==================== design 1
--- src/rtl/fft_pkg.sv ---
// Shared constants, FSM encoding and window helper for the FFT peak detector.
// Everything downstream of the FFT magnitude stage imports this package.
package fft_pkg;

    localparam int FFT_N = 1024;
    localparam int BIN_W = $clog2(FFT_N);
    localparam int MAG_W = 32;

    localparam int DC_SKIP_DEF   = 2;
    localparam bit HALF_ONLY_DEF = 1'b1;

    typedef logic [BIN_W-1:0] bin_t;
    typedef logic [MAG_W-1:0] mag_t;

    typedef enum logic {
        IDLE = 1'b0,
        SCAN = 1'b1
    } state_t;

    typedef struct packed {
        bin_t bin;
        mag_t mag;
    } best_t;

    localparam bin_t LAST_BIN = bin_t'(FFT_N - 1);

    // A real-valued input gives a mirrored spectrum, so only the lower half is searched.
    function automatic bin_t win_hi(input bit half_only);
        return half_only ? bin_t'(FFT_N / 2 - 1) : LAST_BIN;
    endfunction

endpackage

--- src/rtl/fft_peak_detect.sv ---
// Per-frame peak search over the FFT magnitude stream with threshold verdict
// and frame-length error detection.
//
// state | meaning
// IDLE  | between frames; the next valid beat is bin 0
// SCAN  | inside a frame; counting bins and tracking the running best
module fft_peak_detect
    import fft_pkg::*;
#(
    parameter int DC_SKIP   = DC_SKIP_DEF,
    parameter bit HALF_ONLY = HALF_ONLY_DEF
) (
    input  logic             sys_clk,
    input  logic             sys_rst_n,
    input  logic [MAG_W-1:0] fft_data,
    input  logic             fft_valid,
    input  logic             fft_eop,
    input  logic [MAG_W-1:0] threshold,
    output logic [BIN_W-1:0] peak_bin,
    output logic [MAG_W-1:0] peak_mag,
    output logic             peak_found,
    output logic             peak_valid,
    output logic             frame_err,
    output logic [15:0]      frame_cnt
);

    localparam best_t BEST_INIT = '{bin: bin_t'(DC_SKIP), mag: '0};

    state_t state;
    state_t state_nxt;
    bin_t   bin_cnt;
    logic   last_beat;
    logic   first_beat;
    logic   close_good;
    logic   close_err;
    logic   in_win;
    best_t  best;
    best_t  best_base;
    best_t  best_nxt;
    mag_t   thr_lat;
    mag_t   thr_eff;

    assign last_beat = (bin_cnt == LAST_BIN);

    always_ff @(posedge sys_clk or negedge sys_rst_n) begin
        if (!sys_rst_n) begin
            state <= IDLE;
        end else begin
            state <= state_nxt;
        end
    end

    always_comb begin
        state_nxt = state;
        case (state)
            IDLE: begin
                if (fft_valid && !(fft_eop || last_beat)) begin
                    state_nxt = SCAN;
                end
            end
            SCAN: begin
                if (fft_valid && (fft_eop || last_beat)) begin
                    state_nxt = IDLE;
                end
            end
            default: state_nxt = IDLE;
        endcase
    end

    // A missing eop on the last bin closes the frame just like an early eop.
    always_comb begin
        first_beat = 1'b0;
        close_good = 1'b0;
        close_err  = 1'b0;
        if (fft_valid) begin
            first_beat = (state == IDLE);
            if (fft_eop || last_beat) begin
                close_good = fft_eop && last_beat;
                close_err  = !(fft_eop && last_beat);
            end
        end
    end

    assign in_win = (bin_cnt >= bin_t'(DC_SKIP)) && (bin_cnt <= win_hi(HALF_ONLY));

    // Bin 0 starts from a fresh best so the close beat and the next frame's
    // first beat can be back-to-back without a flush cycle.
    always_comb begin
        best_base = first_beat ? BEST_INIT : best;
        best_nxt  = best_base;
        if (fft_valid && in_win && (fft_data > best_base.mag)) begin
            best_nxt = '{bin: bin_cnt, mag: fft_data};
        end
        thr_eff = first_beat ? threshold : thr_lat;
    end

    always_ff @(posedge sys_clk or negedge sys_rst_n) begin
        if (!sys_rst_n) begin
            bin_cnt <= '0;
            best    <= BEST_INIT;
            thr_lat <= '0;
        end else if (fft_valid) begin
            if (close_good || close_err) begin
                bin_cnt <= '0;
                best    <= BEST_INIT;
            end else begin
                bin_cnt <= bin_cnt + bin_t'(1);
                best    <= best_nxt;
            end
            if (first_beat) begin
                thr_lat <= threshold;
            end
        end
    end

    always_ff @(posedge sys_clk or negedge sys_rst_n) begin
        if (!sys_rst_n) begin
            peak_bin   <= '0;
            peak_mag   <= '0;
            peak_found <= 1'b0;
            peak_valid <= 1'b0;
            frame_err  <= 1'b0;
            frame_cnt  <= '0;
        end else begin
            peak_valid <= close_good;
            frame_err  <= close_err;
            if (close_good) begin
                peak_bin   <= best_nxt.bin;
                peak_mag   <= best_nxt.mag;
                peak_found <= (best_nxt.mag >= thr_eff);
                frame_cnt  <= frame_cnt + 16'd1;
            end
        end
    end

endmodule
--- config.mk ---
export PLATFORM = sky130hd
export DESIGN_NAME = fft_peak_detect
export DESIGN_NICKNAME = d
export VERILOG_FILES = /design/src/rtl/fft_pkg.sv /design/src/rtl/fft_peak_detect.sv
export SDC_FILE = /design/constraint.sdc
export NUM_CORES = 1
export LEC_CHECK = 0
export ABC_AREA = 1
export CAP_MARGIN = 25
export CORE_UTILIZATION = 50
export DETAILED_ROUTE_END_ITERATION = 10
export PLACE_DENSITY = 0.73
export SYNTH_ARGS = -nofsm -noshare
export SYNTH_HDL_FRONTEND = slang
export SYNTH_SLANG_ARGS = --single-unit
--- constraint.sdc ---
create_clock -name sys_clk -period 10.6 [get_ports sys_clk]
set_clock_uncertainty 0.2 [all_clocks]
set_input_delay 2.12 -clock sys_clk [delete_from_list [all_inputs] [get_ports sys_clk]]
set_output_delay 2.12 -clock sys_clk [all_outputs]
set_load 0.02 [all_outputs]
==> flow_metrics.py <==
# Synthesis and PnR figures
metrics = {
    "placement": {
        "portBuffers": 128,
    },
    "pwr": {
        "seq_power_share_pct": 35.7,
        "peakVddDrop_v": 0.0001277,
    },
    "final_timing": {
        "layout_setup_ws_ps": 2887,
        "slew_headroom_pct": 41.74,
        "rsz0062_at_grt": "no",
    },
    "logic_synthesis": {
        "syn_inst": 1014,
        "xor_area_share_pct": 1.522,
        "postSynthSeqShare_pct": 45.38,
        "synth.net_count": 1152,
        "top_logic_kind": "simple AND/OR/NAND/NOR gates",
        "postSynth.asyncResetShare_pct": 100.0,
    },
    "die": {
        "die_y_um": 128.9,
    },
    "outcome": {
        "status": "finished, final reports clean",
    },
    "cells_and_area": {
        "nets": 1267,
        "logic_area_um2": 3714,
        "n_antenna_cell": 0,
    },
    "clock_tree": {
        "path_clk_slew_ps": 60,
        "cts_num_sinks": 146,
    },
    "hold_path": {
        "hp-start": "frame_cnt[15]",
    },
    "detailed_routing": {
        "finalWirelength_um": 19620,
        "ant_nets": 0,
    },
    "critical_path": {
        "max_stage_delay_ps": 710,
        "worst_r2r_path_depth": 26,
    },
}
how the worst max path moves through the flow:
stage / startpoint / endpoint / slack, ps / depth (start not counted)
2_1_floorplan: fft_valid / peak_found / 5170 / 29
3_3_place_gp: fft_valid / peak_found / 2550 / 28
3_5_place_dp: fft_valid / peak_found / 2450 / 28
4_1_cts: fft_valid / peak_found / 2900 / 28
5_1_grt: fft_valid / peak_found / 2260 / 28
6_report: fft_valid / peak_found / 2890 / 28
Figure 1. Wires at chosen ports, followed through buffers (design 1).
The bar under the picture is 50 µm long.
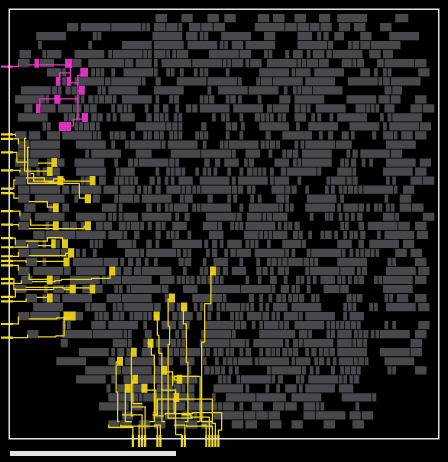
[fft_valid] magenta | bits: 1 | direction: input | end cells: 11 | buffers: 1 | wire: 69.1 µm
[threshold] yellow | bits: 32 | direction: input | end cells: 32 | buffers: 32 | wire: 827 µm

Figure 2. Cell area per tile (design 1).
The bar under the picture is 50 µm long. 13 x 13 tiles, from black (low) to pale yellow (high), 0 to 100% covered.
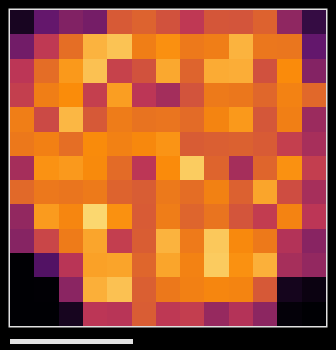
tiles over 75% full: 20%
nearly empty tiles: 4.1%
emptiest ninth of the die: lower left
fullest tile: 91%
mean over tiles: 59%


==================== design 2
Figure 3. Cell area per tile (design 2).
The bar under the picture is 50 µm long. 13 x 13 tiles, from black (low) to pale yellow (high), 0 to 100% covered.
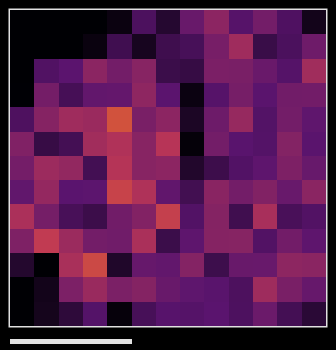
Figure 4. Track usage over the die (design 2).
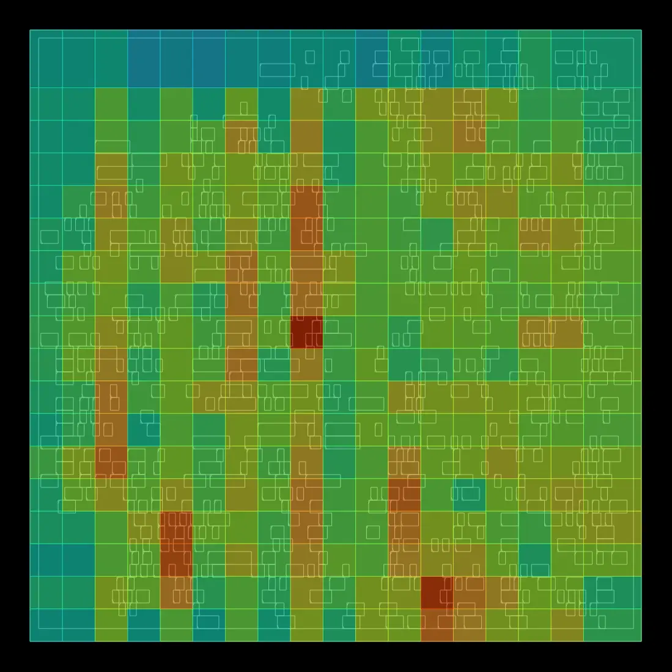
Figure 5. Placed cells, one colour a class (design 2).
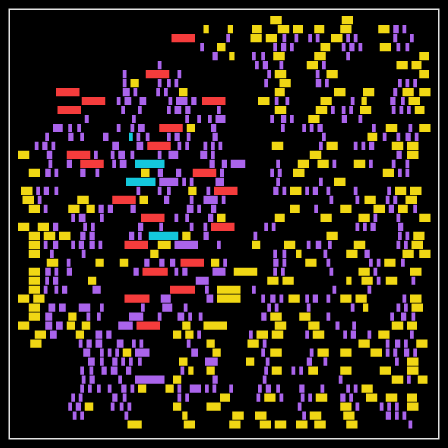
--- config.mk ---
export PLATFORM = sky130hd
export DESIGN_NAME = ni_vc_tx_scheduler
export DESIGN_NICKNAME = d
export VERILOG_FILES = /design/src/rtl/ni_vc_tx_scheduler.sv
export SDC_FILE = /design/constraint.sdc
export NUM_CORES = 1
export LEC_CHECK = 0
export ABC_AREA = 1
export CAP_MARGIN = 40
export CELL_PAD_IN_SITES_DETAIL_PLACEMENT = 1
export CELL_PAD_IN_SITES_GLOBAL_PLACEMENT = 2
export CORE_MARGIN = 1.5
export CORE_UTILIZATION = 15
export CTS_BUF_LIST = sky130_fd_sc_hd__clkbuf_16
export DETAILED_ROUTE_END_ITERATION = 16
export GPL_TIMING_DRIVEN = 1
export HOLD_SLACK_MARGIN = 0.05
export PLACE_DENSITY_LB_ADDON = 0.08
export SYNTH_ARGS = -nofsm -noshare
export SYNTH_HDL_FRONTEND = slang
export SYNTH_SLANG_ARGS = --single-unit
--- constraint.sdc ---
create_clock -name clk -period 2.2 [get_ports clk]
set_input_delay 0.44 -clock clk [delete_from_list [all_inputs] [get_ports clk]]
set_output_delay 0.44 -clock clk [all_outputs]
set_load 0.02 [all_outputs]
--- src/rtl/ni_vc_tx_scheduler.sv ---
// ni_vc_tx_scheduler: packet-level arbiter sharing the NI flit path toward the
// router local port among N_VC per-VC TX flit sources. One VC is granted per
// packet and the grant is held until that packet's tail flit is accepted.
// Optional build macro NI_TX_STRICT_PRIO_EN: IDLE picks the highest-indexed
// valid VC instead of the round-robin choice; rr_ptr then stays 0.
module ni_vc_tx_scheduler #(
  parameter int N_VC        = 3,
  parameter int FLIT_DATA_W = 32,
  parameter int PKT_LEN_W   = 8
) (
  input  logic                          clk,
  input  logic                          arst_n,
  input  logic [N_VC-1:0]               vc_valid_i,
  input  logic [N_VC*PKT_LEN_W-1:0]     vc_len_i,
  input  logic [N_VC*FLIT_DATA_W-1:0]   vc_flit_i,
  output logic [N_VC-1:0]               vc_ready_o,
  output logic                          flit_valid_o,
  output logic [FLIT_DATA_W-1:0]        flit_data_o,
  output logic [$clog2(N_VC)-1:0]       flit_vc_o,
  output logic                          flit_head_o,
  output logic                          flit_tail_o,
  input  logic                          flit_ready_i,
  output logic                          busy_o
);

  localparam int VC_W = $clog2(N_VC);

  typedef enum logic {
    IDLE = 1'b0,
    SEND = 1'b1
  } state_t;

  state_t                 state_q, state_d;
  logic [VC_W-1:0]        rr_ptr_q, rr_ptr_d;
  logic [VC_W-1:0]        grant_q, grant_d;
  logic [PKT_LEN_W-1:0]   len_q, len_d;
  logic [PKT_LEN_W-1:0]   beat_q, beat_d;

  logic [VC_W-1:0]        pick;
  logic                   pick_vld;
  logic [PKT_LEN_W-1:0]   pick_len;
  logic                   g_valid;
  logic [FLIT_DATA_W-1:0] g_flit;

  // Arbiter: choose the VC to lock when the FSM is idle
`ifdef NI_TX_STRICT_PRIO_EN
  always_comb begin
    pick     = '0;
    pick_vld = 1'b0;
    // Ascending scan, last hit wins, so the highest index has priority
    for (int unsigned k = 0; k < N_VC; k++) begin
      if (vc_valid_i[k]) begin
        pick     = VC_W'(k);
        pick_vld = 1'b1;
      end
    end
  end
`else
  always_comb begin : rr_scan
    int unsigned idx;
    pick     = '0;
    pick_vld = 1'b0;
    idx      = 0;
    // Scan from rr_ptr upward, wrapping modulo N_VC; first hit wins
    for (int unsigned k = 0; k < N_VC; k++) begin
      idx = int'(rr_ptr_q) + k;
      if (idx >= N_VC) idx = idx - N_VC;
      if (!pick_vld && vc_valid_i[idx]) begin
        pick     = VC_W'(idx);
        pick_vld = 1'b1;
      end
    end
  end
`endif

  // Select the granted VC's flit/valid and the candidate VC's length field
  always_comb begin
    g_valid  = 1'b0;
    g_flit   = '0;
    pick_len = '0;
    for (int unsigned k = 0; k < N_VC; k++) begin
      if (grant_q == VC_W'(k)) begin
        g_valid = vc_valid_i[k];
        g_flit  = vc_flit_i[k*FLIT_DATA_W +: FLIT_DATA_W];
      end
      if (pick == VC_W'(k)) begin
        pick_len = vc_len_i[k*PKT_LEN_W +: PKT_LEN_W];
      end
    end
  end

  // Next-state and output logic; outputs are all zero outside SEND
  always_comb begin
    state_d      = state_q;
    rr_ptr_d     = rr_ptr_q;
    grant_d      = grant_q;
    len_d        = len_q;
    beat_d       = beat_q;
    vc_ready_o   = '0;
    flit_valid_o = 1'b0;
    flit_data_o  = '0;
    flit_vc_o    = '0;
    flit_head_o  = 1'b0;
    flit_tail_o  = 1'b0;
    busy_o       = 1'b0;
    unique case (state_q)
      IDLE: begin
        if (pick_vld) begin
          grant_d = pick;
          len_d   = pick_len;
          beat_d  = '0;
          state_d = SEND;
        end
      end
      SEND: begin
        busy_o       = 1'b1;
        flit_valid_o = g_valid;
        flit_data_o  = g_flit;
        flit_vc_o    = grant_q;
        flit_head_o  = (beat_q == '0) & g_valid;
        flit_tail_o  = (beat_q == len_q) & g_valid;
        for (int unsigned k = 0; k < N_VC; k++) begin
          vc_ready_o[k] = (grant_q == VC_W'(k)) & g_valid & flit_ready_i;
        end
        if (g_valid && flit_ready_i) begin
          if (beat_q == len_q) begin
            state_d = IDLE;
            beat_d  = '0;
`ifndef NI_TX_STRICT_PRIO_EN
            rr_ptr_d = (grant_q == VC_W'(N_VC - 1)) ? '0 : grant_q + VC_W'(1);
`endif
          end else begin
            beat_d = beat_q + PKT_LEN_W'(1);
          end
        end
      end
      default: state_d = IDLE;
    endcase
  end

  // State register with synchronous active-low reset
  always_ff @(posedge clk) begin
    if (!arst_n) begin
      state_q  <= IDLE;
      rr_ptr_q <= '0;
      grant_q  <= '0;
      len_q    <= '0;
      beat_q   <= '0;
    end else begin
      state_q  <= state_d;
      rr_ptr_q <= rr_ptr_d;
      grant_q  <= grant_d;
      len_q    <= len_d;
      beat_q   <= beat_d;
    end
  end

endmodule

==> flow_metrics.py <==
# Synthesis and PnR figures
metrics = {
    "outcome": {
        "status": "complete, but fails checks",
        "failed_checks": "setup timing",
    },
    "clock_tree": {
        "cts_num_sinks": 21,
        "cts_setup_buffers": 0,
        "path_clk_slew_ps": 60,
        "cts_buffer_depth": 2,
        "tritoncts": "built",
        "ctsResizeCount": 48,
        "cts_hold_buf": 0,
    },
    "logic_synthesis": {
        "flop_cell": "dfxtp_1",
        "postSynthSeqShare_pct": 17.50,
        "syn_inst": 464,
        "most_common_cell": "nand2_1",
        "xor_area_share_pct": 0.3646,
        "yosys.area_share.adder_pct": 3.125,
        "ys_cells": 464,
        "area_leaders": "nand2_1, dfxtp_1, inv_1",
        "syn-cell-area_um2": 2402,
        "top_logic_kind": "simple AND/OR/NAND/NOR gates",
        "postSynth.asyncResetShare_pct": 0,
        "ys_types": 30,
    },
    "pwr": {
        "peakVddDrop_v": 0.0002579,
        "cellPowerDensity_nw_per_um2": 428.0,
    },
    "final_timing": {
        "finalCritPeriodShare_pct": 104.7,
        "setup_viol": 4,
        "timing.hold.ws_ps": 482.2,
        "clock.fmax_ghz": 0.4340,
        "layout_setup_ws_ps": -104.2,
        "fin_skew_ps": 5.423,
        "drv_slew": 0,
    },
    "grt": {
        "use_met2_pct": 25.50,
        "grt_pass1_vias": 3583,
        "grt_busiest_layer": "met2",
        "grt_pass1_wl_um": 18800,
    },
    "die": {
        "boundaryPins": 167,
        "initial_utilization_pct": 15.23,
    },
    "cells_and_area": {
        "stdcell_count": 874,
        "utilization_pct": 29.58,
        "stdcell_area_um2": 4664,
        "syn2layout_area_growth_pct": 94.17,
        "drive_above_1_share_pct": 12.61,
        "layout_top_cells": "nand2_1, clkdlybuf4s50_1, inv_1, nand3_1, buf_4",
        "seq_area_um2": 424.2,
        "n_fill_cell": 2062,
    },
    "detailed_routing": {
        "route.detailed.drc": 0,
        "vias": 3565,
        "viasPerCell": 4.079,
        "finalWirelength_um": 12210,
        "drtIter0Drc": 111,
        "ant_nets": 0,
        "first_pass_iters": 4,
    },
    "critical_path": {
        "rrSetupSlack_ps": 190,
        "start_kind": "flop",
        "crit_type": "flop to primary output",
        "critical_path_buf_inv_count": 3,
        "cp.arrival_ps": 1860,
        "crit_fanout": 7,
        "crit_end": "flit_data_o[29]",
        "max_stage_delay_ps": 600,
        "crit_top_cell": "nand2_1",
    },
    "placement": {
        "place_area_um2": 4608,
        "place_inst": 869,
        "portBuffers": 166,
        "place_congestion": 0.7976,
    },
    "hold_path": {
        "hp-start": "len_q[2]",
        "hold_depth": 2,
    },
    "job": {
        "drv_cap": 0,
    },
}
About Figure 3:
emptiest ninth of the die: upper left
mean over tiles: 26%
fullest tile: 58%

About Figure 4:
Routed wire per std cell: 13.97 µm
GRT met1 Usage: 16.84%
total global-route track usage: 14.10%

About Figure 5:
[flops] red | cells: 21 | share of their area: 9.7%
[other buffers and delay cells] yellow | cells: 205 | share of their area: 44%
[clock drivers and dummy loads] cyan | cells: 4 | share of their area: 1.8%
[combinational and other logic] purple | cells: 428 | share of their area: 44%

power breakdown:
group,internal [µW],leakage (µW),switching [µW]
logic,557,0.00213,604
clock network,243,0.0000423,149
registers,411,0.000173,32.5
total,1210,0.00235,786
cell type report:
cell class / count / area share (%)
clock buffers: 3 / 1.609
clock inverters: 1 / 0.08047
inverters: 79 / 6.438
multi-input cells: 349 / 35.30
flip-flops and latches: 21 / 9.093
well taps: 216 / 5.794
repair buffers: 205 / 41.68
per-layer routing:
layer  part of all wire, %  vias to the layer above
met5                     0                        -
met4                   1.6                        0
met3                   8.8                        8
met2                    47                      115
met1                    42                     1614
li1                      -                     1828

==================== design 3
**config.mk**
```make
export PLATFORM = sky130hd
export DESIGN_NAME = memory_stage
export DESIGN_NICKNAME = d
export VERILOG_FILES = /design/src/rtl/riscv_pkg.sv /design/src/rtl/load_store_align.sv /design/src/rtl/memory_stage.sv
export SDC_FILE = /design/constraint.sdc
export NUM_CORES = 1
export LEC_CHECK = 0
export CORE_MARGIN = 3
export CORE_UTILIZATION = 39
export DETAILED_ROUTE_END_ITERATION = 6
export HOLD_SLACK_MARGIN = 0.03
export PLACE_DENSITY = 0.92
export SETUP_SLACK_MARGIN = 0.3
export SLEW_MARGIN = 40
export SYNTH_ARGS = -nofsm -noshare
export SYNTH_HDL_FRONTEND = slang
export SYNTH_HIERARCHICAL = 1
export SYNTH_SLANG_ARGS = --single-unit
export TNS_END_PERCENT = 50
```
**constraint.sdc**
```tcl
create_clock -name clk -period 4.7 [get_ports clk]
set_input_delay 1.41 -clock clk [delete_from_list [all_inputs] [get_ports clk]]
set_output_delay 1.41 -clock clk [all_outputs]
set_load 0.01 [all_outputs]
```
**src/rtl/riscv_pkg.sv**
```systemverilog
// Shared definitions for the RV32I pipeline.
//   - funct3 encodings for load/store access size and sign
//   - MEM stage FSM state encoding
package riscv_pkg;

    localparam logic [2:0] F3_B  = 3'b000;
    localparam logic [2:0] F3_H  = 3'b001;
    localparam logic [2:0] F3_W  = 3'b010;
    localparam logic [2:0] F3_BU = 3'b100;
    localparam logic [2:0] F3_HU = 3'b101;

    typedef enum logic [1:0] {
        StIdle = 2'd0,
        StReq  = 2'd1,
        StWait = 2'd2
    } mem_state_e;

endpackage

```
**src/rtl/load_store_align.sv**
```systemverilog
// Combinational lane steering for the MEM stage.
// Ports:
//   funct3      in   access size/sign
//   is_store    in   1 = store (restricts the set of legal funct3)
//   addr_lo     in   byte offset within the word
//   store_data  in   rs2 value
//   rdata       in   raw load word from data memory
//   be          out  byte enables
//   wdata       out  lane-replicated store data
//   load_data   out  extracted and extended load value
//   misaligned  out  misaligned address or illegal funct3
module load_store_align
    import riscv_pkg::*;
(
    input  logic [2:0]  funct3,
    input  logic        is_store,
    input  logic [1:0]  addr_lo,
    input  logic [31:0] store_data,
    input  logic [31:0] rdata,
    output logic [3:0]  be,
    output logic [31:0] wdata,
    output logic [31:0] load_data,
    output logic        misaligned
);

    logic [31:0] shifted;

    always_comb begin
        be         = 4'b0000;
        wdata      = store_data;
        load_data  = rdata;
        misaligned = 1'b0;
        // Bring the addressed byte/halfword down to bit 0.
        shifted    = rdata >> {addr_lo, 3'b000};

        case (funct3)
            F3_B, F3_BU: begin
                be    = 4'b0001 << addr_lo;
                wdata = {4{store_data[7:0]}};
                if (funct3 == F3_B) begin
                    load_data = {{24{shifted[7]}}, shifted[7:0]};
                end else begin
                    load_data = {24'h000000, shifted[7:0]};
                end
                misaligned = is_store && (funct3 == F3_BU);
            end
            F3_H, F3_HU: begin
                be    = addr_lo[1] ? 4'b1100 : 4'b0011;
                wdata = {2{store_data[15:0]}};
                if (funct3 == F3_H) begin
                    load_data = {{16{shifted[15]}}, shifted[15:0]};
                end else begin
                    load_data = {16'h0000, shifted[15:0]};
                end
                misaligned = addr_lo[0] || (is_store && (funct3 == F3_HU));
            end
            F3_W: begin
                be         = 4'b1111;
                wdata      = store_data;
                load_data  = rdata;
                misaligned = |addr_lo;
            end
            default: begin
                misaligned = 1'b1;
            end
        endcase
    end

endmodule

```
**src/rtl/memory_stage.sv**
```systemverilog
// MEM stage of the 5-stage RV32I pipeline.
// Issues data-memory accesses over req/gnt/rvalid, stalls upstream while an
// access is outstanding, and owns the MEM/WB pipeline register.
// Ports:
//   clk, rst_n                         clock, async active-low reset
//   valid_in .. funct3_in              EX/MEM register contents
//   mem_stall                          freeze IF..EX/MEM
//   dmem_req/we/addr/be/wdata          request channel to data memory
//   dmem_gnt, dmem_rvalid, dmem_rdata  response channel from data memory
//   valid_out .. misaligned_err_out    MEM/WB register
module memory_stage
    import riscv_pkg::*;
#(
    parameter int unsigned DMEM_ADDR_W = 32
) (
    input  logic                   clk,
    input  logic                   rst_n,
    input  logic                   valid_in,
    input  logic [31:0]            alu_result_in,
    input  logic [31:0]            store_data_in,
    input  logic [4:0]             rd_in,
    input  logic                   reg_write_in,
    input  logic                   mem_read_in,
    input  logic                   mem_write_in,
    input  logic                   mem_to_reg_in,
    input  logic [2:0]             funct3_in,
    output logic                   mem_stall,
    output logic                   dmem_req,
    output logic                   dmem_we,
    output logic [DMEM_ADDR_W-1:0] dmem_addr,
    output logic [3:0]             dmem_be,
    output logic [31:0]            dmem_wdata,
    input  logic                   dmem_gnt,
    input  logic                   dmem_rvalid,
    input  logic [31:0]            dmem_rdata,
    output logic                   valid_out,
    output logic [31:0]            alu_result_out,
    output logic [31:0]            mem_data_out,
    output logic [4:0]             rd_out,
    output logic                   reg_write_out,
    output logic                   mem_to_reg_out,
    output logic                   misaligned_err_out
);

    mem_state_e  state_q, state_d;
    logic [3:0]  be;
    logic [31:0] wdata;
    logic [31:0] load_data;
    logic        misaligned;
    logic        mem_op;
    logic        access;
    logic        access_err;
    logic        load_done;

    load_store_align u_align (
        .funct3     (funct3_in),
        .is_store   (mem_write_in),
        .addr_lo    (alu_result_in[1:0]),
        .store_data (store_data_in),
        .rdata      (dmem_rdata),
        .be         (be),
        .wdata      (wdata),
        .load_data  (load_data),
        .misaligned (misaligned)
    );

    assign mem_op     = valid_in & (mem_read_in | mem_write_in);
    assign access     = mem_op & ~misaligned;
    assign access_err = mem_op & misaligned;

    // Upstream holds the EX/MEM entry stable while stalled, so the request
    // fields stay identical from IDLE through REQ without extra registers.
    assign dmem_we    = dmem_req & mem_write_in;
    assign dmem_addr  = dmem_req ? {alu_result_in[DMEM_ADDR_W-1:2], 2'b00} : '0;
    assign dmem_be    = dmem_req ? be : 4'b0000;
    assign dmem_wdata = dmem_req ? wdata : 32'h0000_0000;

    always_comb begin
        state_d   = state_q;
        dmem_req  = 1'b0;
        mem_stall = 1'b0;
        load_done = 1'b0;

        case (state_q)
            StIdle: begin
                // rvalid is deliberately ignored here: it can only be stale.
                if (access) begin
                    dmem_req = 1'b1;
                    if (dmem_gnt) begin
                        if (!mem_write_in) begin
                            state_d   = StWait;
                            mem_stall = 1'b1;
                        end
                    end else begin
                        state_d   = StReq;
                        mem_stall = 1'b1;
                    end
                end
            end
            StReq: begin
                dmem_req  = 1'b1;
                mem_stall = 1'b1;
                if (dmem_gnt) begin
                    if (mem_write_in) begin
                        state_d   = StIdle;
                        mem_stall = 1'b0;
                    end else begin
                        state_d = StWait;
                    end
                end
            end
            StWait: begin
                mem_stall = 1'b1;
                if (dmem_rvalid) begin
                    state_d   = StIdle;
                    mem_stall = 1'b0;
                    load_done = 1'b1;
                end
            end
            default: begin
                state_d = StIdle;
            end
        endcase
    end

    always_ff @(posedge clk or negedge rst_n) begin
        if (!rst_n) begin
            state_q <= StIdle;
        end else begin
            state_q <= state_d;
        end
    end

    // MEM/WB register: bubble while stalled, otherwise capture the entry.
    always_ff @(posedge clk or negedge rst_n) begin
        if (!rst_n) begin
            valid_out          <= 1'b0;
            alu_result_out     <= 32'h0000_0000;
            mem_data_out       <= 32'h0000_0000;
            rd_out             <= 5'd0;
            reg_write_out      <= 1'b0;
            mem_to_reg_out     <= 1'b0;
            misaligned_err_out <= 1'b0;
        end else if (mem_stall) begin
            valid_out          <= 1'b0;
            alu_result_out     <= 32'h0000_0000;
            mem_data_out       <= 32'h0000_0000;
            rd_out             <= 5'd0;
            reg_write_out      <= 1'b0;
            mem_to_reg_out     <= 1'b0;
            misaligned_err_out <= 1'b0;
        end else begin
            valid_out          <= valid_in;
            alu_result_out     <= alu_result_in;
            mem_data_out       <= load_done ? load_data : 32'h0000_0000;
            rd_out             <= rd_in;
            // A faulting access must never write the register file.
            reg_write_out      <= valid_in & reg_write_in & ~access_err;
            mem_to_reg_out     <= mem_to_reg_in;
            misaligned_err_out <= access_err;
        end
    end

endmodule

```
Figure 6. Power grid (design 3).
The bar under the picture is 20 µm long. Pins as bars on the die edge.
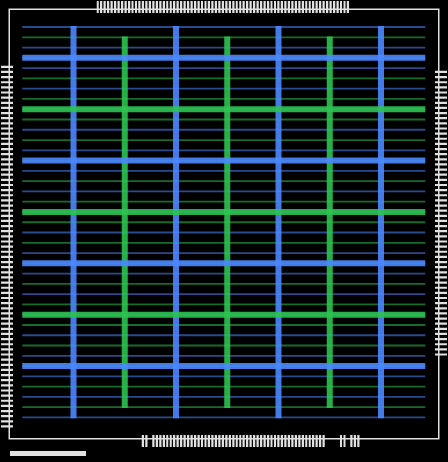
[VDD] green
[VSS] blue
met5 straps: 7
met1 rails: 39
met4 straps: 7
signal pins: 257
rows: 38

Figure 7. Track usage over the die (design 3).
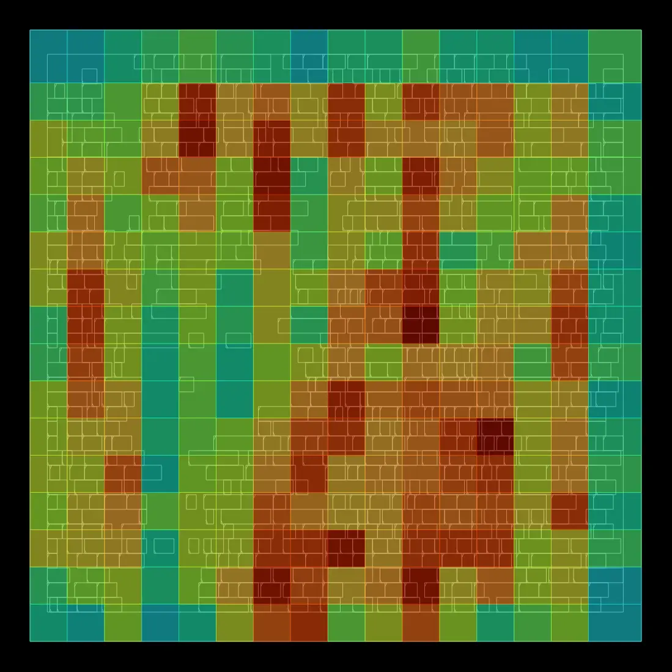
met3 Usage GRT: 5.241%
GRT Max-Usage Layer: met2

==> flow_metrics.py <==
# Synthesis and PnR figures
metrics = {
    "outcome": {
        "status": "finished, final reports clean",
    },
    "critical_path": {
        "rrSetupSlack_ps": 2820,
        "cp.arrival_ps": 4610,
        "cpMaxStageDelayCell": "a221oi_4",
        "crit_end": "reg_write_out",
        "worstReg2RegEnd": "rd_out[2]",
        "crit_top_cell": "buf_4",
        "start_kind": "input pin",
        "reg2reg_from": "state_q[1]",
        "crit_fanout": 3,
        "cp.depth": 26,
    },
    "die": {
        "dieWidth_um": 113.3,
        "die_y_um": 113.3,
        "boundaryPins": 257,
        "placeableCoreArea_um2": 11030,
        "initial_utilization_pct": 40.71,
    },
    "cells_and_area": {
        "syn2layout_area_growth_pct": 71.25,
        "comb_share_pct": 32.59,
        "stdcell_area_um2": 7690,
        "nets": 828,
        "stdcell_count": 860,
        "utilization_pct": 69.71,
        "n_fill_cell": 781,
        "n_all_buffers": 307,
        "lay_top_count": "clkdlybuf4s50_1",
    },
    "detailed_routing": {
        "ant_nets": 0,
        "first_pass_iters": 7,
        "top_layer": "met4",
        "wl_per_cell_um": 19.78,
    },
    "clock_tree": {
        "path_clk_slew_ps": 60,
        "h-tree-depth": 3,
        "tritoncts": "built",
    },
    "final_timing": {
        "fin_skew_ps": 8.101,
        "fin_tns_setup_ps": 0,
        "clock.fmax_ghz": 0.2294,
        "period_needed_ps": 4359,
    },
    "grt": {
        "antenna_found_initial": 2,
    },
    "pwr": {
        "p_sw_share_pct": 27.63,
        "maxPowerGroup": "registers",
        "finalPower_uw": 2014,
        "seq_power_uw": 704,
        "p_int_uw": 1458,
        "leakagePower_uw": 0.003388,
        "cellPowerDensity_nw_per_um2": 261.9,
        "seq_power_share_pct": 34.9,
    },
    "logic_synthesis": {
        "flop_cell": "dfrtp_1",
        "syn_avg_cell_area_um2": 9.979,
        "ys_area_um2": 4491,
        "area_leaders": "dfrtp_1, nor3b_1, mux2_2",
        "xor_area_share_pct": 0.1950,
        "syn_inst": 450,
        "syn-cell-area_um2": 4491,
    },
    "job": {
        "drv_cap": 0,
    },
    "placement": {
        "place_area_um2": 7188,
    },
    "hold_path": {
        "min_to": "state_q[1]",
    },
}
[flip-flops by register name (all words and copies together), names as in the netlist]
name	count
mem_data_out	32
rd_out	5
alu_result_out	32
misaligned_err_out	1
mem_to_reg_out	1
valid_out	1
reg_write_out	1
state_q	2
[kinds of logic (layout without fill, tap and decap cells)]
kind of cell,count (synthesis),in the layout
xor+xnor,1,1
other cells,1,4
simple gates,208,208
compound gates,75,75
flops,75,75
mux,33,33
buf+inv,57,324
[timing repair]
item                       in CTS  in global routing
pin swaps                       3                  7
setup endpoints to repair      69                 54
resized                       313                 30
cloned                          5                  0
buffers inserted               25                  1

==================== design 4
Figure 8. Cell area per tile (design 4).
The bar under the picture is 20 µm long. 8 x 8 tiles, from black (low) to pale yellow (high), 0 to 100% covered.
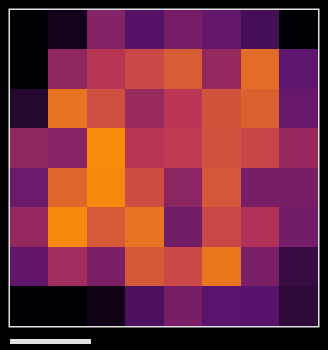
Figure 9. Power grid (design 4).
The bar under the picture is 20 µm long. Pins as bars on the die edge.
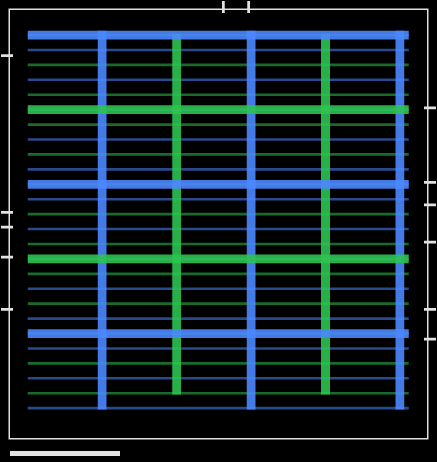
## src/rtl/hit_judge.sv

```systemverilog
// Per-arrow hit/miss judge: debounces four lane keys, scores them against the arrow in the hit zone.
// Optional: define STRAY_PENALTY_EN to emit DOWN on presses outside an open window.
module hit_judge #(
    parameter int unsigned DB_CYCLES = 4,
    parameter int unsigned DB_W      = 3
) (
    input  logic       CLOCK,
    input  logic       RESET,
    input  logic [3:0] KEY,
    input  logic [3:0] ARROW,
    output logic       UP,
    output logic       DOWN,
    output logic       BUSY
);

    typedef enum logic [1:0] {
        IDLE   = 2'd0,
        WINDOW = 2'd1,
        JUDGED = 2'd2
    } state_t;

    localparam logic [DB_W-1:0] LP_DB_LAST = DB_W'(DB_CYCLES - 1);

    logic [3:0]      r_s1;
    logic [3:0]      r_s2;
    logic [3:0]      r_filt;
    logic [3:0]      r_filt_q;
    logic [DB_W-1:0] r_cnt [4];

    state_t          r_state;
    state_t          w_state_nxt;
    logic [3:0]      r_tgt;
    logic [3:0]      r_got;
    logic [3:0]      w_tgt_nxt;
    logic [3:0]      w_got_nxt;
    logic            r_up;
    logic            r_down;
    logic            w_up_nxt;
    logic            w_down_nxt;

    logic [3:0]      w_press;
    logic            w_wrong;
    logic            w_complete;
    logic            w_arrow_new;
    logic            w_stray;

    // Key path: synchronizer, per-lane debounce counter, rising-edge detect
    always_ff @(posedge CLOCK) begin
        if (RESET) begin
            r_s1     <= '0;
            r_s2     <= '0;
            r_filt   <= '0;
            r_filt_q <= '0;
            for (int unsigned i = 0; i < 4; i++) begin
                r_cnt[i] <= '0;
            end
        end else begin
            r_s1     <= KEY;
            r_s2     <= r_s1;
            r_filt_q <= r_filt;
            for (int unsigned i = 0; i < 4; i++) begin
                if (r_s2[i] == r_filt[i]) begin
                    r_cnt[i] <= '0;
                end else if (r_cnt[i] == LP_DB_LAST) begin
                    r_filt[i] <= r_s2[i];
                    r_cnt[i]  <= '0;
                end else begin
                    r_cnt[i] <= r_cnt[i] + DB_W'(1);
                end
            end
        end
    end

    assign w_press     = r_filt & ~r_filt_q;
    assign w_wrong     = |(w_press & ~r_tgt);
    assign w_complete  = !w_wrong && ((r_got | w_press) == r_tgt);
    assign w_arrow_new = (ARROW != 4'd0) && (ARROW != r_tgt);

`ifdef STRAY_PENALTY_EN
    assign w_stray = (r_state != WINDOW) && (w_press != 4'd0);
`else
    assign w_stray = 1'b0;
`endif

    // State register
    always_ff @(posedge CLOCK) begin
        if (RESET) begin
            r_state <= IDLE;
            r_tgt   <= '0;
            r_got   <= '0;
            r_up    <= 1'b0;
            r_down  <= 1'b0;
        end else begin
            r_state <= w_state_nxt;
            r_tgt   <= w_tgt_nxt;
            r_got   <= w_got_nxt;
            r_up    <= w_up_nxt;
            r_down  <= w_down_nxt;
        end
    end

    // Next-state logic; a completing hit follows the same ARROW rules as JUDGED
    always_comb begin
        w_state_nxt = r_state;
        w_tgt_nxt   = r_tgt;
        w_got_nxt   = r_got;
        case (r_state)
            IDLE: begin
                if (ARROW != 4'd0) begin
                    w_tgt_nxt   = ARROW;
                    w_got_nxt   = '0;
                    w_state_nxt = WINDOW;
                end
            end
            WINDOW: begin
                if (w_wrong) begin
                    w_state_nxt = JUDGED;
                end else if (w_complete) begin
                    w_got_nxt = r_got | w_press;
                    if (ARROW == 4'd0) begin
                        w_state_nxt = IDLE;
                    end else if (w_arrow_new) begin
                        w_tgt_nxt   = ARROW;
                        w_got_nxt   = '0;
                        w_state_nxt = WINDOW;
                    end else begin
                        w_state_nxt = JUDGED;
                    end
                end else begin
                    w_got_nxt = r_got | w_press;
                    if (ARROW == 4'd0) begin
                        w_state_nxt = IDLE;
                    end else if (w_arrow_new) begin
                        w_tgt_nxt = ARROW;
                        w_got_nxt = '0;
                    end
                end
            end
            JUDGED: begin
                if (ARROW == 4'd0) begin
                    w_state_nxt = IDLE;
                end else if (w_arrow_new) begin
                    w_tgt_nxt   = ARROW;
                    w_got_nxt   = '0;
                    w_state_nxt = WINDOW;
                end
            end
            default: begin
                w_state_nxt = IDLE;
            end
        endcase
    end

    // Output logic; pulses are registered one edge later
    always_comb begin
        w_up_nxt   = 1'b0;
        w_down_nxt = 1'b0;
        if (r_state == WINDOW) begin
            w_up_nxt   = w_complete;
            w_down_nxt = w_wrong || (!w_complete && (ARROW != r_tgt));
        end else begin
            w_down_nxt = w_stray;
        end
    end

    assign UP   = r_up;
    assign DOWN = r_down;
    assign BUSY = (r_state == WINDOW);

endmodule
```

## config.mk

```make
export PLATFORM = sky130hd
export DESIGN_NAME = hit_judge
export DESIGN_NICKNAME = d
export VERILOG_FILES = /design/src/rtl/hit_judge.sv
export SDC_FILE = /design/constraint.sdc
export NUM_CORES = 1
export LEC_CHECK = 0
export ABC_AREA = 1
export CELL_PAD_IN_SITES_DETAIL_PLACEMENT = 1
export CELL_PAD_IN_SITES_GLOBAL_PLACEMENT = 1
export CORE_AREA = 3 3 73 75
export CTS_CLUSTER_SIZE = 16
export DETAILED_ROUTE_END_ITERATION = 16
export DIE_AREA = 0 0 76 78
export GPL_ROUTABILITY_DRIVEN = 0
export PLACE_DENSITY_LB_ADDON = 0.2
export SYNTH_ARGS = -nofsm -noshare
export SYNTH_HDL_FRONTEND = slang
export SYNTH_SLANG_ARGS = --single-unit
```

## constraint.sdc

```tcl
create_clock -name CLOCK -period 1.6 [get_ports CLOCK]
set_input_delay 0.32 -clock CLOCK [delete_from_list [all_inputs] [get_ports CLOCK]]
set_output_delay 0.32 -clock CLOCK [all_outputs]
set_load 0.03 [all_outputs]
```

==> flow_metrics.py <==
# Synthesis and PnR figures
metrics = {
    "cells_and_area": {
        "comb_share_pct": 39.49,
        "largest_reg_flops": 12,
        "logic_area_um2": 944.7,
        "stdcell_count": 352,
        "n_all_inverters": 49,
        "largest_register": "r_cnt",
        "design.seq.count": 40,
        "final-clk-cell-share_pct": 3.556,
    },
    "placement": {
        "hpwl_um": 3115,
        "dp_slack_ps": -326.4,
        "place_area_um2": 2281,
    },
    "grt": {
        "grt_pass1_vias": 1621,
        "overflow": 0,
        "grt_pass1_wl_um": 7327,
        "grt.met1_usage_pct": 18.88,
    },
    "hold_path": {
        "min_to": "r_tgt[0]",
        "hp-start": "ARROW[0]",
    },
    "critical_path": {
        "start_kind": "flop",
        "cp.required_ps": 1820,
        "rrSetupSlack_ps": 130,
        "cp-end-kind": "flop",
        "crit_fanout": 4,
        "worst_r2r_path_depth": 9,
    },
    "logic_synthesis": {
        "syn_avg_cell_area_um2": 8.016,
        "xor_area_share_pct": 2.612,
        "synth_top_cell_by_area": "dfxtp_1",
        "common_cells": "nor2_1, inv_1, nand2_1",
        "flop_cell": "dfxtp_1",
        "simple_gate_area_share_pct": 25.31,
        "area_leaders": "dfxtp_1, edfxtp_1, nor2_1",
        "yosys.area_share.adder_pct": 7.463,
        "syn-cell-area_um2": 2012,
    },
    "pwr": {
        "p_int_uw": 1772,
        "p_clk_uw": 659,
        "peakVddDrop_v": 0.0005389,
        "clockPowerShare_pct": 24.1,
        "seq_power_uw": 1220,
    },
    "clock_tree": {
        "path_clk_slew_ps": 80,
        "cts_setup_buffers": 0,
    },
    "final_timing": {
        "timing.hold.ws_ps": 387.5,
        "drv_slew": 0,
        "finalCritPeriodShare_pct": 91.70,
        "rsz0062_at_grt": "no",
        "fin_skew_ps": 8.367,
        "hold_viol": 0,
    },
    "job": {
        "warning_count": 29,
        "drv_cap": 0,
    },
    "die": {
        "boundaryPins": 13,
        "initial_utilization_pct": 42.60,
        "dieArea_um2": 5928,
    },
    "detailed_routing": {
        "route.detailed.drc": 0,
        "top_layer": "met4",
        "vias": 1551,
        "finalWirelength_um": 3963,
    },
    "outcome": {
        "status": "finished, final reports clean",
    },
}
About Figure 8:
mean over tiles: 39%
fullest tile: 75%
nearly empty tiles: 7.8%

About Figure 9:
[VSS] blue
[VDD] green
met5 straps: 5
met1 rails: 26
signal pins: 13
met4 straps: 5
rows: 25

## critical path, cell delays in order, from the launching register on
cell     delay, ps
dfxtp_1        380
inv_1           80
ha_1           220
inv_1           70
nor2_1          60
inv_1          110
nand2_1         90
nor2_2         170
nand3_1         90
a21oi_1        130
## cell usage in the layout (no fill, tap or decap), types with 5 or more instances in the layout
master / count
clkbuf_8: 5
buf_4: 6
inv_1: 44
nand2_1: 35
nand3_1: 11
clkdlybuf4s50_1: 5
ha_1: 12
dfxtp_2: 5
edfxtp_1: 12
nand2_2: 8
a21oi_1: 15
conb_1: 12
dfxtp_1: 23
nor2_1: 43
inv_2: 5

==================== design 5
Figure 10. Power grid (design 5).
The bar under the picture is 20 µm long. Pins as bars on the die edge.
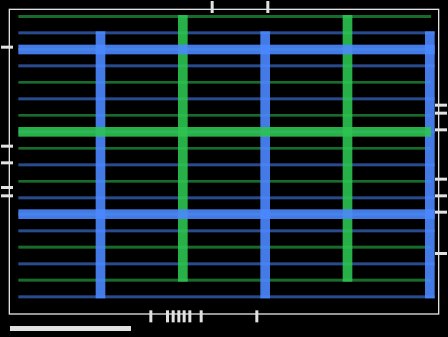
Figure 11. Cell area per tile (design 5).
The bar under the picture is 20 µm long. 7 x 5 tiles, from black (low) to pale yellow (high), 0 to 100% covered.
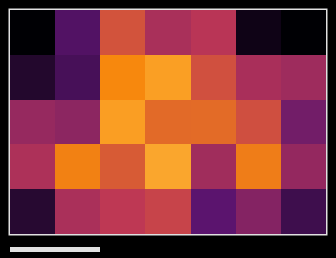
`config.mk`:
```
export PLATFORM = sky130hd
export DESIGN_NAME = pong_match_sequencer
export DESIGN_NICKNAME = d
export VERILOG_FILES = /design/src/rtl/pong_match_sequencer.sv
export SDC_FILE = /design/constraint.sdc
export NUM_CORES = 1
export LEC_CHECK = 0
export CAP_MARGIN = 30
export CORE_ASPECT_RATIO = 0.7
export CORE_UTILIZATION = 40
export DETAILED_ROUTE_END_ITERATION = 8
export HOLD_SLACK_MARGIN = 0.15
export PLACE_DENSITY = 0.65
export SLEW_MARGIN = 25
export SYNTH_ARGS = -nofsm -noshare
export SYNTH_HDL_FRONTEND = slang
export SYNTH_SLANG_ARGS = --single-unit
export TNS_END_PERCENT = 50
```
`constraint.sdc`:
```
create_clock -name PIXEL_CLOCK -period 4.3 [get_ports PIXEL_CLOCK]
set_input_delay 1.075 -clock PIXEL_CLOCK [delete_from_list [all_inputs] [get_ports PIXEL_CLOCK]]
set_output_delay 1.075 -clock PIXEL_CLOCK [all_outputs]
set_load 0.005 [all_outputs]
```
`src/rtl/pong_match_sequencer.sv`:
```
// Pong game-flow controller: sequences attract, serve, rally, point and game-over
// phases, keeps both scores and gates the ball engine.
module pong_match_sequencer #(
  parameter int unsigned WIN_SCORE          = 7,
  parameter int unsigned SERVE_DELAY_FRAMES = 60,
  parameter int unsigned SCORE_WIDTH        = 4
) (
  input  logic                   PIXEL_CLOCK,
  input  logic                   RESET,
  input  logic                   FRAME_TICK,
  input  logic                   START_N,
  input  logic                   GOAL_P1,
  input  logic                   GOAL_P2,
  output logic                   BALL_RESET,
  output logic                   BALL_ENABLE,
  output logic                   SERVE_DIR,
  output logic [SCORE_WIDTH-1:0] P1_SCORE,
  output logic [SCORE_WIDTH-1:0] P2_SCORE,
  output logic                   GAME_OVER,
  output logic                   WINNER,
  output logic [2:0]             STATE
);

  localparam int unsigned CNT_W = (SERVE_DELAY_FRAMES < 2) ? 1 : $clog2(SERVE_DELAY_FRAMES);
  localparam logic [CNT_W-1:0]       SERVE_LAST = CNT_W'(SERVE_DELAY_FRAMES - 1);
  localparam logic [SCORE_WIDTH-1:0] WIN        = SCORE_WIDTH'(WIN_SCORE);

  typedef enum logic [2:0] {
    IDLE   = 3'd0,
    SERVE  = 3'd1,
    PLAY   = 3'd2,
    SCORED = 3'd3,
    OVER   = 3'd4
  } state_t;

  state_t           state;
  logic [CNT_W-1:0] serve_cnt;
  logic             start_meta;
  logic             start_sync;
  logic             start_prev;
  logic             press;

  // Falling edge of the synchronised button; flops idle high (released).
  assign press = start_prev & ~start_sync;
  assign STATE = state;

  always_ff @(posedge PIXEL_CLOCK) begin
    if (RESET) begin
      state       <= IDLE;
      serve_cnt   <= '0;
      P1_SCORE    <= '0;
      P2_SCORE    <= '0;
      BALL_ENABLE <= 1'b0;
      BALL_RESET  <= 1'b0;
      SERVE_DIR   <= 1'b0;
      GAME_OVER   <= 1'b0;
      WINNER      <= 1'b0;
      start_meta  <= 1'b1;
      start_sync  <= 1'b1;
      start_prev  <= 1'b1;
    end else begin
      start_meta <= START_N;
      start_sync <= start_meta;
      start_prev <= start_sync;
      BALL_RESET <= 1'b0;

      case (state)
        IDLE, OVER: begin
          BALL_ENABLE <= 1'b0;
          if (press) begin
            P1_SCORE   <= '0;
            P2_SCORE   <= '0;
            SERVE_DIR  <= 1'b0;
            GAME_OVER  <= 1'b0;
            serve_cnt  <= '0;
            BALL_RESET <= 1'b1;
            state      <= SERVE;
          end
        end

        SERVE: begin
          BALL_ENABLE <= 1'b0;
          if (FRAME_TICK) begin
            if (serve_cnt == SERVE_LAST) begin
              serve_cnt   <= '0;
              BALL_ENABLE <= 1'b1;
              state       <= PLAY;
            end else begin
              serve_cnt <= serve_cnt + 1'b1;
            end
          end
        end

        PLAY: begin
          BALL_ENABLE <= 1'b1;
          // GOAL_P1 wins a same-cycle tie with GOAL_P2.
          if (GOAL_P1) begin
            if (P1_SCORE < WIN) P1_SCORE <= P1_SCORE + 1'b1;
            SERVE_DIR   <= 1'b0;
            BALL_ENABLE <= 1'b0;
            BALL_RESET  <= 1'b1;
            state       <= SCORED;
          end else if (GOAL_P2) begin
            if (P2_SCORE < WIN) P2_SCORE <= P2_SCORE + 1'b1;
            SERVE_DIR   <= 1'b1;
            BALL_ENABLE <= 1'b0;
            BALL_RESET  <= 1'b1;
            state       <= SCORED;
          end
        end

        SCORED: begin
          BALL_ENABLE <= 1'b0;
          if (P1_SCORE == WIN) begin
            WINNER    <= 1'b0;
            GAME_OVER <= 1'b1;
            state     <= OVER;
          end else if (P2_SCORE == WIN) begin
            WINNER    <= 1'b1;
            GAME_OVER <= 1'b1;
            state     <= OVER;
          end else begin
            serve_cnt <= '0;
            state     <= SERVE;
          end
        end

        default: begin
          P1_SCORE    <= '0;
          P2_SCORE    <= '0;
          serve_cnt   <= '0;
          BALL_ENABLE <= 1'b0;
          GAME_OVER   <= 1'b0;
          state       <= IDLE;
        end
      endcase
    end
  end

endmodule

```
==> flow_metrics.py <==
# Synthesis and PnR figures
metrics = {
    "logic_synthesis": {
        "edf_count": 0,
        "flop_cell": "dfxtp_1",
        "syn_avg_cell_area_um2": 9.213,
        "simple_gate_area_share_pct": 28.96,
        "area_leaders": "dfxtp_1, a21oi_1, ha_1",
        "ys_types": 54,
    },
    "clock_tree": {
        "cts_num_sinks": 25,
        "cts_setup_buffers": 0,
    },
    "die": {
        "placeableCoreArea_um2": 3148,
        "dieArea_um2": 3531,
        "rows": 17,
    },
    "placement": {
        "place_area_um2": 1544,
    },
    "cells_and_area": {
        "lay_top_count": "dfxtp_1",
        "syn2layout_area_growth_pct": 20.70,
    },
    "outcome": {
        "failed_checks": "DRC",
        "status": "complete, but fails checks",
    },
    "hold_path": {
        "hold_depth": 1,
    },
    "final_timing": {
        "rsz0062_at_grt": "no",
        "layout_setup_ws_ps": 1585,
        "hold_viol": 0,
    },
    "detailed_routing": {
        "finalWirelength_um": 2942,
        "wl_per_cell_um": 14.64,
        "wl_met3_um": 140,
        "route.detailed.drc": 5,
        "viasPerCell": 5.697,
    },
    "grt": {
        "overflow": 0,
        "use_met2_pct": 26.38,
    },
    "critical_path": {
        "crit_fanout": 24,
        "cp.arrival_ps": 2870,
    },
}
Notes on Figure 10 above:
[VSS] blue
[VDD] green
met1 rails: 18
met5 straps: 3
rows: 17
signal pins: 22

Notes on Figure 11 above:
emptiest ninth of the die: upper left
nearly empty tiles: 5.7%
tiles over 75% full: 8.6%
densest ninth of the die: centre
fullest tile: 81%
mean over tiles: 44%

## final cells by class
| class | instances | area, µm² |
|---|---|---|
| Sequential cell | 25 | 500.5 |
| Fill cell | 314 | 1558 |
| Clock inverter | 1 | 5.005 |
| Clock buffer | 3 | 41.29 |
| Tap cell | 38 | 47.55 |
| Multi-Input combinational cell | 108 | 767.0 |
| Timing Repair Buffer | 21 | 210.2 |
| Inverter | 5 | 18.77 |
## worst paths after layout
path                                 start            to
worst min-delay path            start_meta    start_sync
worst min register to register  start_meta    start_sync
worst max register to register    STATE[1]  serve_cnt[1]
worst max-delay path                 RESET  serve_cnt[2]

==================== design 6
===== src/rtl/sound_sequencer.sv =====
// sound_sequencer: control stage ahead of the audio sample player.
// Derives the 8 kHz sample strobe from the 25 MHz clock, arbitrates one-cycle
// game-event requests by priority, times each one-shot sound in sample strobes
// and pulses sound_restart whenever a sound starts.
//
// Ports:
//   clk_25MHZ     in   system clock
//   rst           in   synchronous reset, active-high
//   req_intro     in   one-cycle request: intro  (priority 1)
//   req_chomp     in   one-cycle request: chomp  (priority 0)
//   req_death     in   one-cycle request: death  (priority 3)
//   req_win       in   one-cycle request: win    (priority 2)
//   mute          in   level; forces audio_en low, sequencing unaffected
//   clk_8KHZ      out  one-cycle sample strobe, period CLK_DIV
//   sound_type    out  selected sound (sound_t encoding below)
//   sound_restart out  one-cycle pulse on every sound start
//   audio_en      out  playing & ~mute
//   playing       out  high while in PLAY
//   done          out  one-cycle pulse on natural end of a sound
module sound_sequencer #(
  parameter int unsigned CLK_DIV   = 3125,
  parameter int unsigned INTRO_LEN = 12280,
  parameter int unsigned CHOMP_LEN = 5736,
  parameter int unsigned DEATH_LEN = 33736,
  parameter int unsigned WIN_LEN   = 16000
) (
  input  logic       clk_25MHZ,
  input  logic       rst,
  input  logic       req_intro,
  input  logic       req_chomp,
  input  logic       req_death,
  input  logic       req_win,
  input  logic       mute,
  output logic       clk_8KHZ,
  output logic [1:0] sound_type,
  output logic       sound_restart,
  output logic       audio_en,
  output logic       playing,
  output logic       done
);

  localparam int unsigned DIV_W = (CLK_DIV > 1) ? $clog2(CLK_DIV) : 1;
  localparam int unsigned CNT_W = 16;

  // sound_t encoding
  localparam logic [1:0] SOUND_LOADING   = 2'd0;
  localparam logic [1:0] SOUND_GAME_PLAY = 2'd1;
  localparam logic [1:0] SOUND_FAIL      = 2'd2;
  localparam logic [1:0] SOUND_WIN       = 2'd3;

  localparam logic [1:0] PRIO_CHOMP = 2'd0;
  localparam logic [1:0] PRIO_INTRO = 2'd1;
  localparam logic [1:0] PRIO_WIN   = 2'd2;
  localparam logic [1:0] PRIO_DEATH = 2'd3;

  typedef enum logic {IDLE, PLAY} state_t;

  state_t             state, state_d;
  logic [DIV_W-1:0]   div;
  logic [CNT_W-1:0]   sample_cnt, cnt_d;
  logic [CNT_W-1:0]   cur_len, len_d;
  logic [1:0]         cur_prio, prio_d;
  logic [1:0]         type_d;
  logic               restart_d;
  logic               done_d;
  logic               req_any_c;
  logic [1:0]         req_prio_c;

  function automatic logic [CNT_W-1:0] len_of(input logic [1:0] p);
    case (p)
      PRIO_DEATH: len_of = CNT_W'(DEATH_LEN);
      PRIO_WIN:   len_of = CNT_W'(WIN_LEN);
      PRIO_INTRO: len_of = CNT_W'(INTRO_LEN);
      default:    len_of = CNT_W'(CHOMP_LEN);
    endcase
  endfunction

  function automatic logic [1:0] type_of(input logic [1:0] p);
    case (p)
      PRIO_DEATH: type_of = SOUND_FAIL;
      PRIO_WIN:   type_of = SOUND_WIN;
      PRIO_INTRO: type_of = SOUND_LOADING;
      default:    type_of = SOUND_GAME_PLAY;
    endcase
  endfunction

  // Free-running strobe divider; only reset can realign it
  always_ff @(posedge clk_25MHZ) begin
    if (rst) begin
      div      <= '0;
      clk_8KHZ <= 1'b0;
    end else if (div == DIV_W'(CLK_DIV - 1)) begin
      div      <= '0;
      clk_8KHZ <= 1'b1;
    end else begin
      div      <= div + DIV_W'(1);
      clk_8KHZ <= 1'b0;
    end
  end

  // Highest-priority pending request; lower ones in the same cycle are dropped
  always_comb begin
    req_any_c  = req_death | req_win | req_intro | req_chomp;
    req_prio_c = PRIO_CHOMP;
    if (req_death)      req_prio_c = PRIO_DEATH;
    else if (req_win)   req_prio_c = PRIO_WIN;
    else if (req_intro) req_prio_c = PRIO_INTRO;
  end

  // Next-state: finish first, then evaluate a request against the
  // post-finish state so a request coinciding with the end always starts
  always_comb begin
    state_d   = state;
    cnt_d     = sample_cnt;
    prio_d    = cur_prio;
    len_d     = cur_len;
    type_d    = sound_type;
    restart_d = 1'b0;
    done_d    = 1'b0;

    if (state == PLAY && clk_8KHZ) begin
      if (sample_cnt == cur_len - CNT_W'(1)) begin
        state_d = IDLE;
        done_d  = 1'b1;
        cnt_d   = '0;
      end else begin
        cnt_d = sample_cnt + CNT_W'(1);
      end
    end

    // Chomp-on-chomp is the only equal-priority request that retriggers
    if (req_any_c && (state_d == IDLE || req_prio_c > cur_prio ||
                      (req_prio_c == PRIO_CHOMP && cur_prio == PRIO_CHOMP))) begin
      state_d   = PLAY;
      cnt_d     = '0;
      prio_d    = req_prio_c;
      len_d     = len_of(req_prio_c);
      type_d    = type_of(req_prio_c);
      restart_d = 1'b1;
    end
  end

  // State and registered outputs
  always_ff @(posedge clk_25MHZ) begin
    if (rst) begin
      state         <= IDLE;
      sample_cnt    <= '0;
      cur_prio      <= PRIO_CHOMP;
      cur_len       <= '0;
      sound_type    <= SOUND_LOADING;
      sound_restart <= 1'b0;
      done          <= 1'b0;
      playing       <= 1'b0;
      audio_en      <= 1'b0;
    end else begin
      state         <= state_d;
      sample_cnt    <= cnt_d;
      cur_prio      <= prio_d;
      cur_len       <= len_d;
      sound_type    <= type_d;
      sound_restart <= restart_d;
      done          <= done_d;
      playing       <= (state_d == PLAY);
      audio_en      <= (state_d == PLAY) & ~mute;
    end
  end

endmodule

===== config.mk =====
export PLATFORM = sky130hd
export DESIGN_NAME = sound_sequencer
export DESIGN_NICKNAME = d
export VERILOG_FILES = /design/src/rtl/sound_sequencer.sv
export SDC_FILE = /design/constraint.sdc
export NUM_CORES = 1
export LEC_CHECK = 0
export CORE_MARGIN = 2
export CORE_UTILIZATION = 65
export CTS_BUF_LIST = sky130_fd_sc_hd__clkbuf_8 sky130_fd_sc_hd__clkbuf_16
export CTS_CLUSTER_DIAMETER = 100
export CTS_CLUSTER_SIZE = 24
export DETAILED_ROUTE_END_ITERATION = 16
export DONT_BUFFER_PORTS = 1
export PLACE_DENSITY_LB_ADDON = 0.08
export SLEW_MARGIN = 20
export SYNTH_ARGS = -nofsm -noshare
export SYNTH_HDL_FRONTEND = slang
export SYNTH_SLANG_ARGS = --single-unit

===== constraint.sdc =====
create_clock -name clk_25MHZ -period 4.34 [get_ports clk_25MHZ]
set_input_delay 0.868 -clock clk_25MHZ [delete_from_list [all_inputs] [get_ports clk_25MHZ]]
set_output_delay 0.868 -clock clk_25MHZ [all_outputs]
set_load 0.03 [all_outputs]

Figure 12. Power grid (design 6).
The bar under the picture is 20 µm long. Pins as bars on the die edge.
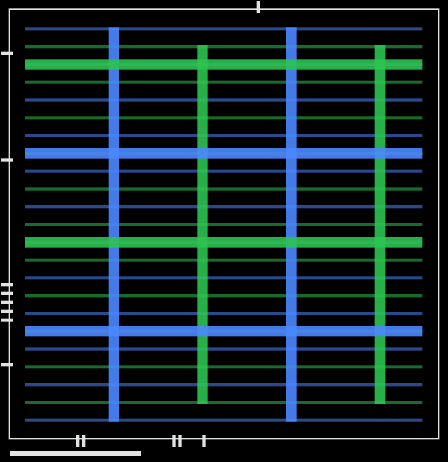
[VDD] green
[VSS] blue
met1 rails: 23
met4 straps: 4
signal pins: 14
rows: 22

==> flow_metrics.py <==
# Synthesis and PnR figures
metrics = {
    "pwr": {
        "cellPowerDensity_nw_per_um2": 338.0,
        "p_int_uw": 621.0,
        "leakagePower_uw": 0.0009189,
        "p_clk_uw": 261,
        "seq_power_uw": 471,
        "clockPowerShare_pct": 30.5,
        "finalPower_uw": 856.5,
        "p_sw_share_pct": 27.50,
        "power_frac_comb_pct": 14.4,
    },
    "logic_synthesis": {
        "most_common_cell": "dfxtp_1",
        "postSynth.asyncResetShare_pct": 0,
        "ys_cells": 285,
        "numSynthFlops": 46,
        "edf_count": 0,
        "yosysWarnings": 0,
        "synth.net_count": 304,
        "yosys.area.top_type_share_pct": 37.53,
    },
    "critical_path": {
        "max_stage_delay_ps": 460,
        "cp.required_ps": 4550,
        "cp.depth": 9,
        "worst_r2r_path_depth": 9,
        "crit_path_start": "cur_len[6]",
        "cp.arrival_ps": 3290,
        "critical_path_buf_inv_count": 1,
        "reg2reg_from": "cur_len[6]",
        "worstReg2RegEnd": "cur_len[5]",
    },
    "detailed_routing": {
        "wl_met1_um": 2288,
        "drtIter0Drc": 108,
        "ant_nets": 0,
    },
    "clock_tree": {
        "h-tree-depth": 2,
        "ctsResizeCount": 0,
        "clock-root-buffer": "clkbuf_8",
    },
    "placement": {
        "hpwl_um": 3392,
        "place_congestion": 0.9394,
    },
    "grt": {
        "grt_pass1_vias": 1699,
        "grt_pass1_wl_um": 7886,
    },
    "hold_path": {
        "hp-start": "cur_prio[1]",
    },
    "final_timing": {
        "fin_skew_ps": 3.286,
        "tightest_slew_ps": 570.1,
        "finalCritPeriodShare_pct": 70.81,
        "drv_slew": 0,
        "fin_tns_setup_ps": 0,
    },
    "die": {
        "placeableCoreArea_um2": 3633,
        "boundaryPins": 14,
    },
    "outcome": {
        "status": "finished, final reports clean",
    },
    "cells_and_area": {
        "layout_top_cells": "dfxtp_1, nor2_1, xnor2_1, nand2_1, xor2_1",
        "stdcell_area_um2": 2534,
    },
}
==> flip-flops by register name, indices dropped and copies added, names as in the netlist <==
| signal | cells |
|---|---|
| audio_en | 1 |
| sound_restart | 1 |
| sample_cnt | 16 |
| sound_type | 2 |
| state | 1 |
| clk_8KHZ | 1 |
| cur_len | 9 |
| done | 1 |
| div | 12 |
| cur_prio | 2 |
==> final cells by class <==
class                   count  area [µm²]
multi-input cells         211        1405
fillers                   316        1100
flip-flops and latches     46       920.9
clock buffers               6       82.58
well taps                  48       60.06
inverters                  15       56.30
clock inverters             2       8.758

==================== design 7
Figure 13. Track usage over the die (design 7).
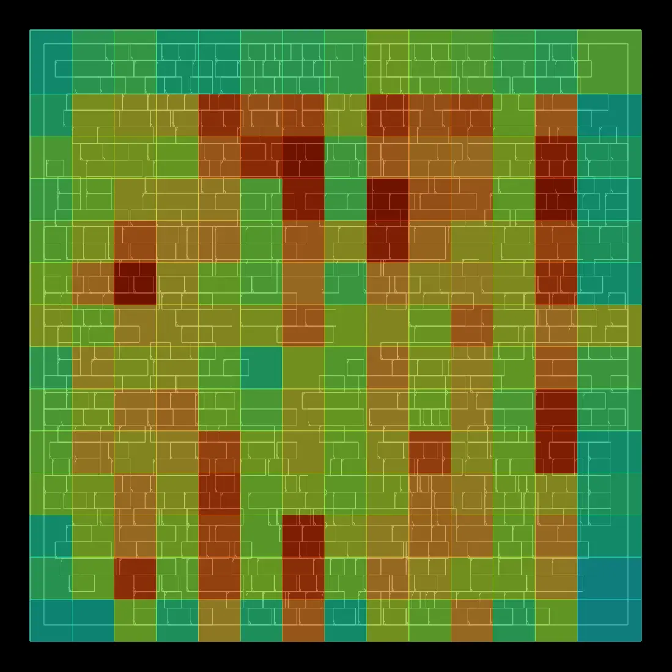
Figure 14. Placed cells, one colour a class (design 7).
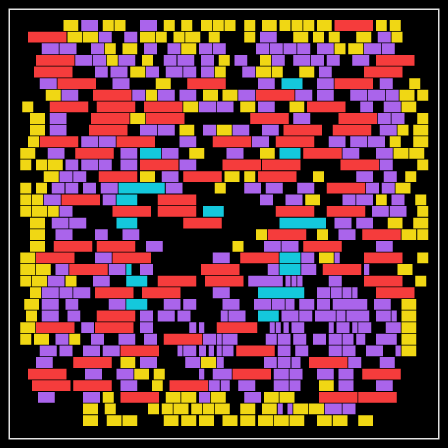
### config.mk
export PLATFORM = sky130hd
export DESIGN_NAME = alu_result_buffer
export DESIGN_NICKNAME = d
export VERILOG_FILES = /design/src/rtl/alu_result_buffer.sv
export SDC_FILE = /design/constraint.sdc
export NUM_CORES = 1
export LEC_CHECK = 0
export CAP_MARGIN = 10
export CORE_MARGIN = 2
export CORE_UTILIZATION = 49
export CTS_CLUSTER_SIZE = 10
export DETAILED_ROUTE_END_ITERATION = 7
export PLACE_DENSITY_LB_ADDON = 0.3
export SLEW_MARGIN = 10
export SYNTH_ARGS = -nofsm -noshare
export SYNTH_HDL_FRONTEND = slang
export SYNTH_SLANG_ARGS = --single-unit
### constraint.sdc
create_clock -name clk -period 6.46 [get_ports clk]
set_input_delay 1.292 -clock clk [delete_from_list [all_inputs] [get_ports clk]]
set_output_delay 1.292 -clock clk [all_outputs]
set_load 0.1 [all_outputs]
### src/rtl/alu_result_buffer.sv
// alu_result_buffer: two-entry elastic buffer between the ALU and writeback.
// Holds each ALU result with its static field (write-enable + destination)
// and forwards pending writes to decode.
module alu_result_buffer #(
  parameter int unsigned OPERAND_SIZE     = 32,
  parameter int unsigned REG_ADDRESS_SIZE = 5
) (
  input  logic                        clk,
  input  logic                        reset_n,
  input  logic                        in_valid,
  output logic                        in_ready,
  input  logic [OPERAND_SIZE-1:0]     in_result,
  input  logic [REG_ADDRESS_SIZE:0]   in_static,
  output logic                        out_valid,
  input  logic                        out_ready,
  output logic [OPERAND_SIZE-1:0]     out_result,
  output logic [REG_ADDRESS_SIZE:0]   out_static,
  input  logic                        flush,
  input  logic [REG_ADDRESS_SIZE-1:0] fwd_addr_a,
  input  logic [REG_ADDRESS_SIZE-1:0] fwd_addr_b,
  output logic                        fwd_hit_a,
  output logic                        fwd_hit_b,
  output logic [OPERAND_SIZE-1:0]     fwd_data_a,
  output logic [OPERAND_SIZE-1:0]     fwd_data_b,
  output logic [1:0]                  count
);

  localparam int unsigned STATIC_SIZE = REG_ADDRESS_SIZE + 1;

  typedef enum logic [1:0] {
    EMPTY = 2'd0,
    ONE   = 2'd1,
    FULL  = 2'd2
  } state_t;

  state_t                  state_q;
  logic                    head_q;
  logic [OPERAND_SIZE-1:0] result_q [2];
  logic [STATIC_SIZE-1:0]  static_q [2];

  logic push_c;
  logic pop_c;
  logic tail_c;
  logic wr_idx_c;

  // Handshake decode; ready/valid depend on occupancy only.
  assign in_ready = (state_q != FULL);
  assign out_valid = (state_q != EMPTY);
  assign count = 2'(state_q);
  assign push_c = in_valid & in_ready;
  assign pop_c = out_valid & out_ready;
  assign tail_c = ~head_q;
  // An empty buffer writes at the head slot; otherwise the slot behind it.
  assign wr_idx_c = (state_q == EMPTY) ? head_q : tail_c;

  assign out_result = result_q[head_q];
  assign out_static = static_q[head_q];

  // Occupancy state and head pointer; flush overrides push and pop.
  always_ff @(posedge clk or negedge reset_n) begin
    if (!reset_n) begin
      state_q <= EMPTY;
      head_q  <= 1'b0;
    end else if (flush) begin
      state_q <= EMPTY;
      head_q  <= 1'b0;
    end else begin
      if (pop_c) begin
        head_q <= ~head_q;
      end
      unique case (state_q)
        EMPTY: if (push_c) state_q <= ONE;
        ONE: begin
          if (push_c && !pop_c) begin
            state_q <= FULL;
          end else if (pop_c && !push_c) begin
            state_q <= EMPTY;
          end
        end
        FULL: if (pop_c) state_q <= ONE;
        default: state_q <= EMPTY;
      endcase
    end
  end

  // Entry storage; written only on an accepted, non-flushed push.
  always_ff @(posedge clk or negedge reset_n) begin
    if (!reset_n) begin
      result_q[0] <= '0;
      result_q[1] <= '0;
      static_q[0] <= '0;
      static_q[1] <= '0;
    end else if (push_c && !flush) begin
      result_q[wr_idx_c] <= in_result;
      static_q[wr_idx_c] <= in_static;
    end
  end

  function automatic logic fwd_match(input logic [STATIC_SIZE-1:0] st,
                                     input logic [REG_ADDRESS_SIZE-1:0] addr);
    return st[REG_ADDRESS_SIZE] && (st[REG_ADDRESS_SIZE-1:0] == addr) && (addr != '0);
  endfunction

  // Forwarding from stored entries; the younger (tail) entry wins.
  always_comb begin
    logic head_a, tail_a, head_b, tail_b;
    head_a = out_valid && fwd_match(static_q[head_q], fwd_addr_a);
    tail_a = (state_q == FULL) && fwd_match(static_q[tail_c], fwd_addr_a);
    head_b = out_valid && fwd_match(static_q[head_q], fwd_addr_b);
    tail_b = (state_q == FULL) && fwd_match(static_q[tail_c], fwd_addr_b);
    fwd_hit_a  = head_a | tail_a;
    fwd_hit_b  = head_b | tail_b;
    fwd_data_a = '0;
    fwd_data_b = '0;
    if (tail_a) begin
      fwd_data_a = result_q[tail_c];
    end else if (head_a) begin
      fwd_data_a = result_q[head_q];
    end
    if (tail_b) begin
      fwd_data_b = result_q[tail_c];
    end else if (head_b) begin
      fwd_data_b = result_q[head_q];
    end
  end

endmodule

==> flow_metrics.py <==
# Synthesis and PnR figures
metrics = {
    "logic_synthesis": {
        "synthMuxAreaShare_pct": 31.15,
        "yosys.area_share.adder_pct": 0,
        "syn_inst": 362,
        "aoi_share_pct": 13.11,
        "common_cells": "mux2_2, dfrtp_1, a22o_1",
        "postSynthSeqShare_pct": 43.60,
        "top_logic_kind": "multiplexers",
        "numSynthFlops": 79,
        "flop_cell": "dfrtp_1",
    },
    "detailed_routing": {
        "route.detailed.drc": 0,
        "wl_per_cell_um": 19.03,
    },
    "outcome": {
        "status": "finished, final reports clean",
    },
    "grt": {
        "overflow": 0,
        "grt_max_degree": 80,
        "grt.met1_usage_pct": 31.67,
    },
    "die": {
        "initial_utilization_pct": 49.78,
    },
    "pwr": {
        "seq_power_uw": 789,
    },
    "placement": {
        "portBuffers": 160,
    },
    "cells_and_area": {
        "design.seq.count": 79,
        "multiInputCombCellCount": 250,
    },
    "clock_tree": {
        "clock-root-buffer": "clkbuf_8",
    },
    "hold_path": {
        "hp-start": "static_q[5]",
    },
    "critical_path": {
        "cp.arrival_ps": 4060,
    },
}
## Picture notes: Figure 13
fin util: 68.86%
met3 Usage GRT: 3.969%
M2 GR Usage: 39.44%

## Picture notes: Figure 14
[other buffers and delay cells] yellow | cells: 165 | share of their area: 24%
[combinational and other logic] purple | cells: 256 | share of their area: 40%
[flops] red | cells: 79 | share of their area: 32%
[clock drivers and dummy loads] cyan | cells: 15 | share of their area: 4.0%

[worst reg2reg max path, stage by stage (launching register included)]
cell,delay (ps)
dfrtp_2,930
buf_4,500
a21oi_1,130
nor3b_2,590
buf_4,530
mux2_2,400
[per-stage QoR]
stage | worst slack (ps) | hold WS [ps] | cells | util [%]
floorplan | 1157 | 492.3 | 362 | -
global placement | 1187 | 505.0 | 611 | 66.17
detailed placement | 1144 | 515.2 | 611 | 66.17
CTS | 1119 | 534.9 | 626 | 68.86
global route | 988.4 | 559.8 | 626 | 68.86
finish | 1107 | 535.4 | 626 | 68.86

==================== design 8
--- config.mk ---
export PLATFORM = sky130hd
export DESIGN_NAME = imm_ext_stage
export DESIGN_NICKNAME = d
export VERILOG_FILES = /design/src/rtl/imm_ext_stage.sv
export SDC_FILE = /design/constraint.sdc
export NUM_CORES = 1
export LEC_CHECK = 0
export CAP_MARGIN = 5
export CORE_ASPECT_RATIO = 1.4
export CORE_UTILIZATION = 40
export DETAILED_ROUTE_END_ITERATION = 7
export GPL_TIMING_DRIVEN = 0
export PLACE_DENSITY = 0.71
export SETUP_SLACK_MARGIN = 0.5
export SLEW_MARGIN = 30
export SYNTH_ARGS = -nofsm -noshare
export SYNTH_HDL_FRONTEND = slang
export SYNTH_SLANG_ARGS = --single-unit
--- constraint.sdc ---
create_clock -name clk -period 2.4 [get_ports clk]
set_clock_uncertainty 0.05 [all_clocks]
set_input_delay 0.36 -clock clk [delete_from_list [all_inputs] [get_ports clk]]
set_output_delay 0.36 -clock clk [all_outputs]
set_load 0.02 [all_outputs]
--- src/rtl/imm_ext_stage.sv ---
// imm_ext_stage: registered immediate extender with skid-buffered valid/ready output; IMM_EXT_PERF_CNT_EN adds xfer_cnt
module imm_ext_stage #(
  parameter int IMM_W  = 16,
  parameter int DATA_W = 32,
  parameter int SHAMT  = 2
) (
  input  logic              clk,
  input  logic              rst,
  input  logic              flush,
  input  logic              in_valid,
  output logic              in_ready,
  input  logic [IMM_W-1:0]  imm_in,
  input  logic [1:0]        mode_in,
  output logic              out_valid,
  input  logic              out_ready,
  output logic [DATA_W-1:0] imm_out
`ifdef IMM_EXT_PERF_CNT_EN
  ,
  output logic [31:0]       xfer_cnt
`endif
);
  typedef enum logic [1:0] {EMPTY, ONE, FULL} state_t;
  state_t state, nxt;
  logic [DATA_W-1:0] sx, zx, up, br, ext, skid;
  logic accept, consume;
  always_comb begin
    sx  = {{(DATA_W-IMM_W){imm_in[IMM_W-1]}}, imm_in};
    zx  = {{(DATA_W-IMM_W){1'b0}}, imm_in};
    up  = {imm_in, {(DATA_W-IMM_W){1'b0}}};
    br  = sx << SHAMT;
    ext = mode_in[1] ? (mode_in[0] ? br : up) : (mode_in[0] ? zx : sx);
  end
  always_ff @(posedge clk)
    state <= rst ? EMPTY : nxt;
  always_comb begin
    nxt = flush ? EMPTY :
          state == EMPTY ? (accept ? ONE : EMPTY) :
          state == ONE   ? (accept && !consume ? FULL : (!accept && consume ? EMPTY : ONE)) :
                           (consume ? ONE : FULL);
  end
  always_comb begin
    out_valid = state != EMPTY;
    in_ready  = state != FULL;
    accept    = in_valid && in_ready;
    consume   = out_valid && out_ready;
  end
  // FULL drains skid into main; otherwise a new entry lands in main unless main is still occupied
  always_ff @(posedge clk) begin
    if (rst) begin
      imm_out <= '0;
      skid    <= '0;
    end else if (!flush) begin
      if (state == FULL && consume) imm_out <= skid;
      else if (accept && (state == EMPTY || consume)) imm_out <= ext;
      else if (accept) skid <= ext;
    end
  end
`ifdef IMM_EXT_PERF_CNT_EN
  always_ff @(posedge clk) begin
    if (rst) xfer_cnt <= '0;
    else if (consume && xfer_cnt != 32'hFFFF_FFFF) xfer_cnt <= xfer_cnt + 32'd1;
  end
`endif
endmodule

Figure 15. Track usage over the die (design 8).
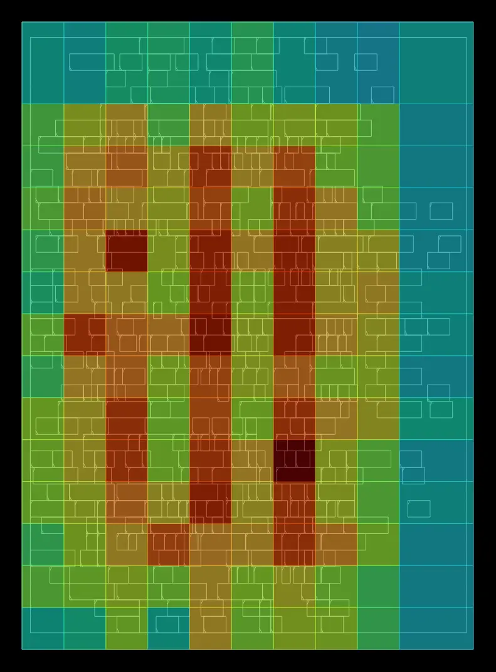
fin util: 53.54%
met3 Usage GRT: 5.279%
total global-route track usage: 22.55%

Figure 16. Wires at chosen ports, followed through buffers (design 8).
The bar under the picture is 20 µm long.
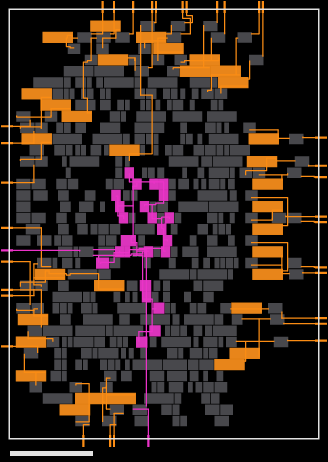
[imm_out] orange | bits: 32 | direction: output | end cells: 32 | buffers: 32 | wire: 720 µm
[mode_in] magenta | bits: 2 | direction: input | end cells: 24 | buffers: 4 | wire: 209 µm

Figure 17. Power grid (design 8).
The bar under the picture is 20 µm long. Pins as bars on the die edge.
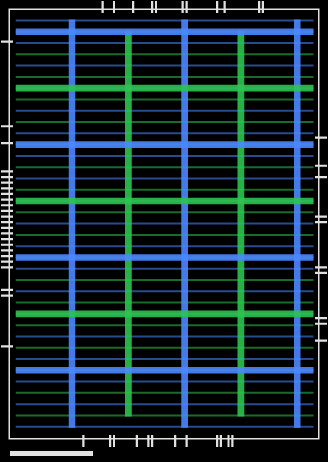
[VSS] blue
[VDD] green
met5 straps: 7
met1 rails: 37
signal pins: 57
rows: 36
met4 straps: 5

[state kept, by name, summed over array words and instances (netlist names)]
register,cells
imm_out,32
state,2
skid,32
[worst max-delay path, stage by stage (launching register included)]
cell,delay [ps]
dfxtp_1,310
buf_4,150
or2_2,290
dlygate4sd2_1,320
[cells by family (layout without fill, tap and decap cells)]
| logic type | count (synthesis) | count (layout) |
|---|---|---|
| simple gates | 99 | 99 |
| buf+inv | 37 | 106 |
| mux | 3 | 3 |
| compound gates | 135 | 135 |
| flops | 66 | 66 |
| xor+xnor | 1 | 1 |
==> flow_metrics.py <==
# Synthesis and PnR figures
metrics = {
    "detailed_routing": {
        "vias": 2735,
    },
    "critical_path": {
        "cp.required_ps": 1990,
        "crit_path_start": "state[1]",
        "cp-end-kind": "primary output",
        "crit_end": "out_valid",
    },
    "pwr": {
        "p_clk_uw": 819,
        "switchingPower_uw": 663.2,
        "leakagePower_uw": 0.001382,
        "comb-power_uw": 394,
        "p_sw_share_pct": 27.95,
    },
    "logic_synthesis": {
        "ys_types": 32,
        "synthMuxAreaShare_pct": 1.027,
        "most_common_cell": "dfxtp_1",
        "postSynth.asyncResetShare_pct": 0,
    },
    "final_timing": {
        "timing.hold.ws_ps": 284.5,
        "layout_setup_ws_ps": 570.3,
        "clock.fmax_ghz": 0.5465,
    },
    "hold_path": {
        "hp-start": "out_ready",
        "hold_depth": 2,
    },
    "die": {
        "placeableCoreArea_um2": 7027,
    },
    "placement": {
        "portBuffers": 53,
        "hpwl_um": 5822,
        "place_congestion": 0.9640,
    },
    "outcome": {
        "status": "finished, final reports clean",
    },
    "cells_and_area": {
        "bufAreaShareNonClock_pct": 19.02,
    },
    "grt": {
        "grt_pass1_vias": 2618,
    },
    "clock_tree": {
        "cts_num_sinks": 66,
    },
}

==================== design 9
==> src/rtl/credit_fifo_mc.sv <==
// credit_fifo_mc: NCH per-channel FIFOs, each gated by its own downstream credit counter,
//    sharing one output port through a round-robin arbiter.
// Latency: push to earliest issue is 1 cycle; issue is combinational from registered state.
// Backpressure: out_rdy=0 stalls issue; credit exhaustion parks a channel; push while full drops.
//
// Ports:
//    clk, rst       clock, asynchronous active-high reset
//    push, data_in  per-channel write strobe and data (channel c at [c*WIDTH +: WIDTH])
//    credit_return  per-channel +1 credit from the downstream receive buffers
//    out_rdy        downstream accepts the offered entry this cycle
//    full, empty    per-channel FIFO status
//    out_vld, out_ch, data_out  offered entry and its channel (zero when nothing is eligible)
//    credit_err, ovf_err        sticky error flags, cleared only by rst

// credit_fifo_mc_fifo: circular buffer with separate occupancy count.
// Latency: written entry is visible at the head on the following cycle.
// Backpressure: caller must gate i_wr with !o_full and i_rd with !o_empty.
module credit_fifo_mc_fifo #(
   parameter int WIDTH = 8,
   parameter int DEPTH = 4
) (
   input  logic             clk,
   input  logic             rst,
   input  logic             i_wr,
   input  logic [WIDTH-1:0] i_wr_dat,
   input  logic             i_rd,
   output logic [WIDTH-1:0] o_rd_dat,
   output logic             o_full,
   output logic             o_empty
);
   localparam int AW = $clog2(DEPTH);

   logic [WIDTH-1:0] r_mem [DEPTH];
   logic [AW-1:0]    r_wr_ptr;
   logic [AW-1:0]    r_rd_ptr;
   logic [AW:0]      r_cnt;

   // Storage carries no reset; the head is only consumed when the count says it is valid.
   always_ff @(posedge clk) begin
      if (i_wr) begin
         r_mem[r_wr_ptr] <= i_wr_dat;
      end
   end

   // DEPTH is a power of two, so the pointers wrap DEPTH-1 -> 0 by natural overflow.
   always_ff @(posedge clk or posedge rst) begin
      if (rst) begin
         r_wr_ptr <= '0;
         r_rd_ptr <= '0;
         r_cnt    <= '0;
      end else begin
         if (i_wr) begin
            r_wr_ptr <= r_wr_ptr + 1'b1;
         end
         if (i_rd) begin
            r_rd_ptr <= r_rd_ptr + 1'b1;
         end
         case ({i_wr, i_rd})
            2'b10:   r_cnt <= r_cnt + 1'b1;
            2'b01:   r_cnt <= r_cnt - 1'b1;
            default: r_cnt <= r_cnt;
         endcase
      end
   end

   assign o_rd_dat = r_mem[r_rd_ptr];
   assign o_full   = (r_cnt == (AW+1)'(DEPTH));
   assign o_empty  = (r_cnt == '0);
endmodule

module credit_fifo_mc #(
   parameter int WIDTH    = 8,
   parameter int DEPTH    = 4,
   parameter int NCH      = 4,
   parameter int DS_DEPTH = 4,
   parameter int CHW      = $clog2(NCH),
   parameter int CW       = $clog2(DS_DEPTH + 1)
) (
   input  logic                 clk,
   input  logic                 rst,
   input  logic [NCH-1:0]       push,
   input  logic [NCH*WIDTH-1:0] data_in,
   input  logic [NCH-1:0]       credit_return,
   input  logic                 out_rdy,
   output logic [NCH-1:0]       full,
   output logic [NCH-1:0]       empty,
   output logic                 out_vld,
   output logic [CHW-1:0]       out_ch,
   output logic [WIDTH-1:0]     data_out,
   output logic                 credit_err,
   output logic                 ovf_err
);
   logic [NCH-1:0]   w_full;
   logic [NCH-1:0]   w_empty;
   logic [NCH-1:0]   w_elig;
   logic [NCH-1:0]   w_wr;
   logic [NCH-1:0]   w_rd;
   logic [NCH-1:0]   w_cr_ovf;
   logic [WIDTH-1:0] w_head [NCH];
   logic [CW-1:0]    r_credit [NCH];
   logic [CHW-1:0]   r_ptr;
   logic [CHW-1:0]   w_gnt;
   logic [CHW-1:0]   w_idx;
   logic [CHW:0]     w_sum;
   logic             w_gnt_vld;
   logic             w_issue;
   logic             r_credit_err;
   logic             r_ovf_err;

   for (genvar c = 0; c < NCH; c++) begin : g_ch
      credit_fifo_mc_fifo #(
         .WIDTH (WIDTH),
         .DEPTH (DEPTH)
      ) u_fifo (
         .clk      (clk),
         .rst      (rst),
         .i_wr     (w_wr[c]),
         .i_wr_dat (data_in[c*WIDTH +: WIDTH]),
         .i_rd     (w_rd[c]),
         .o_rd_dat (w_head[c]),
         .o_full   (w_full[c]),
         .o_empty  (w_empty[c])
      );

      // A push into a full FIFO is dropped even if the same channel pops this cycle.
      assign w_wr[c]     = push[c] & ~w_full[c];
      assign w_elig[c]   = ~w_empty[c] & (r_credit[c] != '0);
      assign w_rd[c]     = w_issue & (w_gnt == CHW'(c));
      // A return with no matching issue on a channel already holding every credit is bogus.
      assign w_cr_ovf[c] = credit_return[c] & ~w_rd[c] & (r_credit[c] == CW'(DS_DEPTH));
   end

   // Round-robin scan starting at r_ptr; the modulo is folded into one conditional subtract.
   always_comb begin
      w_gnt_vld = 1'b0;
      w_gnt     = '0;
      w_sum     = '0;
      w_idx     = '0;
      for (int i = 0; i < NCH; i++) begin
         w_sum = {1'b0, r_ptr} + (CHW+1)'(i);
         if (w_sum >= (CHW+1)'(NCH)) begin
            w_sum = w_sum - (CHW+1)'(NCH);
         end
         w_idx = w_sum[CHW-1:0];
         if (!w_gnt_vld && w_elig[w_idx]) begin
            w_gnt_vld = 1'b1;
            w_gnt     = w_idx;
         end
      end
   end

   assign w_issue  = w_gnt_vld & out_rdy;
   assign out_vld  = w_gnt_vld;
   assign out_ch   = w_gnt;
   assign data_out = w_gnt_vld ? w_head[w_gnt] : '0;
   assign full     = w_full;
   assign empty    = w_empty;

   // Pointer moves only on an issue, to the channel after the one just served.
   always_ff @(posedge clk or posedge rst) begin
      if (rst) begin
         r_ptr <= '0;
      end else if (w_issue) begin
         r_ptr <= (w_gnt == CHW'(NCH-1)) ? '0 : w_gnt + 1'b1;
      end
   end

   // Issue and return in the same cycle cancel; decrement at zero cannot occur since
   // a channel without credit is never eligible.
   always_ff @(posedge clk or posedge rst) begin
      if (rst) begin
         for (int c = 0; c < NCH; c++) begin
            r_credit[c] <= CW'(DS_DEPTH);
         end
      end else begin
         for (int c = 0; c < NCH; c++) begin
            if (w_rd[c] && !credit_return[c]) begin
               r_credit[c] <= r_credit[c] - 1'b1;
            end else if (!w_rd[c] && credit_return[c] && (r_credit[c] != CW'(DS_DEPTH))) begin
               r_credit[c] <= r_credit[c] + 1'b1;
            end
         end
      end
   end

   always_ff @(posedge clk or posedge rst) begin
      if (rst) begin
         r_credit_err <= 1'b0;
         r_ovf_err    <= 1'b0;
      end else begin
         if (|w_cr_ovf) begin
            r_credit_err <= 1'b1;
         end
         if (|(push & w_full)) begin
            r_ovf_err <= 1'b1;
         end
      end
   end

   assign credit_err = r_credit_err;
   assign ovf_err    = r_ovf_err;
endmodule

==> config.mk <==
export PLATFORM = sky130hd
export DESIGN_NAME = credit_fifo_mc
export DESIGN_NICKNAME = d
export VERILOG_FILES = /design/src/rtl/credit_fifo_mc.sv
export SDC_FILE = /design/constraint.sdc
export NUM_CORES = 1
export LEC_CHECK = 0
export CAP_MARGIN = 10
export CORE_MARGIN = 3
export CORE_UTILIZATION = 53
export DETAILED_ROUTE_END_ITERATION = 12
export PLACE_DENSITY = 0.78
export SLEW_MARGIN = 20
export SYNTH_ARGS = -nofsm -noshare
export SYNTH_HDL_FRONTEND = slang
export SYNTH_SLANG_ARGS = --single-unit
==> constraint.sdc <==
create_clock -name clk -period 3.3 [get_ports clk]
set_clock_uncertainty 0.05 [all_clocks]
set_input_delay 0.66 -clock clk [delete_from_list [all_inputs] [get_ports clk]]
set_output_delay 0.66 -clock clk [all_outputs]
set_load 0.01 [all_outputs]
Figure 18. Power grid (design 9).
The bar under the picture is 50 µm long. Pins as bars on the die edge.
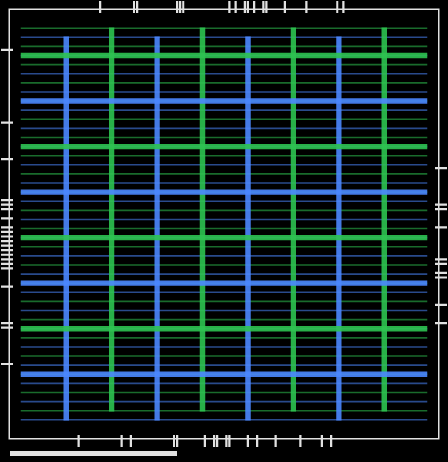
[VSS] blue
[VDD] green
rows: 43
met5 straps: 8
met1 rails: 44
met4 straps: 8
signal pins: 64

==> flow_metrics.py <==
# Synthesis and PnR figures
metrics = {
    "outcome": {
        "status": "finished, final reports clean",
    },
    "placement": {
        "place_inst": 758,
        "hpwl_um": 10750,
        "place_congestion": 0.7966,
    },
    "logic_synthesis": {
        "area_leaders": "edfxtp_1, dfrtp_1, mux4_2",
        "numSynthFlops": 172,
        "synth_top_cell_by_area": "edfxtp_1",
        "synth.net_count": 597,
        "postSynth.asyncResetShare_pct": 25.58,
    },
    "clock_tree": {
        "cts_buffer_depth": 2,
        "cts_hold_buf": 0,
        "ctsResizeCount": 31,
        "h-tree-depth": 4,
    },
    "pwr": {
        "cellPowerDensity_nw_per_um2": 1089,
        "finalPower_uw": 10420,
        "p_clk_uw": 2050,
        "p_int_uw": 6580,
        "p_sw_share_pct": 36.86,
    },
    "detailed_routing": {
        "route.detailed.drc": 0,
        "vias": 4662,
        "ant_nets": 0,
        "drtIter0Drc": 464,
    },
    "grt": {
        "grt.met1_usage_pct": 28.06,
        "grt_max_degree": 45,
    },
    "critical_path": {
        "max_stage_delay_ps": 530,
        "start_kind": "flop",
        "cp-end-kind": "primary output",
    },
    "cells_and_area": {
        "bufAreaShareNonClock_pct": 9.155,
        "multiInputCombCellCount": 280,
        "stdcell_count": 804,
        "stdcell_area_um2": 9567,
    },
    "final_timing": {
        "fin_tns_setup_ps": 0,
        "tightest_slew_ps": 982.0,
        "drv_slew": 0,
        "clock.fmax_ghz": 0.3040,
    },
    "die": {
        "dieArea_um2": 16340,
    },
    "hold_path": {
        "hp-class": "flop to flop",
    },
}
## worst max-delay path, delay by kind of cell, from the launching register on
| kind | cells | cell delay [ps] |
|---|---|---|
| buf+inv | 2 | 300 |
| flops | 1 | 530 |
| compound gates | 2 | 560 |
| mux | 1 | 210 |
| simple gates | 3 | 540 |
## logic make-up after synthesis
logic type | count (synthesis)
compound gates | 63
xor+xnor | 26
fa+ha+maj | 32
buf+inv | 70
flops | 172
mux | 51
simple gates | 108

==================== design 10
**config.mk**
```make
export PLATFORM = sky130hd
export DESIGN_NAME = psdsquare_flat
export DESIGN_NICKNAME = d
export VERILOG_FILES = /design/src/rtl/psdsquare_if.sv /design/src/rtl/psdsquare.sv /design/src/flat_wrapper.sv
export SDC_FILE = /design/constraint.sdc
export NUM_CORES = 1
export LEC_CHECK = 0
export CAP_MARGIN = 20
export CELL_PAD_IN_SITES_DETAIL_PLACEMENT = 0
export CELL_PAD_IN_SITES_GLOBAL_PLACEMENT = 2
export CORE_MARGIN = 5
export CORE_UTILIZATION = 41
export CTS_CLUSTER_DIAMETER = 60
export DETAILED_ROUTE_END_ITERATION = 10
export PLACE_DENSITY = 0.82
export SLEW_MARGIN = 20
export SYNTH_ARGS = -nofsm -noshare
export SYNTH_HDL_FRONTEND = slang
export SYNTH_SLANG_ARGS = --single-unit
```
**constraint.sdc**
```tcl
create_clock -name clock -period 10.97 [get_ports clock]
set_input_delay 2.194 -clock clock [delete_from_list [all_inputs] [get_ports clock]]
set_output_delay 2.194 -clock clock [all_outputs]
set_load 0.05 [all_outputs]
```
**src/rtl/psdsquare_if.sv**
```systemverilog
// Start/busy/done handshake bundle for the psdsquare shift-add squarer.
// ROOT_CHECK_EN adds the xref/ok root-check signals.
interface psdsquare_if #(
  parameter int WIDTH = 16
);
  logic               start;
  logic [WIDTH-1:0]   xin;
  logic               busy;
  logic               done;
  logic [2*WIDTH-1:0] square;
`ifdef ROOT_CHECK_EN
  logic [2*WIDTH-1:0] xref;
  logic               ok;

  modport master (output start, xin, xref, input busy, done, square, ok);
  modport slave  (input start, xin, xref, output busy, done, square, ok);
`else
  modport master (output start, xin, input busy, done, square);
  modport slave  (input start, xin, output busy, done, square);
`endif
endinterface

```
**src/rtl/psdsquare.sv**
```systemverilog
// Sequential shift-add squarer: square = xin * xin, one multiplier bit per clock.
// Optional ROOT_CHECK_EN: ok flags whether xin == floor(sqrt(xref)).
module psdsquare #(
  parameter int WIDTH = 16
) (
  input  logic       clock,
  input  logic       reset,
  psdsquare_if.slave bus
);
  localparam int CW = $clog2(WIDTH + 1);

  typedef enum logic [1:0] {IDLE, RUN, DONE} state_t;

  state_t             state_q, state_d;
  logic [2*WIDTH-1:0] acc_q, acc_d;
  logic [2*WIDTH-1:0] mcand_q, mcand_d;
  logic [WIDTH-1:0]   mplier_q, mplier_d;
  logic [CW-1:0]      count_q, count_d;
  logic [2*WIDTH-1:0] square_q, square_d;
  logic               done_q, done_d;
`ifdef ROOT_CHECK_EN
  logic [2*WIDTH-1:0] xref_q, xref_d;
  logic [WIDTH-1:0]   root_q, root_d;
  logic               ok_q, ok_d;
  logic [2*WIDTH:0]   diff, twice_root;
  logic               ok_now;

  // One extra bit keeps xref - square and 2*root from wrapping.
  always_comb begin
    diff       = {1'b0, xref_q} - {1'b0, acc_q};
    twice_root = {{WIDTH{1'b0}}, root_q, 1'b0};
    ok_now     = (xref_q >= acc_q) && (diff <= twice_root);
  end
`endif

  always_comb begin
    state_d  = state_q;
    acc_d    = acc_q;
    mcand_d  = mcand_q;
    mplier_d = mplier_q;
    count_d  = count_q;
    square_d = square_q;
    done_d   = 1'b0;
`ifdef ROOT_CHECK_EN
    xref_d   = xref_q;
    root_d   = root_q;
    ok_d     = ok_q;
`endif
    case (state_q)
      IDLE: begin
        if (bus.start) begin
          mcand_d  = {{WIDTH{1'b0}}, bus.xin};
          mplier_d = bus.xin;
          acc_d    = '0;
          count_d  = '0;
          state_d  = RUN;
`ifdef ROOT_CHECK_EN
          xref_d   = bus.xref;
          root_d   = bus.xin;
`endif
        end
      end
      RUN: begin
        if (mplier_q[0]) acc_d = acc_q + mcand_q;
        mcand_d  = mcand_q << 1;
        mplier_d = mplier_q >> 1;
        count_d  = count_q + 1'b1;
        if (count_q == CW'(WIDTH - 1)) state_d = DONE;
      end
      DONE: begin
        square_d = acc_q;
        done_d   = 1'b1;
        state_d  = IDLE;
`ifdef ROOT_CHECK_EN
        ok_d     = ok_now;
`endif
      end
      default: state_d = IDLE;
    endcase
  end

  always_ff @(posedge clock or posedge reset) begin
    if (reset) begin
      state_q  <= IDLE;
      acc_q    <= '0;
      mcand_q  <= '0;
      mplier_q <= '0;
      count_q  <= '0;
      square_q <= '0;
      done_q   <= 1'b0;
`ifdef ROOT_CHECK_EN
      xref_q   <= '0;
      root_q   <= '0;
      ok_q     <= 1'b0;
`endif
    end else begin
      state_q  <= state_d;
      acc_q    <= acc_d;
      mcand_q  <= mcand_d;
      mplier_q <= mplier_d;
      count_q  <= count_d;
      square_q <= square_d;
      done_q   <= done_d;
`ifdef ROOT_CHECK_EN
      xref_q   <= xref_d;
      root_q   <= root_d;
      ok_q     <= ok_d;
`endif
    end
  end

  assign bus.busy   = (state_q != IDLE);
  assign bus.done   = done_q;
  assign bus.square = square_q;
`ifdef ROOT_CHECK_EN
  assign bus.ok     = ok_q;
`endif
endmodule

```
**src/flat_wrapper.sv**
```systemverilog
// flat-port wrapper written by rule: the top's interface ports become plain ports
module psdsquare_flat 
#(
  parameter int WIDTH = 16
)
  (clock, reset, bus_start, bus_xin, bus_busy, bus_done, bus_square);
  psdsquare_if #(.WIDTH(WIDTH)) bus_i ();
  input  logic clock;
  input  logic reset;
  input wire logic [$bits(bus_i.start)-1:0] bus_start;
  input wire logic [$bits(bus_i.xin)-1:0] bus_xin;
  output wire logic [$bits(bus_i.busy)-1:0] bus_busy;
  output wire logic [$bits(bus_i.done)-1:0] bus_done;
  output wire logic [$bits(bus_i.square)-1:0] bus_square;
  assign bus_i.start = bus_start;
  assign bus_i.xin = bus_xin;
  assign bus_busy = bus_i.busy;
  assign bus_done = bus_i.done;
  assign bus_square = bus_i.square;
  psdsquare #(.WIDTH(WIDTH)) u_core (.clock(clock), .reset(reset), .bus(bus_i));
endmodule
```
Figure 19. Track usage over the die (design 10).
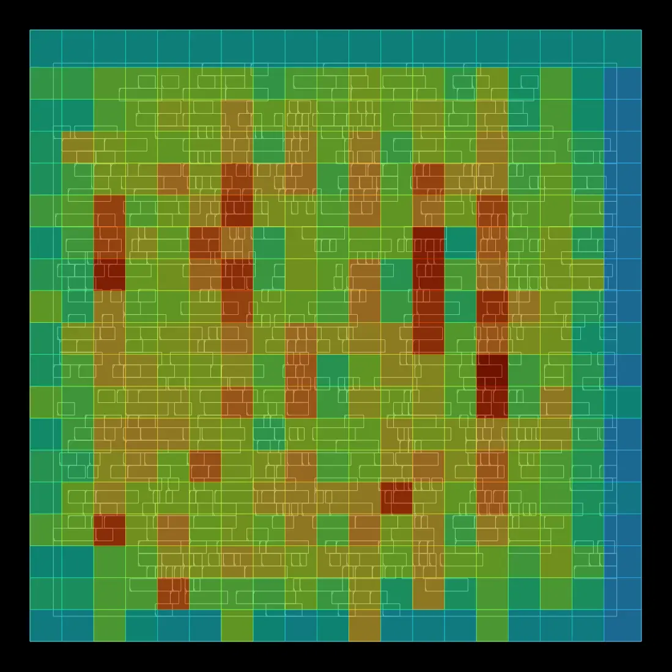
total global-route track usage: 16.32%
Routed wire per std cell: 16.27 µm
fin util: 51.05%
M2 GR Usage: 24.96%
met3 Usage GRT: 4.046%

==> flow_metrics.py <==
# Synthesis and PnR figures
metrics = {
    "critical_path": {
        "start_kind": "flop",
        "critical_path_buf_inv_count": 1,
        "cpMaxStageDelayCell": "clkdlybuf4s50_1",
        "crit_end": "bus_busy",
        "cp.required_ps": 8780,
        "worstReg2RegEnd": "u_core.acc_q[24]",
        "cp.arrival_ps": 1880,
    },
    "logic_synthesis": {
        "numSynthFlops": 120,
        "synthMuxAreaShare_pct": 6.182,
        "postSynth.asyncResetShare_pct": 100.0,
        "syn_inst": 588,
        "yosysWarnings": 0,
        "aoi_share_pct": 19.20,
        "ys_types": 48,
    },
    "clock_tree": {
        "cts_hold_buf": 0,
        "cts_num_sinks": 120,
        "cts_buffers": 17,
        "worstSkewPairLatency_ps": 420,
        "cts_buffer_depth": 2,
    },
    "job": {
        "warning_count": 26,
    },
    "pwr": {
        "finalPower_uw": 2576,
        "leakagePower_uw": 0.003447,
    },
    "cells_and_area": {
        "n_antenna_cell": 0,
        "clockBufferCount": 25,
        "seq_area_um2": 3003,
        "multiInputCombCellCount": 423,
        "stdcell_count": 833,
    },
    "placement": {
        "hpwl_um": 9345,
    },
    "grt": {
        "grt_max_degree": 78,
    },
    "hold_path": {
        "hp-class": "flop to flop",
        "hp-start": "u_core.count_q[3]",
    },
    "final_timing": {
        "drv_slew": 0,
        "period_needed_ps": 4069,
        "fin_tns_setup_ps": 0,
        "rsz0062_at_grt": "no",
    },
    "die": {
        "dieWidth_um": 132.3,
        "initial_utilization_pct": 42.03,
    },
    "detailed_routing": {
        "wl_met1_um": 6590,
        "wl_met3_um": 482,
        "first_pass_iters": 4,
    },
    "outcome": {
        "status": "finished, final reports clean",
    },
}
==> synth_stat cells (all sizes together), types with 7 or more instances <==
master / n / area (µm²)
xor2: 10 / 87.58
ha: 33 / 412.9
nor2: 11 / 41.29
dfrtp: 120 / 3003
a21oi: 31 / 155.2
inv: 17 / 63.81
and2: 19 / 118.9
a221o: 28 / 280.3
clkbuf: 27 / 101.4
xnor2: 11 / 96.34
nor2b: 7 / 43.79
a211oi: 7 / 62.56
o21ai: 59 / 295.3
mux2: 31 / 349.1
nand2: 86 / 322.8
a21o: 12 / 90.09

==================== design 11
Figure 20. Placed cells, one colour a class (design 11).
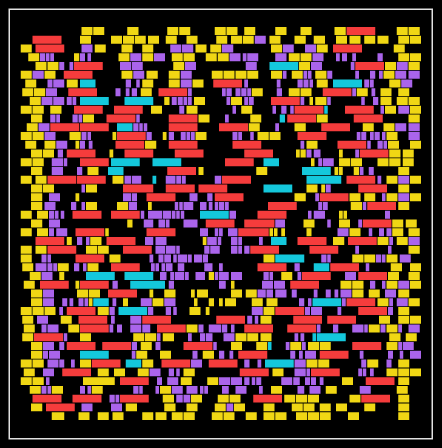
Figure 21. Track usage over the die (design 11).
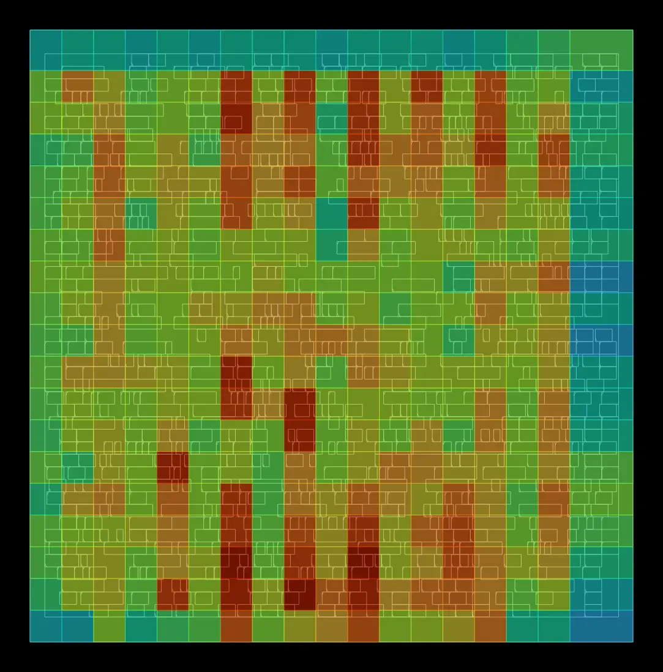
File: config.mk
export PLATFORM = sky130hd
export DESIGN_NAME = mips_bus_arb
export DESIGN_NICKNAME = d
export VERILOG_FILES = /design/src/rtl/mips_bus_pkg.sv /design/src/rtl/mips_bus_decode.sv /design/src/rtl/mips_bus_arb.sv
export SDC_FILE = /design/constraint.sdc
export NUM_CORES = 1
export LEC_CHECK = 0
export CAP_MARGIN = 25
export CORE_AREA = 3 3 128 130
export DETAILED_ROUTE_END_ITERATION = 7
export DIE_AREA = 0 0 131 133
export GPL_TIMING_DRIVEN = 0
export PLACE_DENSITY_LB_ADDON = 0.05
export SYNTH_ARGS = -nofsm -noshare
export SYNTH_HDL_FRONTEND = slang
export SYNTH_SLANG_ARGS = --single-unit
File: constraint.sdc
create_clock -name clk -period 2.5 [get_ports clk]
set_input_delay 0.625 -clock clk [delete_from_list [all_inputs] [get_ports clk]]
set_output_delay 0.625 -clock clk [all_outputs]
set_load 0.02 [all_outputs]
File: src/rtl/mips_bus_pkg.sv
// rtl/mips_bus_pkg.sv - shared types and region bases for the MIPS bus
package mips_bus_pkg;

  typedef enum logic [1:0] {IDLE, ACCESS, RESP} state_t;

  typedef enum logic [1:0] {REG_MEM, REG_IO1, REG_IO2, REG_NONE} region_t;

  localparam logic [23:0] MEM_BASE = 24'h000000;
  localparam logic [23:0] IO1_BASE = 24'h000008;
  localparam logic [23:0] IO2_BASE = 24'h000009;

endpackage

File: src/rtl/mips_bus_decode.sv
// rtl/mips_bus_decode.sv - address page (addr[31:8]) to region decoder
module mips_bus_decode
  import mips_bus_pkg::*;
(
  input  logic [23:0] page,
  output region_t     region
);

  always_comb begin
    region = REG_NONE;
    if (page == MEM_BASE)      region = REG_MEM;
    else if (page == IO1_BASE) region = REG_IO1;
    else if (page == IO2_BASE) region = REG_IO2;
  end

endmodule

File: src/rtl/mips_bus_arb.sv
// rtl/mips_bus_arb.sv - two-master round-robin bus controller with region decode,
// write strobes, per-region wait states and registered responses
module mips_bus_arb
  import mips_bus_pkg::*;
#(
  parameter int MEM_WAIT = 0,
  parameter int IO_WAIT  = 1,
  parameter int WAIT_W   = 4
) (
  input  logic        clk,
  input  logic        rst_n,
  input  logic        m0_req,
  input  logic [31:0] m0_addr,
  input  logic        m0_we,
  input  logic [31:0] m0_wdata,
  input  logic        m1_req,
  input  logic [31:0] m1_addr,
  input  logic        m1_we,
  input  logic [31:0] m1_wdata,
  output logic        m0_ack,
  output logic        m1_ack,
  output logic        m_err,
  output logic [31:0] m_rdata,
  output logic [31:0] bus_addr,
  output logic [31:0] bus_wdata,
  output logic        wem,
  output logic        we1,
  output logic        we2,
  input  logic [31:0] mem_rdata,
  input  logic [31:0] io1_rdata,
  input  logic [31:0] io2_rdata
);

  localparam int WAIT_MAX = (1 << WAIT_W) - 1;
  localparam logic [WAIT_W-1:0] MEM_CNT = WAIT_W'((MEM_WAIT > WAIT_MAX) ? WAIT_MAX : MEM_WAIT);
  localparam logic [WAIT_W-1:0] IO_CNT  = WAIT_W'((IO_WAIT > WAIT_MAX) ? WAIT_MAX : IO_WAIT);

  state_t            state, state_nx;
  region_t           region, sel_region;
  logic              last_gnt, gnt, we_q;
  logic [WAIT_W-1:0] cnt;

  logic              any_req, win, sel_we;
  logic [31:0]       sel_addr, sel_wdata, rd_mux;

  logic              m0_ack_nx, m1_ack_nx, m_err_nx, wem_nx, we1_nx, we2_nx;
  logic [31:0]       m_rdata_nx;

  // last_gnt holds the previously granted master; on contention the other one wins
  assign any_req   = m0_req | m1_req;
  assign win       = (m0_req & m1_req) ? ~last_gnt : m1_req;
  assign sel_addr  = win ? m1_addr  : m0_addr;
  assign sel_we    = win ? m1_we    : m0_we;
  assign sel_wdata = win ? m1_wdata : m0_wdata;

  mips_bus_decode u_decode (
    .page   (sel_addr[31:8]),
    .region (sel_region)
  );

  always_comb begin
    rd_mux = '0;
    case (region)
      REG_MEM: rd_mux = mem_rdata;
      REG_IO1: rd_mux = io1_rdata;
      REG_IO2: rd_mux = io2_rdata;
      default: rd_mux = '0;
    endcase
  end

  always_ff @(posedge clk or negedge rst_n) begin
    if (!rst_n) state <= IDLE;
    else        state <= state_nx;
  end

  always_comb begin
    state_nx = state;
    case (state)
      IDLE:    if (any_req) state_nx = (sel_region == REG_NONE) ? RESP : ACCESS;
      ACCESS:  if (cnt == '0) state_nx = RESP;
      RESP:    state_nx = IDLE;
      default: state_nx = IDLE;
    endcase
  end

  // Next values of the registered outputs; ack is raised on entry to RESP
  always_comb begin
    m0_ack_nx  = 1'b0;
    m1_ack_nx  = 1'b0;
    m_err_nx   = 1'b0;
    m_rdata_nx = '0;
    wem_nx     = 1'b0;
    we1_nx     = 1'b0;
    we2_nx     = 1'b0;
    case (state)
      IDLE: begin
        if (any_req) begin
          if (sel_region == REG_NONE) begin
            m_err_nx  = 1'b1;
            m0_ack_nx = ~win;
            m1_ack_nx = win;
          end else if (sel_we) begin
            wem_nx = (sel_region == REG_MEM);
            we1_nx = (sel_region == REG_IO1);
            we2_nx = (sel_region == REG_IO2);
          end
        end
      end
      ACCESS: begin
        if (cnt == '0) begin
          m0_ack_nx  = ~gnt;
          m1_ack_nx  = gnt;
          m_rdata_nx = we_q ? 32'd0 : rd_mux;
        end
      end
      default: ;
    endcase
  end

  always_ff @(posedge clk or negedge rst_n) begin
    if (!rst_n) begin
      m0_ack  <= 1'b0;
      m1_ack  <= 1'b0;
      m_err   <= 1'b0;
      m_rdata <= '0;
      wem     <= 1'b0;
      we1     <= 1'b0;
      we2     <= 1'b0;
    end else begin
      m0_ack  <= m0_ack_nx;
      m1_ack  <= m1_ack_nx;
      m_err   <= m_err_nx;
      m_rdata <= m_rdata_nx;
      wem     <= wem_nx;
      we1     <= we1_nx;
      we2     <= we2_nx;
    end
  end

  always_ff @(posedge clk or negedge rst_n) begin
    if (!rst_n) begin
      last_gnt  <= 1'b1;
      gnt       <= 1'b0;
      we_q      <= 1'b0;
      region    <= REG_NONE;
      cnt       <= '0;
      bus_addr  <= '0;
      bus_wdata <= '0;
    end else begin
      if (state == IDLE && any_req) begin
        last_gnt  <= win;
        gnt       <= win;
        we_q      <= sel_we;
        region    <= sel_region;
        cnt       <= (sel_region == REG_MEM) ? MEM_CNT : IO_CNT;
        bus_addr  <= sel_addr;
        bus_wdata <= sel_wdata;
      end else if (state == ACCESS && cnt != '0) begin
        cnt <= cnt - 1'b1;
      end
    end
  end

endmodule

==> flow_metrics.py <==
# Synthesis and PnR figures
metrics = {
    "grt": {
        "antenna_found_initial": 1,
        "overflow": 0,
        "grt_pass1_vias": 5842,
        "grt_max_degree": 72,
    },
    "clock_tree": {
        "clock-root-buffer": "clkbuf_16",
        "cts_hold_buf": 0,
        "worstSkewPairLatency_ps": 410,
        "tritoncts": "built",
        "cts_buffer_depth": 2,
        "h-tree-depth": 4,
    },
    "placement": {
        "hpwl_um": 15600,
        "place_area_um2": 9072,
        "place_congestion": 0.7778,
    },
    "critical_path": {
        "reg2reg_from": "last_gnt",
        "worstReg2RegEnd": "cnt[0]",
        "cp.arrival_ps": 2670,
        "crit_type": "input pin to flop",
    },
    "cells_and_area": {
        "seq_area_um2": 2831,
        "layout_top_cells": "clkdlybuf4s50_1, dfrtp_1, mux2i_1, nor2_1, nand2_1",
        "multiInputCombCellCount": 411,
        "utilization_pct": 63.57,
        "lay_top_count": "clkdlybuf4s50_1",
        "n_all_buffers": 371,
        "nets": 1151,
        "clockBufferCount": 29,
        "sh_seq_area_pct": 29.19,
    },
    "final_timing": {
        "layout_setup_ws_ps": 88.51,
        "fin_tns_setup_ps": 0,
        "hold_viol": 0,
        "setup_viol": 0,
    },
    "pwr": {
        "switchingPower_uw": 1735,
    },
    "job": {
        "drv_cap": 0,
        "warning_count": 27,
    },
    "logic_synthesis": {
        "yosys.area_share.adder_pct": 0.4569,
        "postSynth.asyncResetShare_pct": 100.0,
        "synthMuxAreaShare_pct": 17.73,
        "edf_count": 0,
    },
    "outcome": {
        "status": "finished, final reports clean",
    },
    "detailed_routing": {
        "first_pass_iters": 5,
        "finalWirelength_um": 19640,
    },
    "die": {
        "rows": 45,
    },
}
Notes on Figure 20 above:
[clock drivers and dummy loads] cyan | cells: 32 | share of their area: 6.5%
[flops] red | cells: 113 | share of their area: 30%
[other buffers and delay cells] yellow | cells: 371 | share of their area: 37%
[combinational and other logic] purple | cells: 416 | share of their area: 26%

Notes on Figure 21 above:
Routed wire per std cell: 17.16 µm
met3 Usage GRT: 7.913%

## flip-flops by register name (all words and copies together), names as in the netlist, 2 cells and up
name	flops
m_rdata	32
bus_addr	32
region	2
cnt	4
state	2
bus_wdata	32
## per-layer routing
| layer | track usage, % | up-vias |
|---|---|---|
| li1 | - | 2670 |
| met1 | 22.82 | 2572 |
| met2 | 39.33 | 231 |
| met3 | 7.913 | 35 |
| met4 | 9.200 | 0 |
| met5 | 0 | - |
## worst max-delay path, stage by stage
cell,delay (ps)
clkdlybuf4s50_1,470
a21boi_1,160
buf_2,190
or4_1,460
or3_4,440
a21oi_2,210
a22oi_1,110

==================== design 12
## config.mk

```make
export PLATFORM = sky130hd
export DESIGN_NAME = cs_useq_flat
export DESIGN_NICKNAME = d
export VERILOG_FILES = /design/src/rtl/cs_useq_pkg.sv /design/src/rtl/cs_useq_if.sv /design/src/rtl/cs_useq_stack.sv /design/src/rtl/cs_useq.sv /design/src/flat_wrapper.sv
export SDC_FILE = /design/constraint.sdc
export NUM_CORES = 1
export LEC_CHECK = 0
export CORE_MARGIN = 5
export CORE_UTILIZATION = 55
export CTS_CLUSTER_DIAMETER = 150
export DETAILED_ROUTE_END_ITERATION = 8
export PLACE_DENSITY = 0.76
export SLEW_MARGIN = 20
export SYNTH_ARGS = -nofsm -noshare
export SYNTH_HDL_FRONTEND = slang
export SYNTH_HIERARCHICAL = 1
export SYNTH_SLANG_ARGS = --single-unit
export TNS_END_PERCENT = 30
```

## constraint.sdc

```tcl
create_clock -name CS_USEQ_CLOCK_50 -period 6.65 [get_ports CS_USEQ_CLOCK_50]
set_clock_uncertainty 0.1 [all_clocks]
set_input_delay 1.33 -clock CS_USEQ_CLOCK_50 [delete_from_list [all_inputs] [get_ports CS_USEQ_CLOCK_50]]
set_output_delay 1.33 -clock CS_USEQ_CLOCK_50 [all_outputs]
set_load 0.005 [all_outputs]
```

## src/rtl/cs_useq_pkg.sv

```systemverilog
// cs_useq shared definitions: next-address op encodings
// and default geometry of the microsequencer.
package cs_useq_pkg;

  localparam int ADDR_W_DEF      = 11;
  localparam int STACK_DEPTH_DEF = 4;

  typedef enum logic [2:0] {
    OP_NEXT    = 3'd0,
    OP_JUMP    = 3'd1,
    OP_BR_T    = 3'd2,
    OP_BR_F    = 3'd3,
    OP_CALL    = 3'd4,
    OP_RET     = 3'd5,
    OP_HOLD    = 3'd6,
    OP_RESTART = 3'd7
  } op_e;

  function automatic int sp_width(int depth);
    return $clog2(depth + 1);
  endfunction

endpackage

```

## src/rtl/cs_useq_if.sv

```systemverilog
// Decoder <-> microsequencer bus: op request in,
// current/next microaddress and stack status out.
interface cs_useq_if #(
  parameter int ADDR_W = 11,
  parameter int SP_W   = 3
);
  logic              CS_USEQ_ACK;
  logic [2:0]        CS_USEQ_OP;
  logic [ADDR_W-1:0] CS_USEQ_JUMP_ADDR;
  logic              CS_USEQ_COND;
  logic [ADDR_W-1:0] CS_USEQ_data_OutBUS;
  logic [ADDR_W-1:0] CS_USEQ_CSAI_OutBUS;
  logic [SP_W-1:0]   CS_USEQ_SP;
  logic              CS_USEQ_STACK_ERR;

  modport master (
    output CS_USEQ_ACK, CS_USEQ_OP,
    output CS_USEQ_JUMP_ADDR, CS_USEQ_COND,
    input  CS_USEQ_data_OutBUS, CS_USEQ_CSAI_OutBUS,
    input  CS_USEQ_SP, CS_USEQ_STACK_ERR
  );

  modport slave (
    input  CS_USEQ_ACK, CS_USEQ_OP,
    input  CS_USEQ_JUMP_ADDR, CS_USEQ_COND,
    output CS_USEQ_data_OutBUS, CS_USEQ_CSAI_OutBUS,
    output CS_USEQ_SP, CS_USEQ_STACK_ERR
  );
endinterface

```

## src/rtl/cs_useq_stack.sv

```systemverilog
// Return-address LIFO; top is read combinationally
// from the register array, push/pop never together.
module cs_useq_stack #(
  parameter int ADDR_W = 11,
  parameter int DEPTH  = 4,
  parameter int CNT_W  = $clog2(DEPTH + 1)
) (
  input  logic              clk,
  input  logic              rst,
  input  logic              clr,
  input  logic              push,
  input  logic              pop,
  input  logic [ADDR_W-1:0] push_data,
  output logic [ADDR_W-1:0] top,
  output logic              full,
  output logic              empty,
  output logic [CNT_W-1:0]  count
);

  logic [ADDR_W-1:0] mem_q [DEPTH];
  logic [ADDR_W-1:0] mem_d [DEPTH];
  logic [CNT_W-1:0]  count_q, count_d;

  always_comb begin
    mem_d   = mem_q;
    count_d = count_q;
    top     = '0;
    for (int i = 0; i < DEPTH; i++) begin
      if (push && CNT_W'(i) == count_q)
        mem_d[i] = push_data;
      if (CNT_W'(i) + 1'b1 == count_q)
        top = mem_q[i];
    end
    if (clr)
      count_d = '0;
    else if (push)
      count_d = count_q + 1'b1;
    else if (pop)
      count_d = count_q - 1'b1;
  end

  always_ff @(posedge clk) begin
    if (rst) count_q <= '0;
    else     count_q <= count_d;
  end

  // Entries above the count are dead; no reset needed.
  always_ff @(posedge clk) begin
    mem_q <= mem_d;
  end

  assign full  = (count_q == CNT_W'(DEPTH));
  assign empty = (count_q == '0);
  assign count = count_q;

endmodule

```

## src/rtl/cs_useq.sv

```systemverilog
// Control-store microsequencer: next-address select,
// registered upc and upc+1, return stack, sticky error.
module cs_useq
  import cs_useq_pkg::*;
#(
  parameter int          ADDR_W      = ADDR_W_DEF,
  parameter int          STACK_DEPTH = STACK_DEPTH_DEF,
  parameter int unsigned RESET_ADDR  = 0
) (
  input logic      CS_USEQ_CLOCK_50,
  input logic      CS_USEQ_RESET,
  cs_useq_if.slave bus
);

  localparam int SP_W = $clog2(STACK_DEPTH + 1);
  localparam logic [ADDR_W-1:0] RST_A = ADDR_W'(RESET_ADDR);
  localparam logic [ADDR_W-1:0] RST_C = RST_A + 1'b1;

  logic [ADDR_W-1:0] upc_q, upc_d;
  logic [ADDR_W-1:0] csai_q, csai_d;
  logic              err_q, err_d;
  logic              push, pop, clr;
  logic              full, empty;
  logic [ADDR_W-1:0] top;
  logic [SP_W-1:0]   sp;
  op_e               op;

  assign op = op_e'(bus.CS_USEQ_OP);

  always_comb begin
    upc_d = upc_q;
    err_d = err_q;
    push  = 1'b0;
    pop   = 1'b0;
    clr   = 1'b0;
    if (bus.CS_USEQ_ACK) begin
      unique case (op)
        OP_NEXT: upc_d = csai_q;
        OP_JUMP: upc_d = bus.CS_USEQ_JUMP_ADDR;
        OP_BR_T: upc_d = bus.CS_USEQ_COND ?
                         bus.CS_USEQ_JUMP_ADDR : csai_q;
        OP_BR_F: upc_d = bus.CS_USEQ_COND ?
                         csai_q : bus.CS_USEQ_JUMP_ADDR;
        OP_CALL: begin
          if (!full) begin
            push  = 1'b1;
            upc_d = bus.CS_USEQ_JUMP_ADDR;
          end else begin
            upc_d = csai_q;
            err_d = 1'b1;
          end
        end
        OP_RET: begin
          if (!empty) begin
            pop   = 1'b1;
            upc_d = top;
          end else begin
            upc_d = csai_q;
            err_d = 1'b1;
          end
        end
        OP_HOLD: upc_d = upc_q;
        OP_RESTART: begin
          upc_d = RST_A;
          err_d = 1'b0;
          clr   = 1'b1;
        end
      endcase
    end
    // Increment precomputed from next value: no adder after the flop.
    csai_d = upc_d + 1'b1;
  end

  always_ff @(posedge CS_USEQ_CLOCK_50) begin
    if (CS_USEQ_RESET) begin
      upc_q  <= RST_A;
      csai_q <= RST_C;
      err_q  <= 1'b0;
    end else begin
      upc_q  <= upc_d;
      csai_q <= csai_d;
      err_q  <= err_d;
    end
  end

  cs_useq_stack #(
    .ADDR_W (ADDR_W),
    .DEPTH  (STACK_DEPTH),
    .CNT_W  (SP_W)
  ) u_stack (
    .clk       (CS_USEQ_CLOCK_50),
    .rst       (CS_USEQ_RESET),
    .clr       (clr),
    .push      (push),
    .pop       (pop),
    .push_data (csai_q),
    .top       (top),
    .full      (full),
    .empty     (empty),
    .count     (sp)
  );

  assign bus.CS_USEQ_data_OutBUS = upc_q;
  assign bus.CS_USEQ_CSAI_OutBUS = csai_q;
  assign bus.CS_USEQ_SP          = sp;
  assign bus.CS_USEQ_STACK_ERR   = err_q;

endmodule

```

## src/flat_wrapper.sv

```systemverilog
// flat-port wrapper written by rule: the top's interface ports become plain ports
module cs_useq_flat import cs_useq_pkg::*;
#(
  parameter int          ADDR_W      = ADDR_W_DEF,
  parameter int          STACK_DEPTH = STACK_DEPTH_DEF,
  parameter int unsigned RESET_ADDR  = 0
)
  (CS_USEQ_CLOCK_50, CS_USEQ_RESET, bus_CS_USEQ_ACK, bus_CS_USEQ_OP, bus_CS_USEQ_JUMP_ADDR, bus_CS_USEQ_COND, bus_CS_USEQ_data_OutBUS, bus_CS_USEQ_CSAI_OutBUS, bus_CS_USEQ_SP, bus_CS_USEQ_STACK_ERR);
  cs_useq_if #(.ADDR_W(ADDR_W), .SP_W(($clog2((4) + 1)))) bus_i ();
  input logic CS_USEQ_CLOCK_50;
  input logic CS_USEQ_RESET;
  input wire logic [$bits(bus_i.CS_USEQ_ACK)-1:0] bus_CS_USEQ_ACK;
  input wire logic [$bits(bus_i.CS_USEQ_OP)-1:0] bus_CS_USEQ_OP;
  input wire logic [$bits(bus_i.CS_USEQ_JUMP_ADDR)-1:0] bus_CS_USEQ_JUMP_ADDR;
  input wire logic [$bits(bus_i.CS_USEQ_COND)-1:0] bus_CS_USEQ_COND;
  output wire logic [$bits(bus_i.CS_USEQ_data_OutBUS)-1:0] bus_CS_USEQ_data_OutBUS;
  output wire logic [$bits(bus_i.CS_USEQ_CSAI_OutBUS)-1:0] bus_CS_USEQ_CSAI_OutBUS;
  output wire logic [$bits(bus_i.CS_USEQ_SP)-1:0] bus_CS_USEQ_SP;
  output wire logic [$bits(bus_i.CS_USEQ_STACK_ERR)-1:0] bus_CS_USEQ_STACK_ERR;
  assign bus_i.CS_USEQ_ACK = bus_CS_USEQ_ACK;
  assign bus_i.CS_USEQ_OP = bus_CS_USEQ_OP;
  assign bus_i.CS_USEQ_JUMP_ADDR = bus_CS_USEQ_JUMP_ADDR;
  assign bus_i.CS_USEQ_COND = bus_CS_USEQ_COND;
  assign bus_CS_USEQ_data_OutBUS = bus_i.CS_USEQ_data_OutBUS;
  assign bus_CS_USEQ_CSAI_OutBUS = bus_i.CS_USEQ_CSAI_OutBUS;
  assign bus_CS_USEQ_SP = bus_i.CS_USEQ_SP;
  assign bus_CS_USEQ_STACK_ERR = bus_i.CS_USEQ_STACK_ERR;
  cs_useq #(.ADDR_W(ADDR_W), .STACK_DEPTH(STACK_DEPTH), .RESET_ADDR(RESET_ADDR)) u_core (.CS_USEQ_CLOCK_50(CS_USEQ_CLOCK_50), .CS_USEQ_RESET(CS_USEQ_RESET), .bus(bus_i));
endmodule
```

Figure 22. Wires at chosen ports, followed through buffers (design 12).
The bar under the picture is 20 µm long.
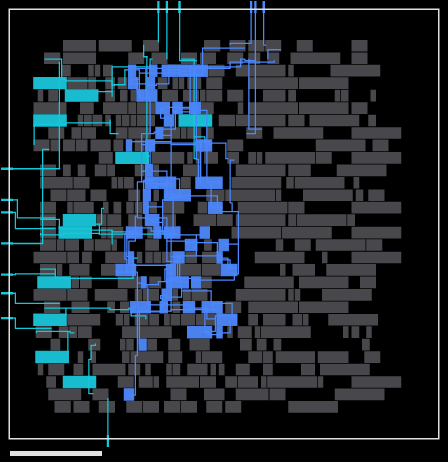
[bus_CS_USEQ_OP] blue | bits: 3 | direction: input | end cells: 60 | buffers: 6 | wire: 837 µm
[bus_CS_USEQ_data_OutBUS] cyan | bits: 11 | direction: output | end cells: 11 | buffers: 11 | wire: 446 µm

==> flow_metrics.py <==
# Synthesis and PnR figures
metrics = {
    "cells_and_area": {
        "n_fill_cell": 562,
        "nets": 419,
        "design.seq.count": 70,
        "syn2layout_area_growth_pct": 15.47,
        "multiInputCombCellCount": 255,
        "drive_above_1_share_pct": 8.772,
        "stdcell_count": 495,
        "lay_top_count": "edfxtp_1",
        "clockBufferCount": 10,
        "largest_reg_flops": 44,
        "n_antenna_cell": 0,
        "n_all_inverters": 12,
    },
    "critical_path": {
        "cp-end-kind": "flop",
        "cp.arrival_ps": 4770,
        "cp.depth": 14,
        "crit_type": "flop to flop",
        "worstReg2RegEnd": "u_core/bus.CS_USEQ_CSAI_OutBUS[10]",
        "reg2reg_from": "u_core/u_stack/count[2]",
        "cp.required_ps": 6780,
        "worstPathCellList": "inv_1, ha_1, nor4b_4, a222oi_1, a21oi_1, mux2i_1, o221ai_1, a211oi_1, a221oi_2, ha_1, nor3b_1, nand4bb_1, nor4_2, mux2_1",
        "start_kind": "flop",
        "crit_fanout": 15,
    },
    "clock_tree": {
        "h-tree-depth": 3,
        "ctsResizeCount": 0,
        "cts_setup_buffers": 0,
        "path_clk_slew_ps": 80,
        "tritoncts": "built",
    },
    "pwr": {
        "leakagePower_uw": 0.001552,
        "cellPowerDensity_nw_per_um2": 222.8,
        "p_int_uw": 724.5,
        "maxPowerGroup": "registers",
        "power_frac_comb_pct": 15.6,
        "clockPowerShare_pct": 33.9,
        "switchingPower_uw": 262.2,
        "seq_power_uw": 498,
        "peakVddDrop_v": 0.0001301,
    },
    "grt": {
        "grt_pass1_wl_um": 15440,
        "grt_pass1_vias": 2984,
        "grt_max_degree": 41,
        "grt_util_all_layers_pct": 22.80,
        "grt_busiest_layer": "met2",
    },
    "final_timing": {
        "slew_headroom_pct": 28.88,
        "drv_slew": 0,
        "clock.fmax_ghz": 0.2153,
        "tightest_slew_ps": 1064,
        "layout_setup_ws_ps": 2005,
    },
    "detailed_routing": {
        "first_pass_iters": 5,
        "top_layer": "met4",
        "viasPerCell": 6.222,
        "wl_met2_um": 4583,
        "wl_met3_um": 636,
        "route.detailed.drc": 0,
    },
    "logic_synthesis": {
        "postSynth.asyncResetShare_pct": 0,
        "syn-cell-area_um2": 3835,
        "ys_cells": 363,
        "edf_count": 44,
        "synthMuxAreaShare_pct": 4.829,
        "synth.net_count": 388,
        "aoi_share_pct": 17.52,
        "flop_cell": "edfxtp_1",
    },
    "placement": {
        "place_inst": 479,
        "portBuffers": 43,
    },
    "outcome": {
        "status": "finished, final reports clean",
    },
    "die": {
        "placeableCoreArea_um2": 6794,
    },
    "hold_path": {
        "hold_depth": 0,
        "hp-class": "flop to flop",
        "min_to": "u_core/u_stack/mem_q[27]",
    },
}
Figure 23. Placed cells, one colour a class (design 12).
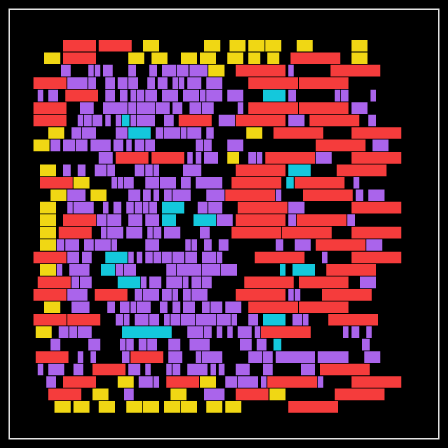
[combinational and other logic] purple | cells: 267 | share of their area: 42%
[flops] red | cells: 70 | share of their area: 43%
[clock drivers and dummy loads] cyan | cells: 16 | share of their area: 4.4%
[other buffers and delay cells] yellow | cells: 46 | share of their area: 11%

## Yosys cell counts, drive strengths merged, types with 6 or more instances
cell type | count | share of area [%]
mux2i | 14 | 3.7
edfxtp | 44 | 34
nand2 | 17 | 1.7
nand2b | 7 | 1.1
a21oi | 26 | 3.4
inv | 12 | 1.2
a222oi | 10 | 2.6
nor2b | 12 | 2.0
ha | 7 | 2.3
o21ai | 12 | 1.6
a31oi | 6 | 0.98
dfxtp | 26 | 14
buf | 21 | 4.1
nand3 | 9 | 1.2
nor2 | 37 | 3.6


==> layout pictures side by side <==
Power grid.
image #1
The bar under the picture is 50 µm long. Pins as bars on the die edge.
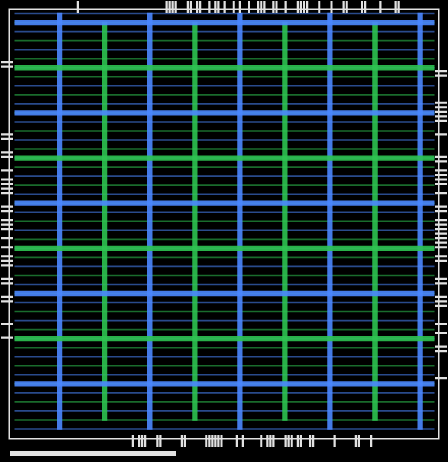
image #2
The bar under the picture is 50 µm long. Pins as bars on the die edge.
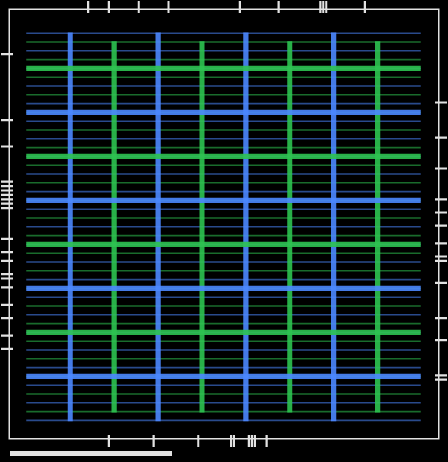
image #3
The bar under the picture is 20 µm long. Pins as bars on the die edge.
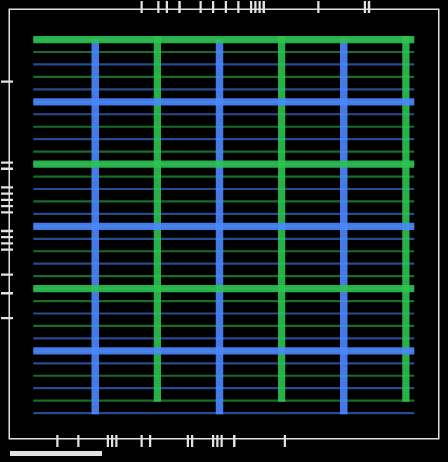
image #4
The bar under the picture is 50 µm long. Pins as bars on the die edge.
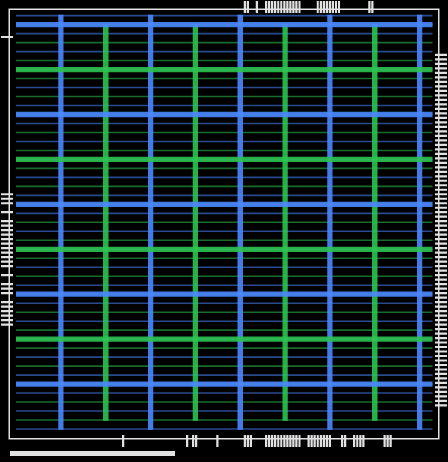
image #5
The bar under the picture is 50 µm long. Pins as bars on the die edge.
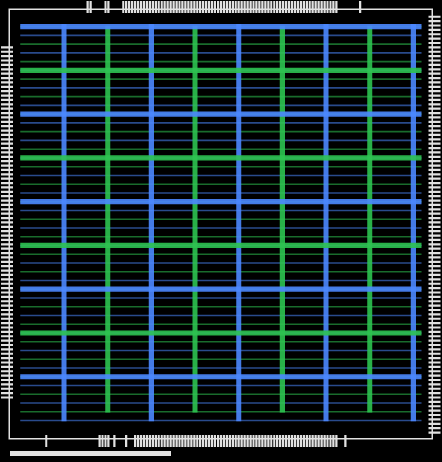
image #6
The bar under the picture is 20 µm long. Pins as bars on the die edge.
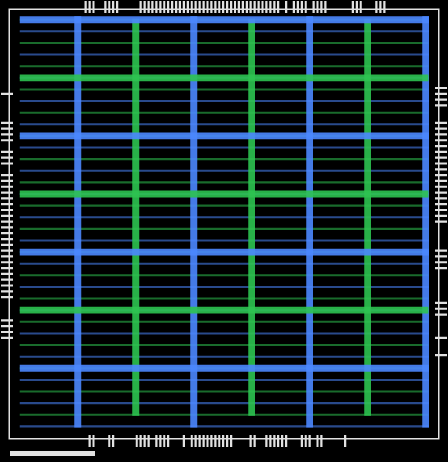
Of these, most pins: image #5
Of these, fewest pins: image #3
Design 11 is image #5.
Design 1 is image #1.
Design 10 is image #2.
Design 2 is image #4.
Design 12 is image #3.
Design 7 is image #6.


==> gallery <==
Wires at chosen ports, followed through buffers.
picture 1
The bar under the picture is 50 µm long.
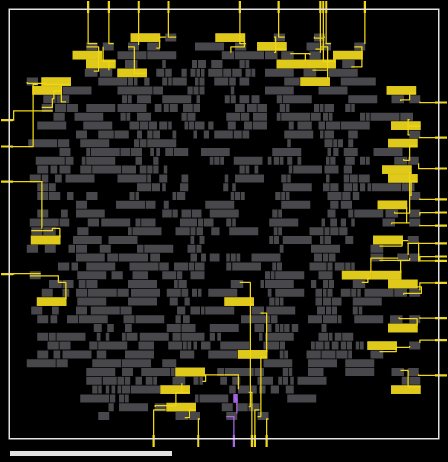
picture 2
The bar under the picture is 50 µm long.
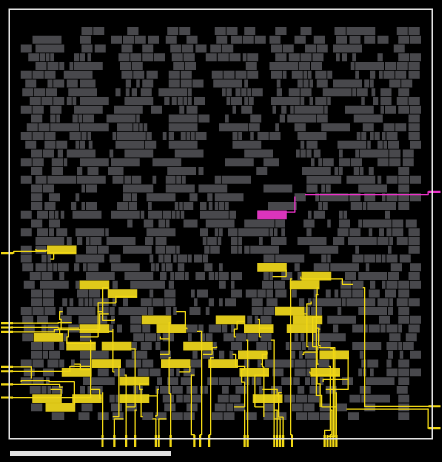
picture 3
The bar under the picture is 20 µm long.
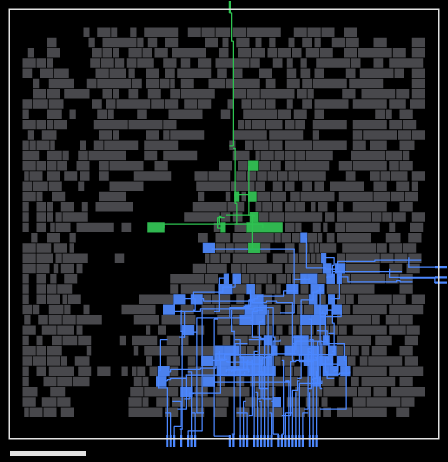
picture 4
The bar under the picture is 20 µm long.
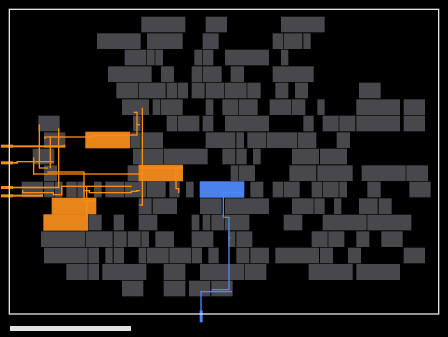
picture 5
The bar under the picture is 20 µm long.
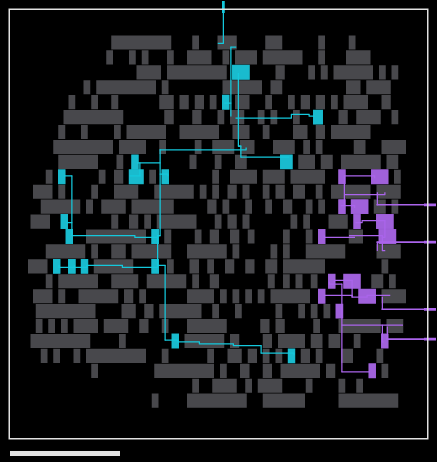
picture 6
The bar under the picture is 50 µm long.
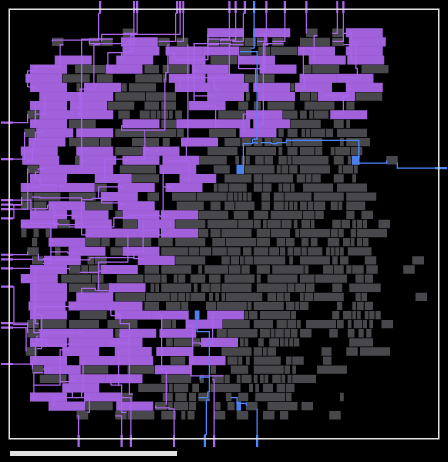
For design 11, see picture 2.
For design 5, see picture 4.
For design 3, see picture 3.
For design 4, see picture 5.
For design 9, see picture 6.
For design 10, see picture 1.

Power and IR drop assume default switching activity.
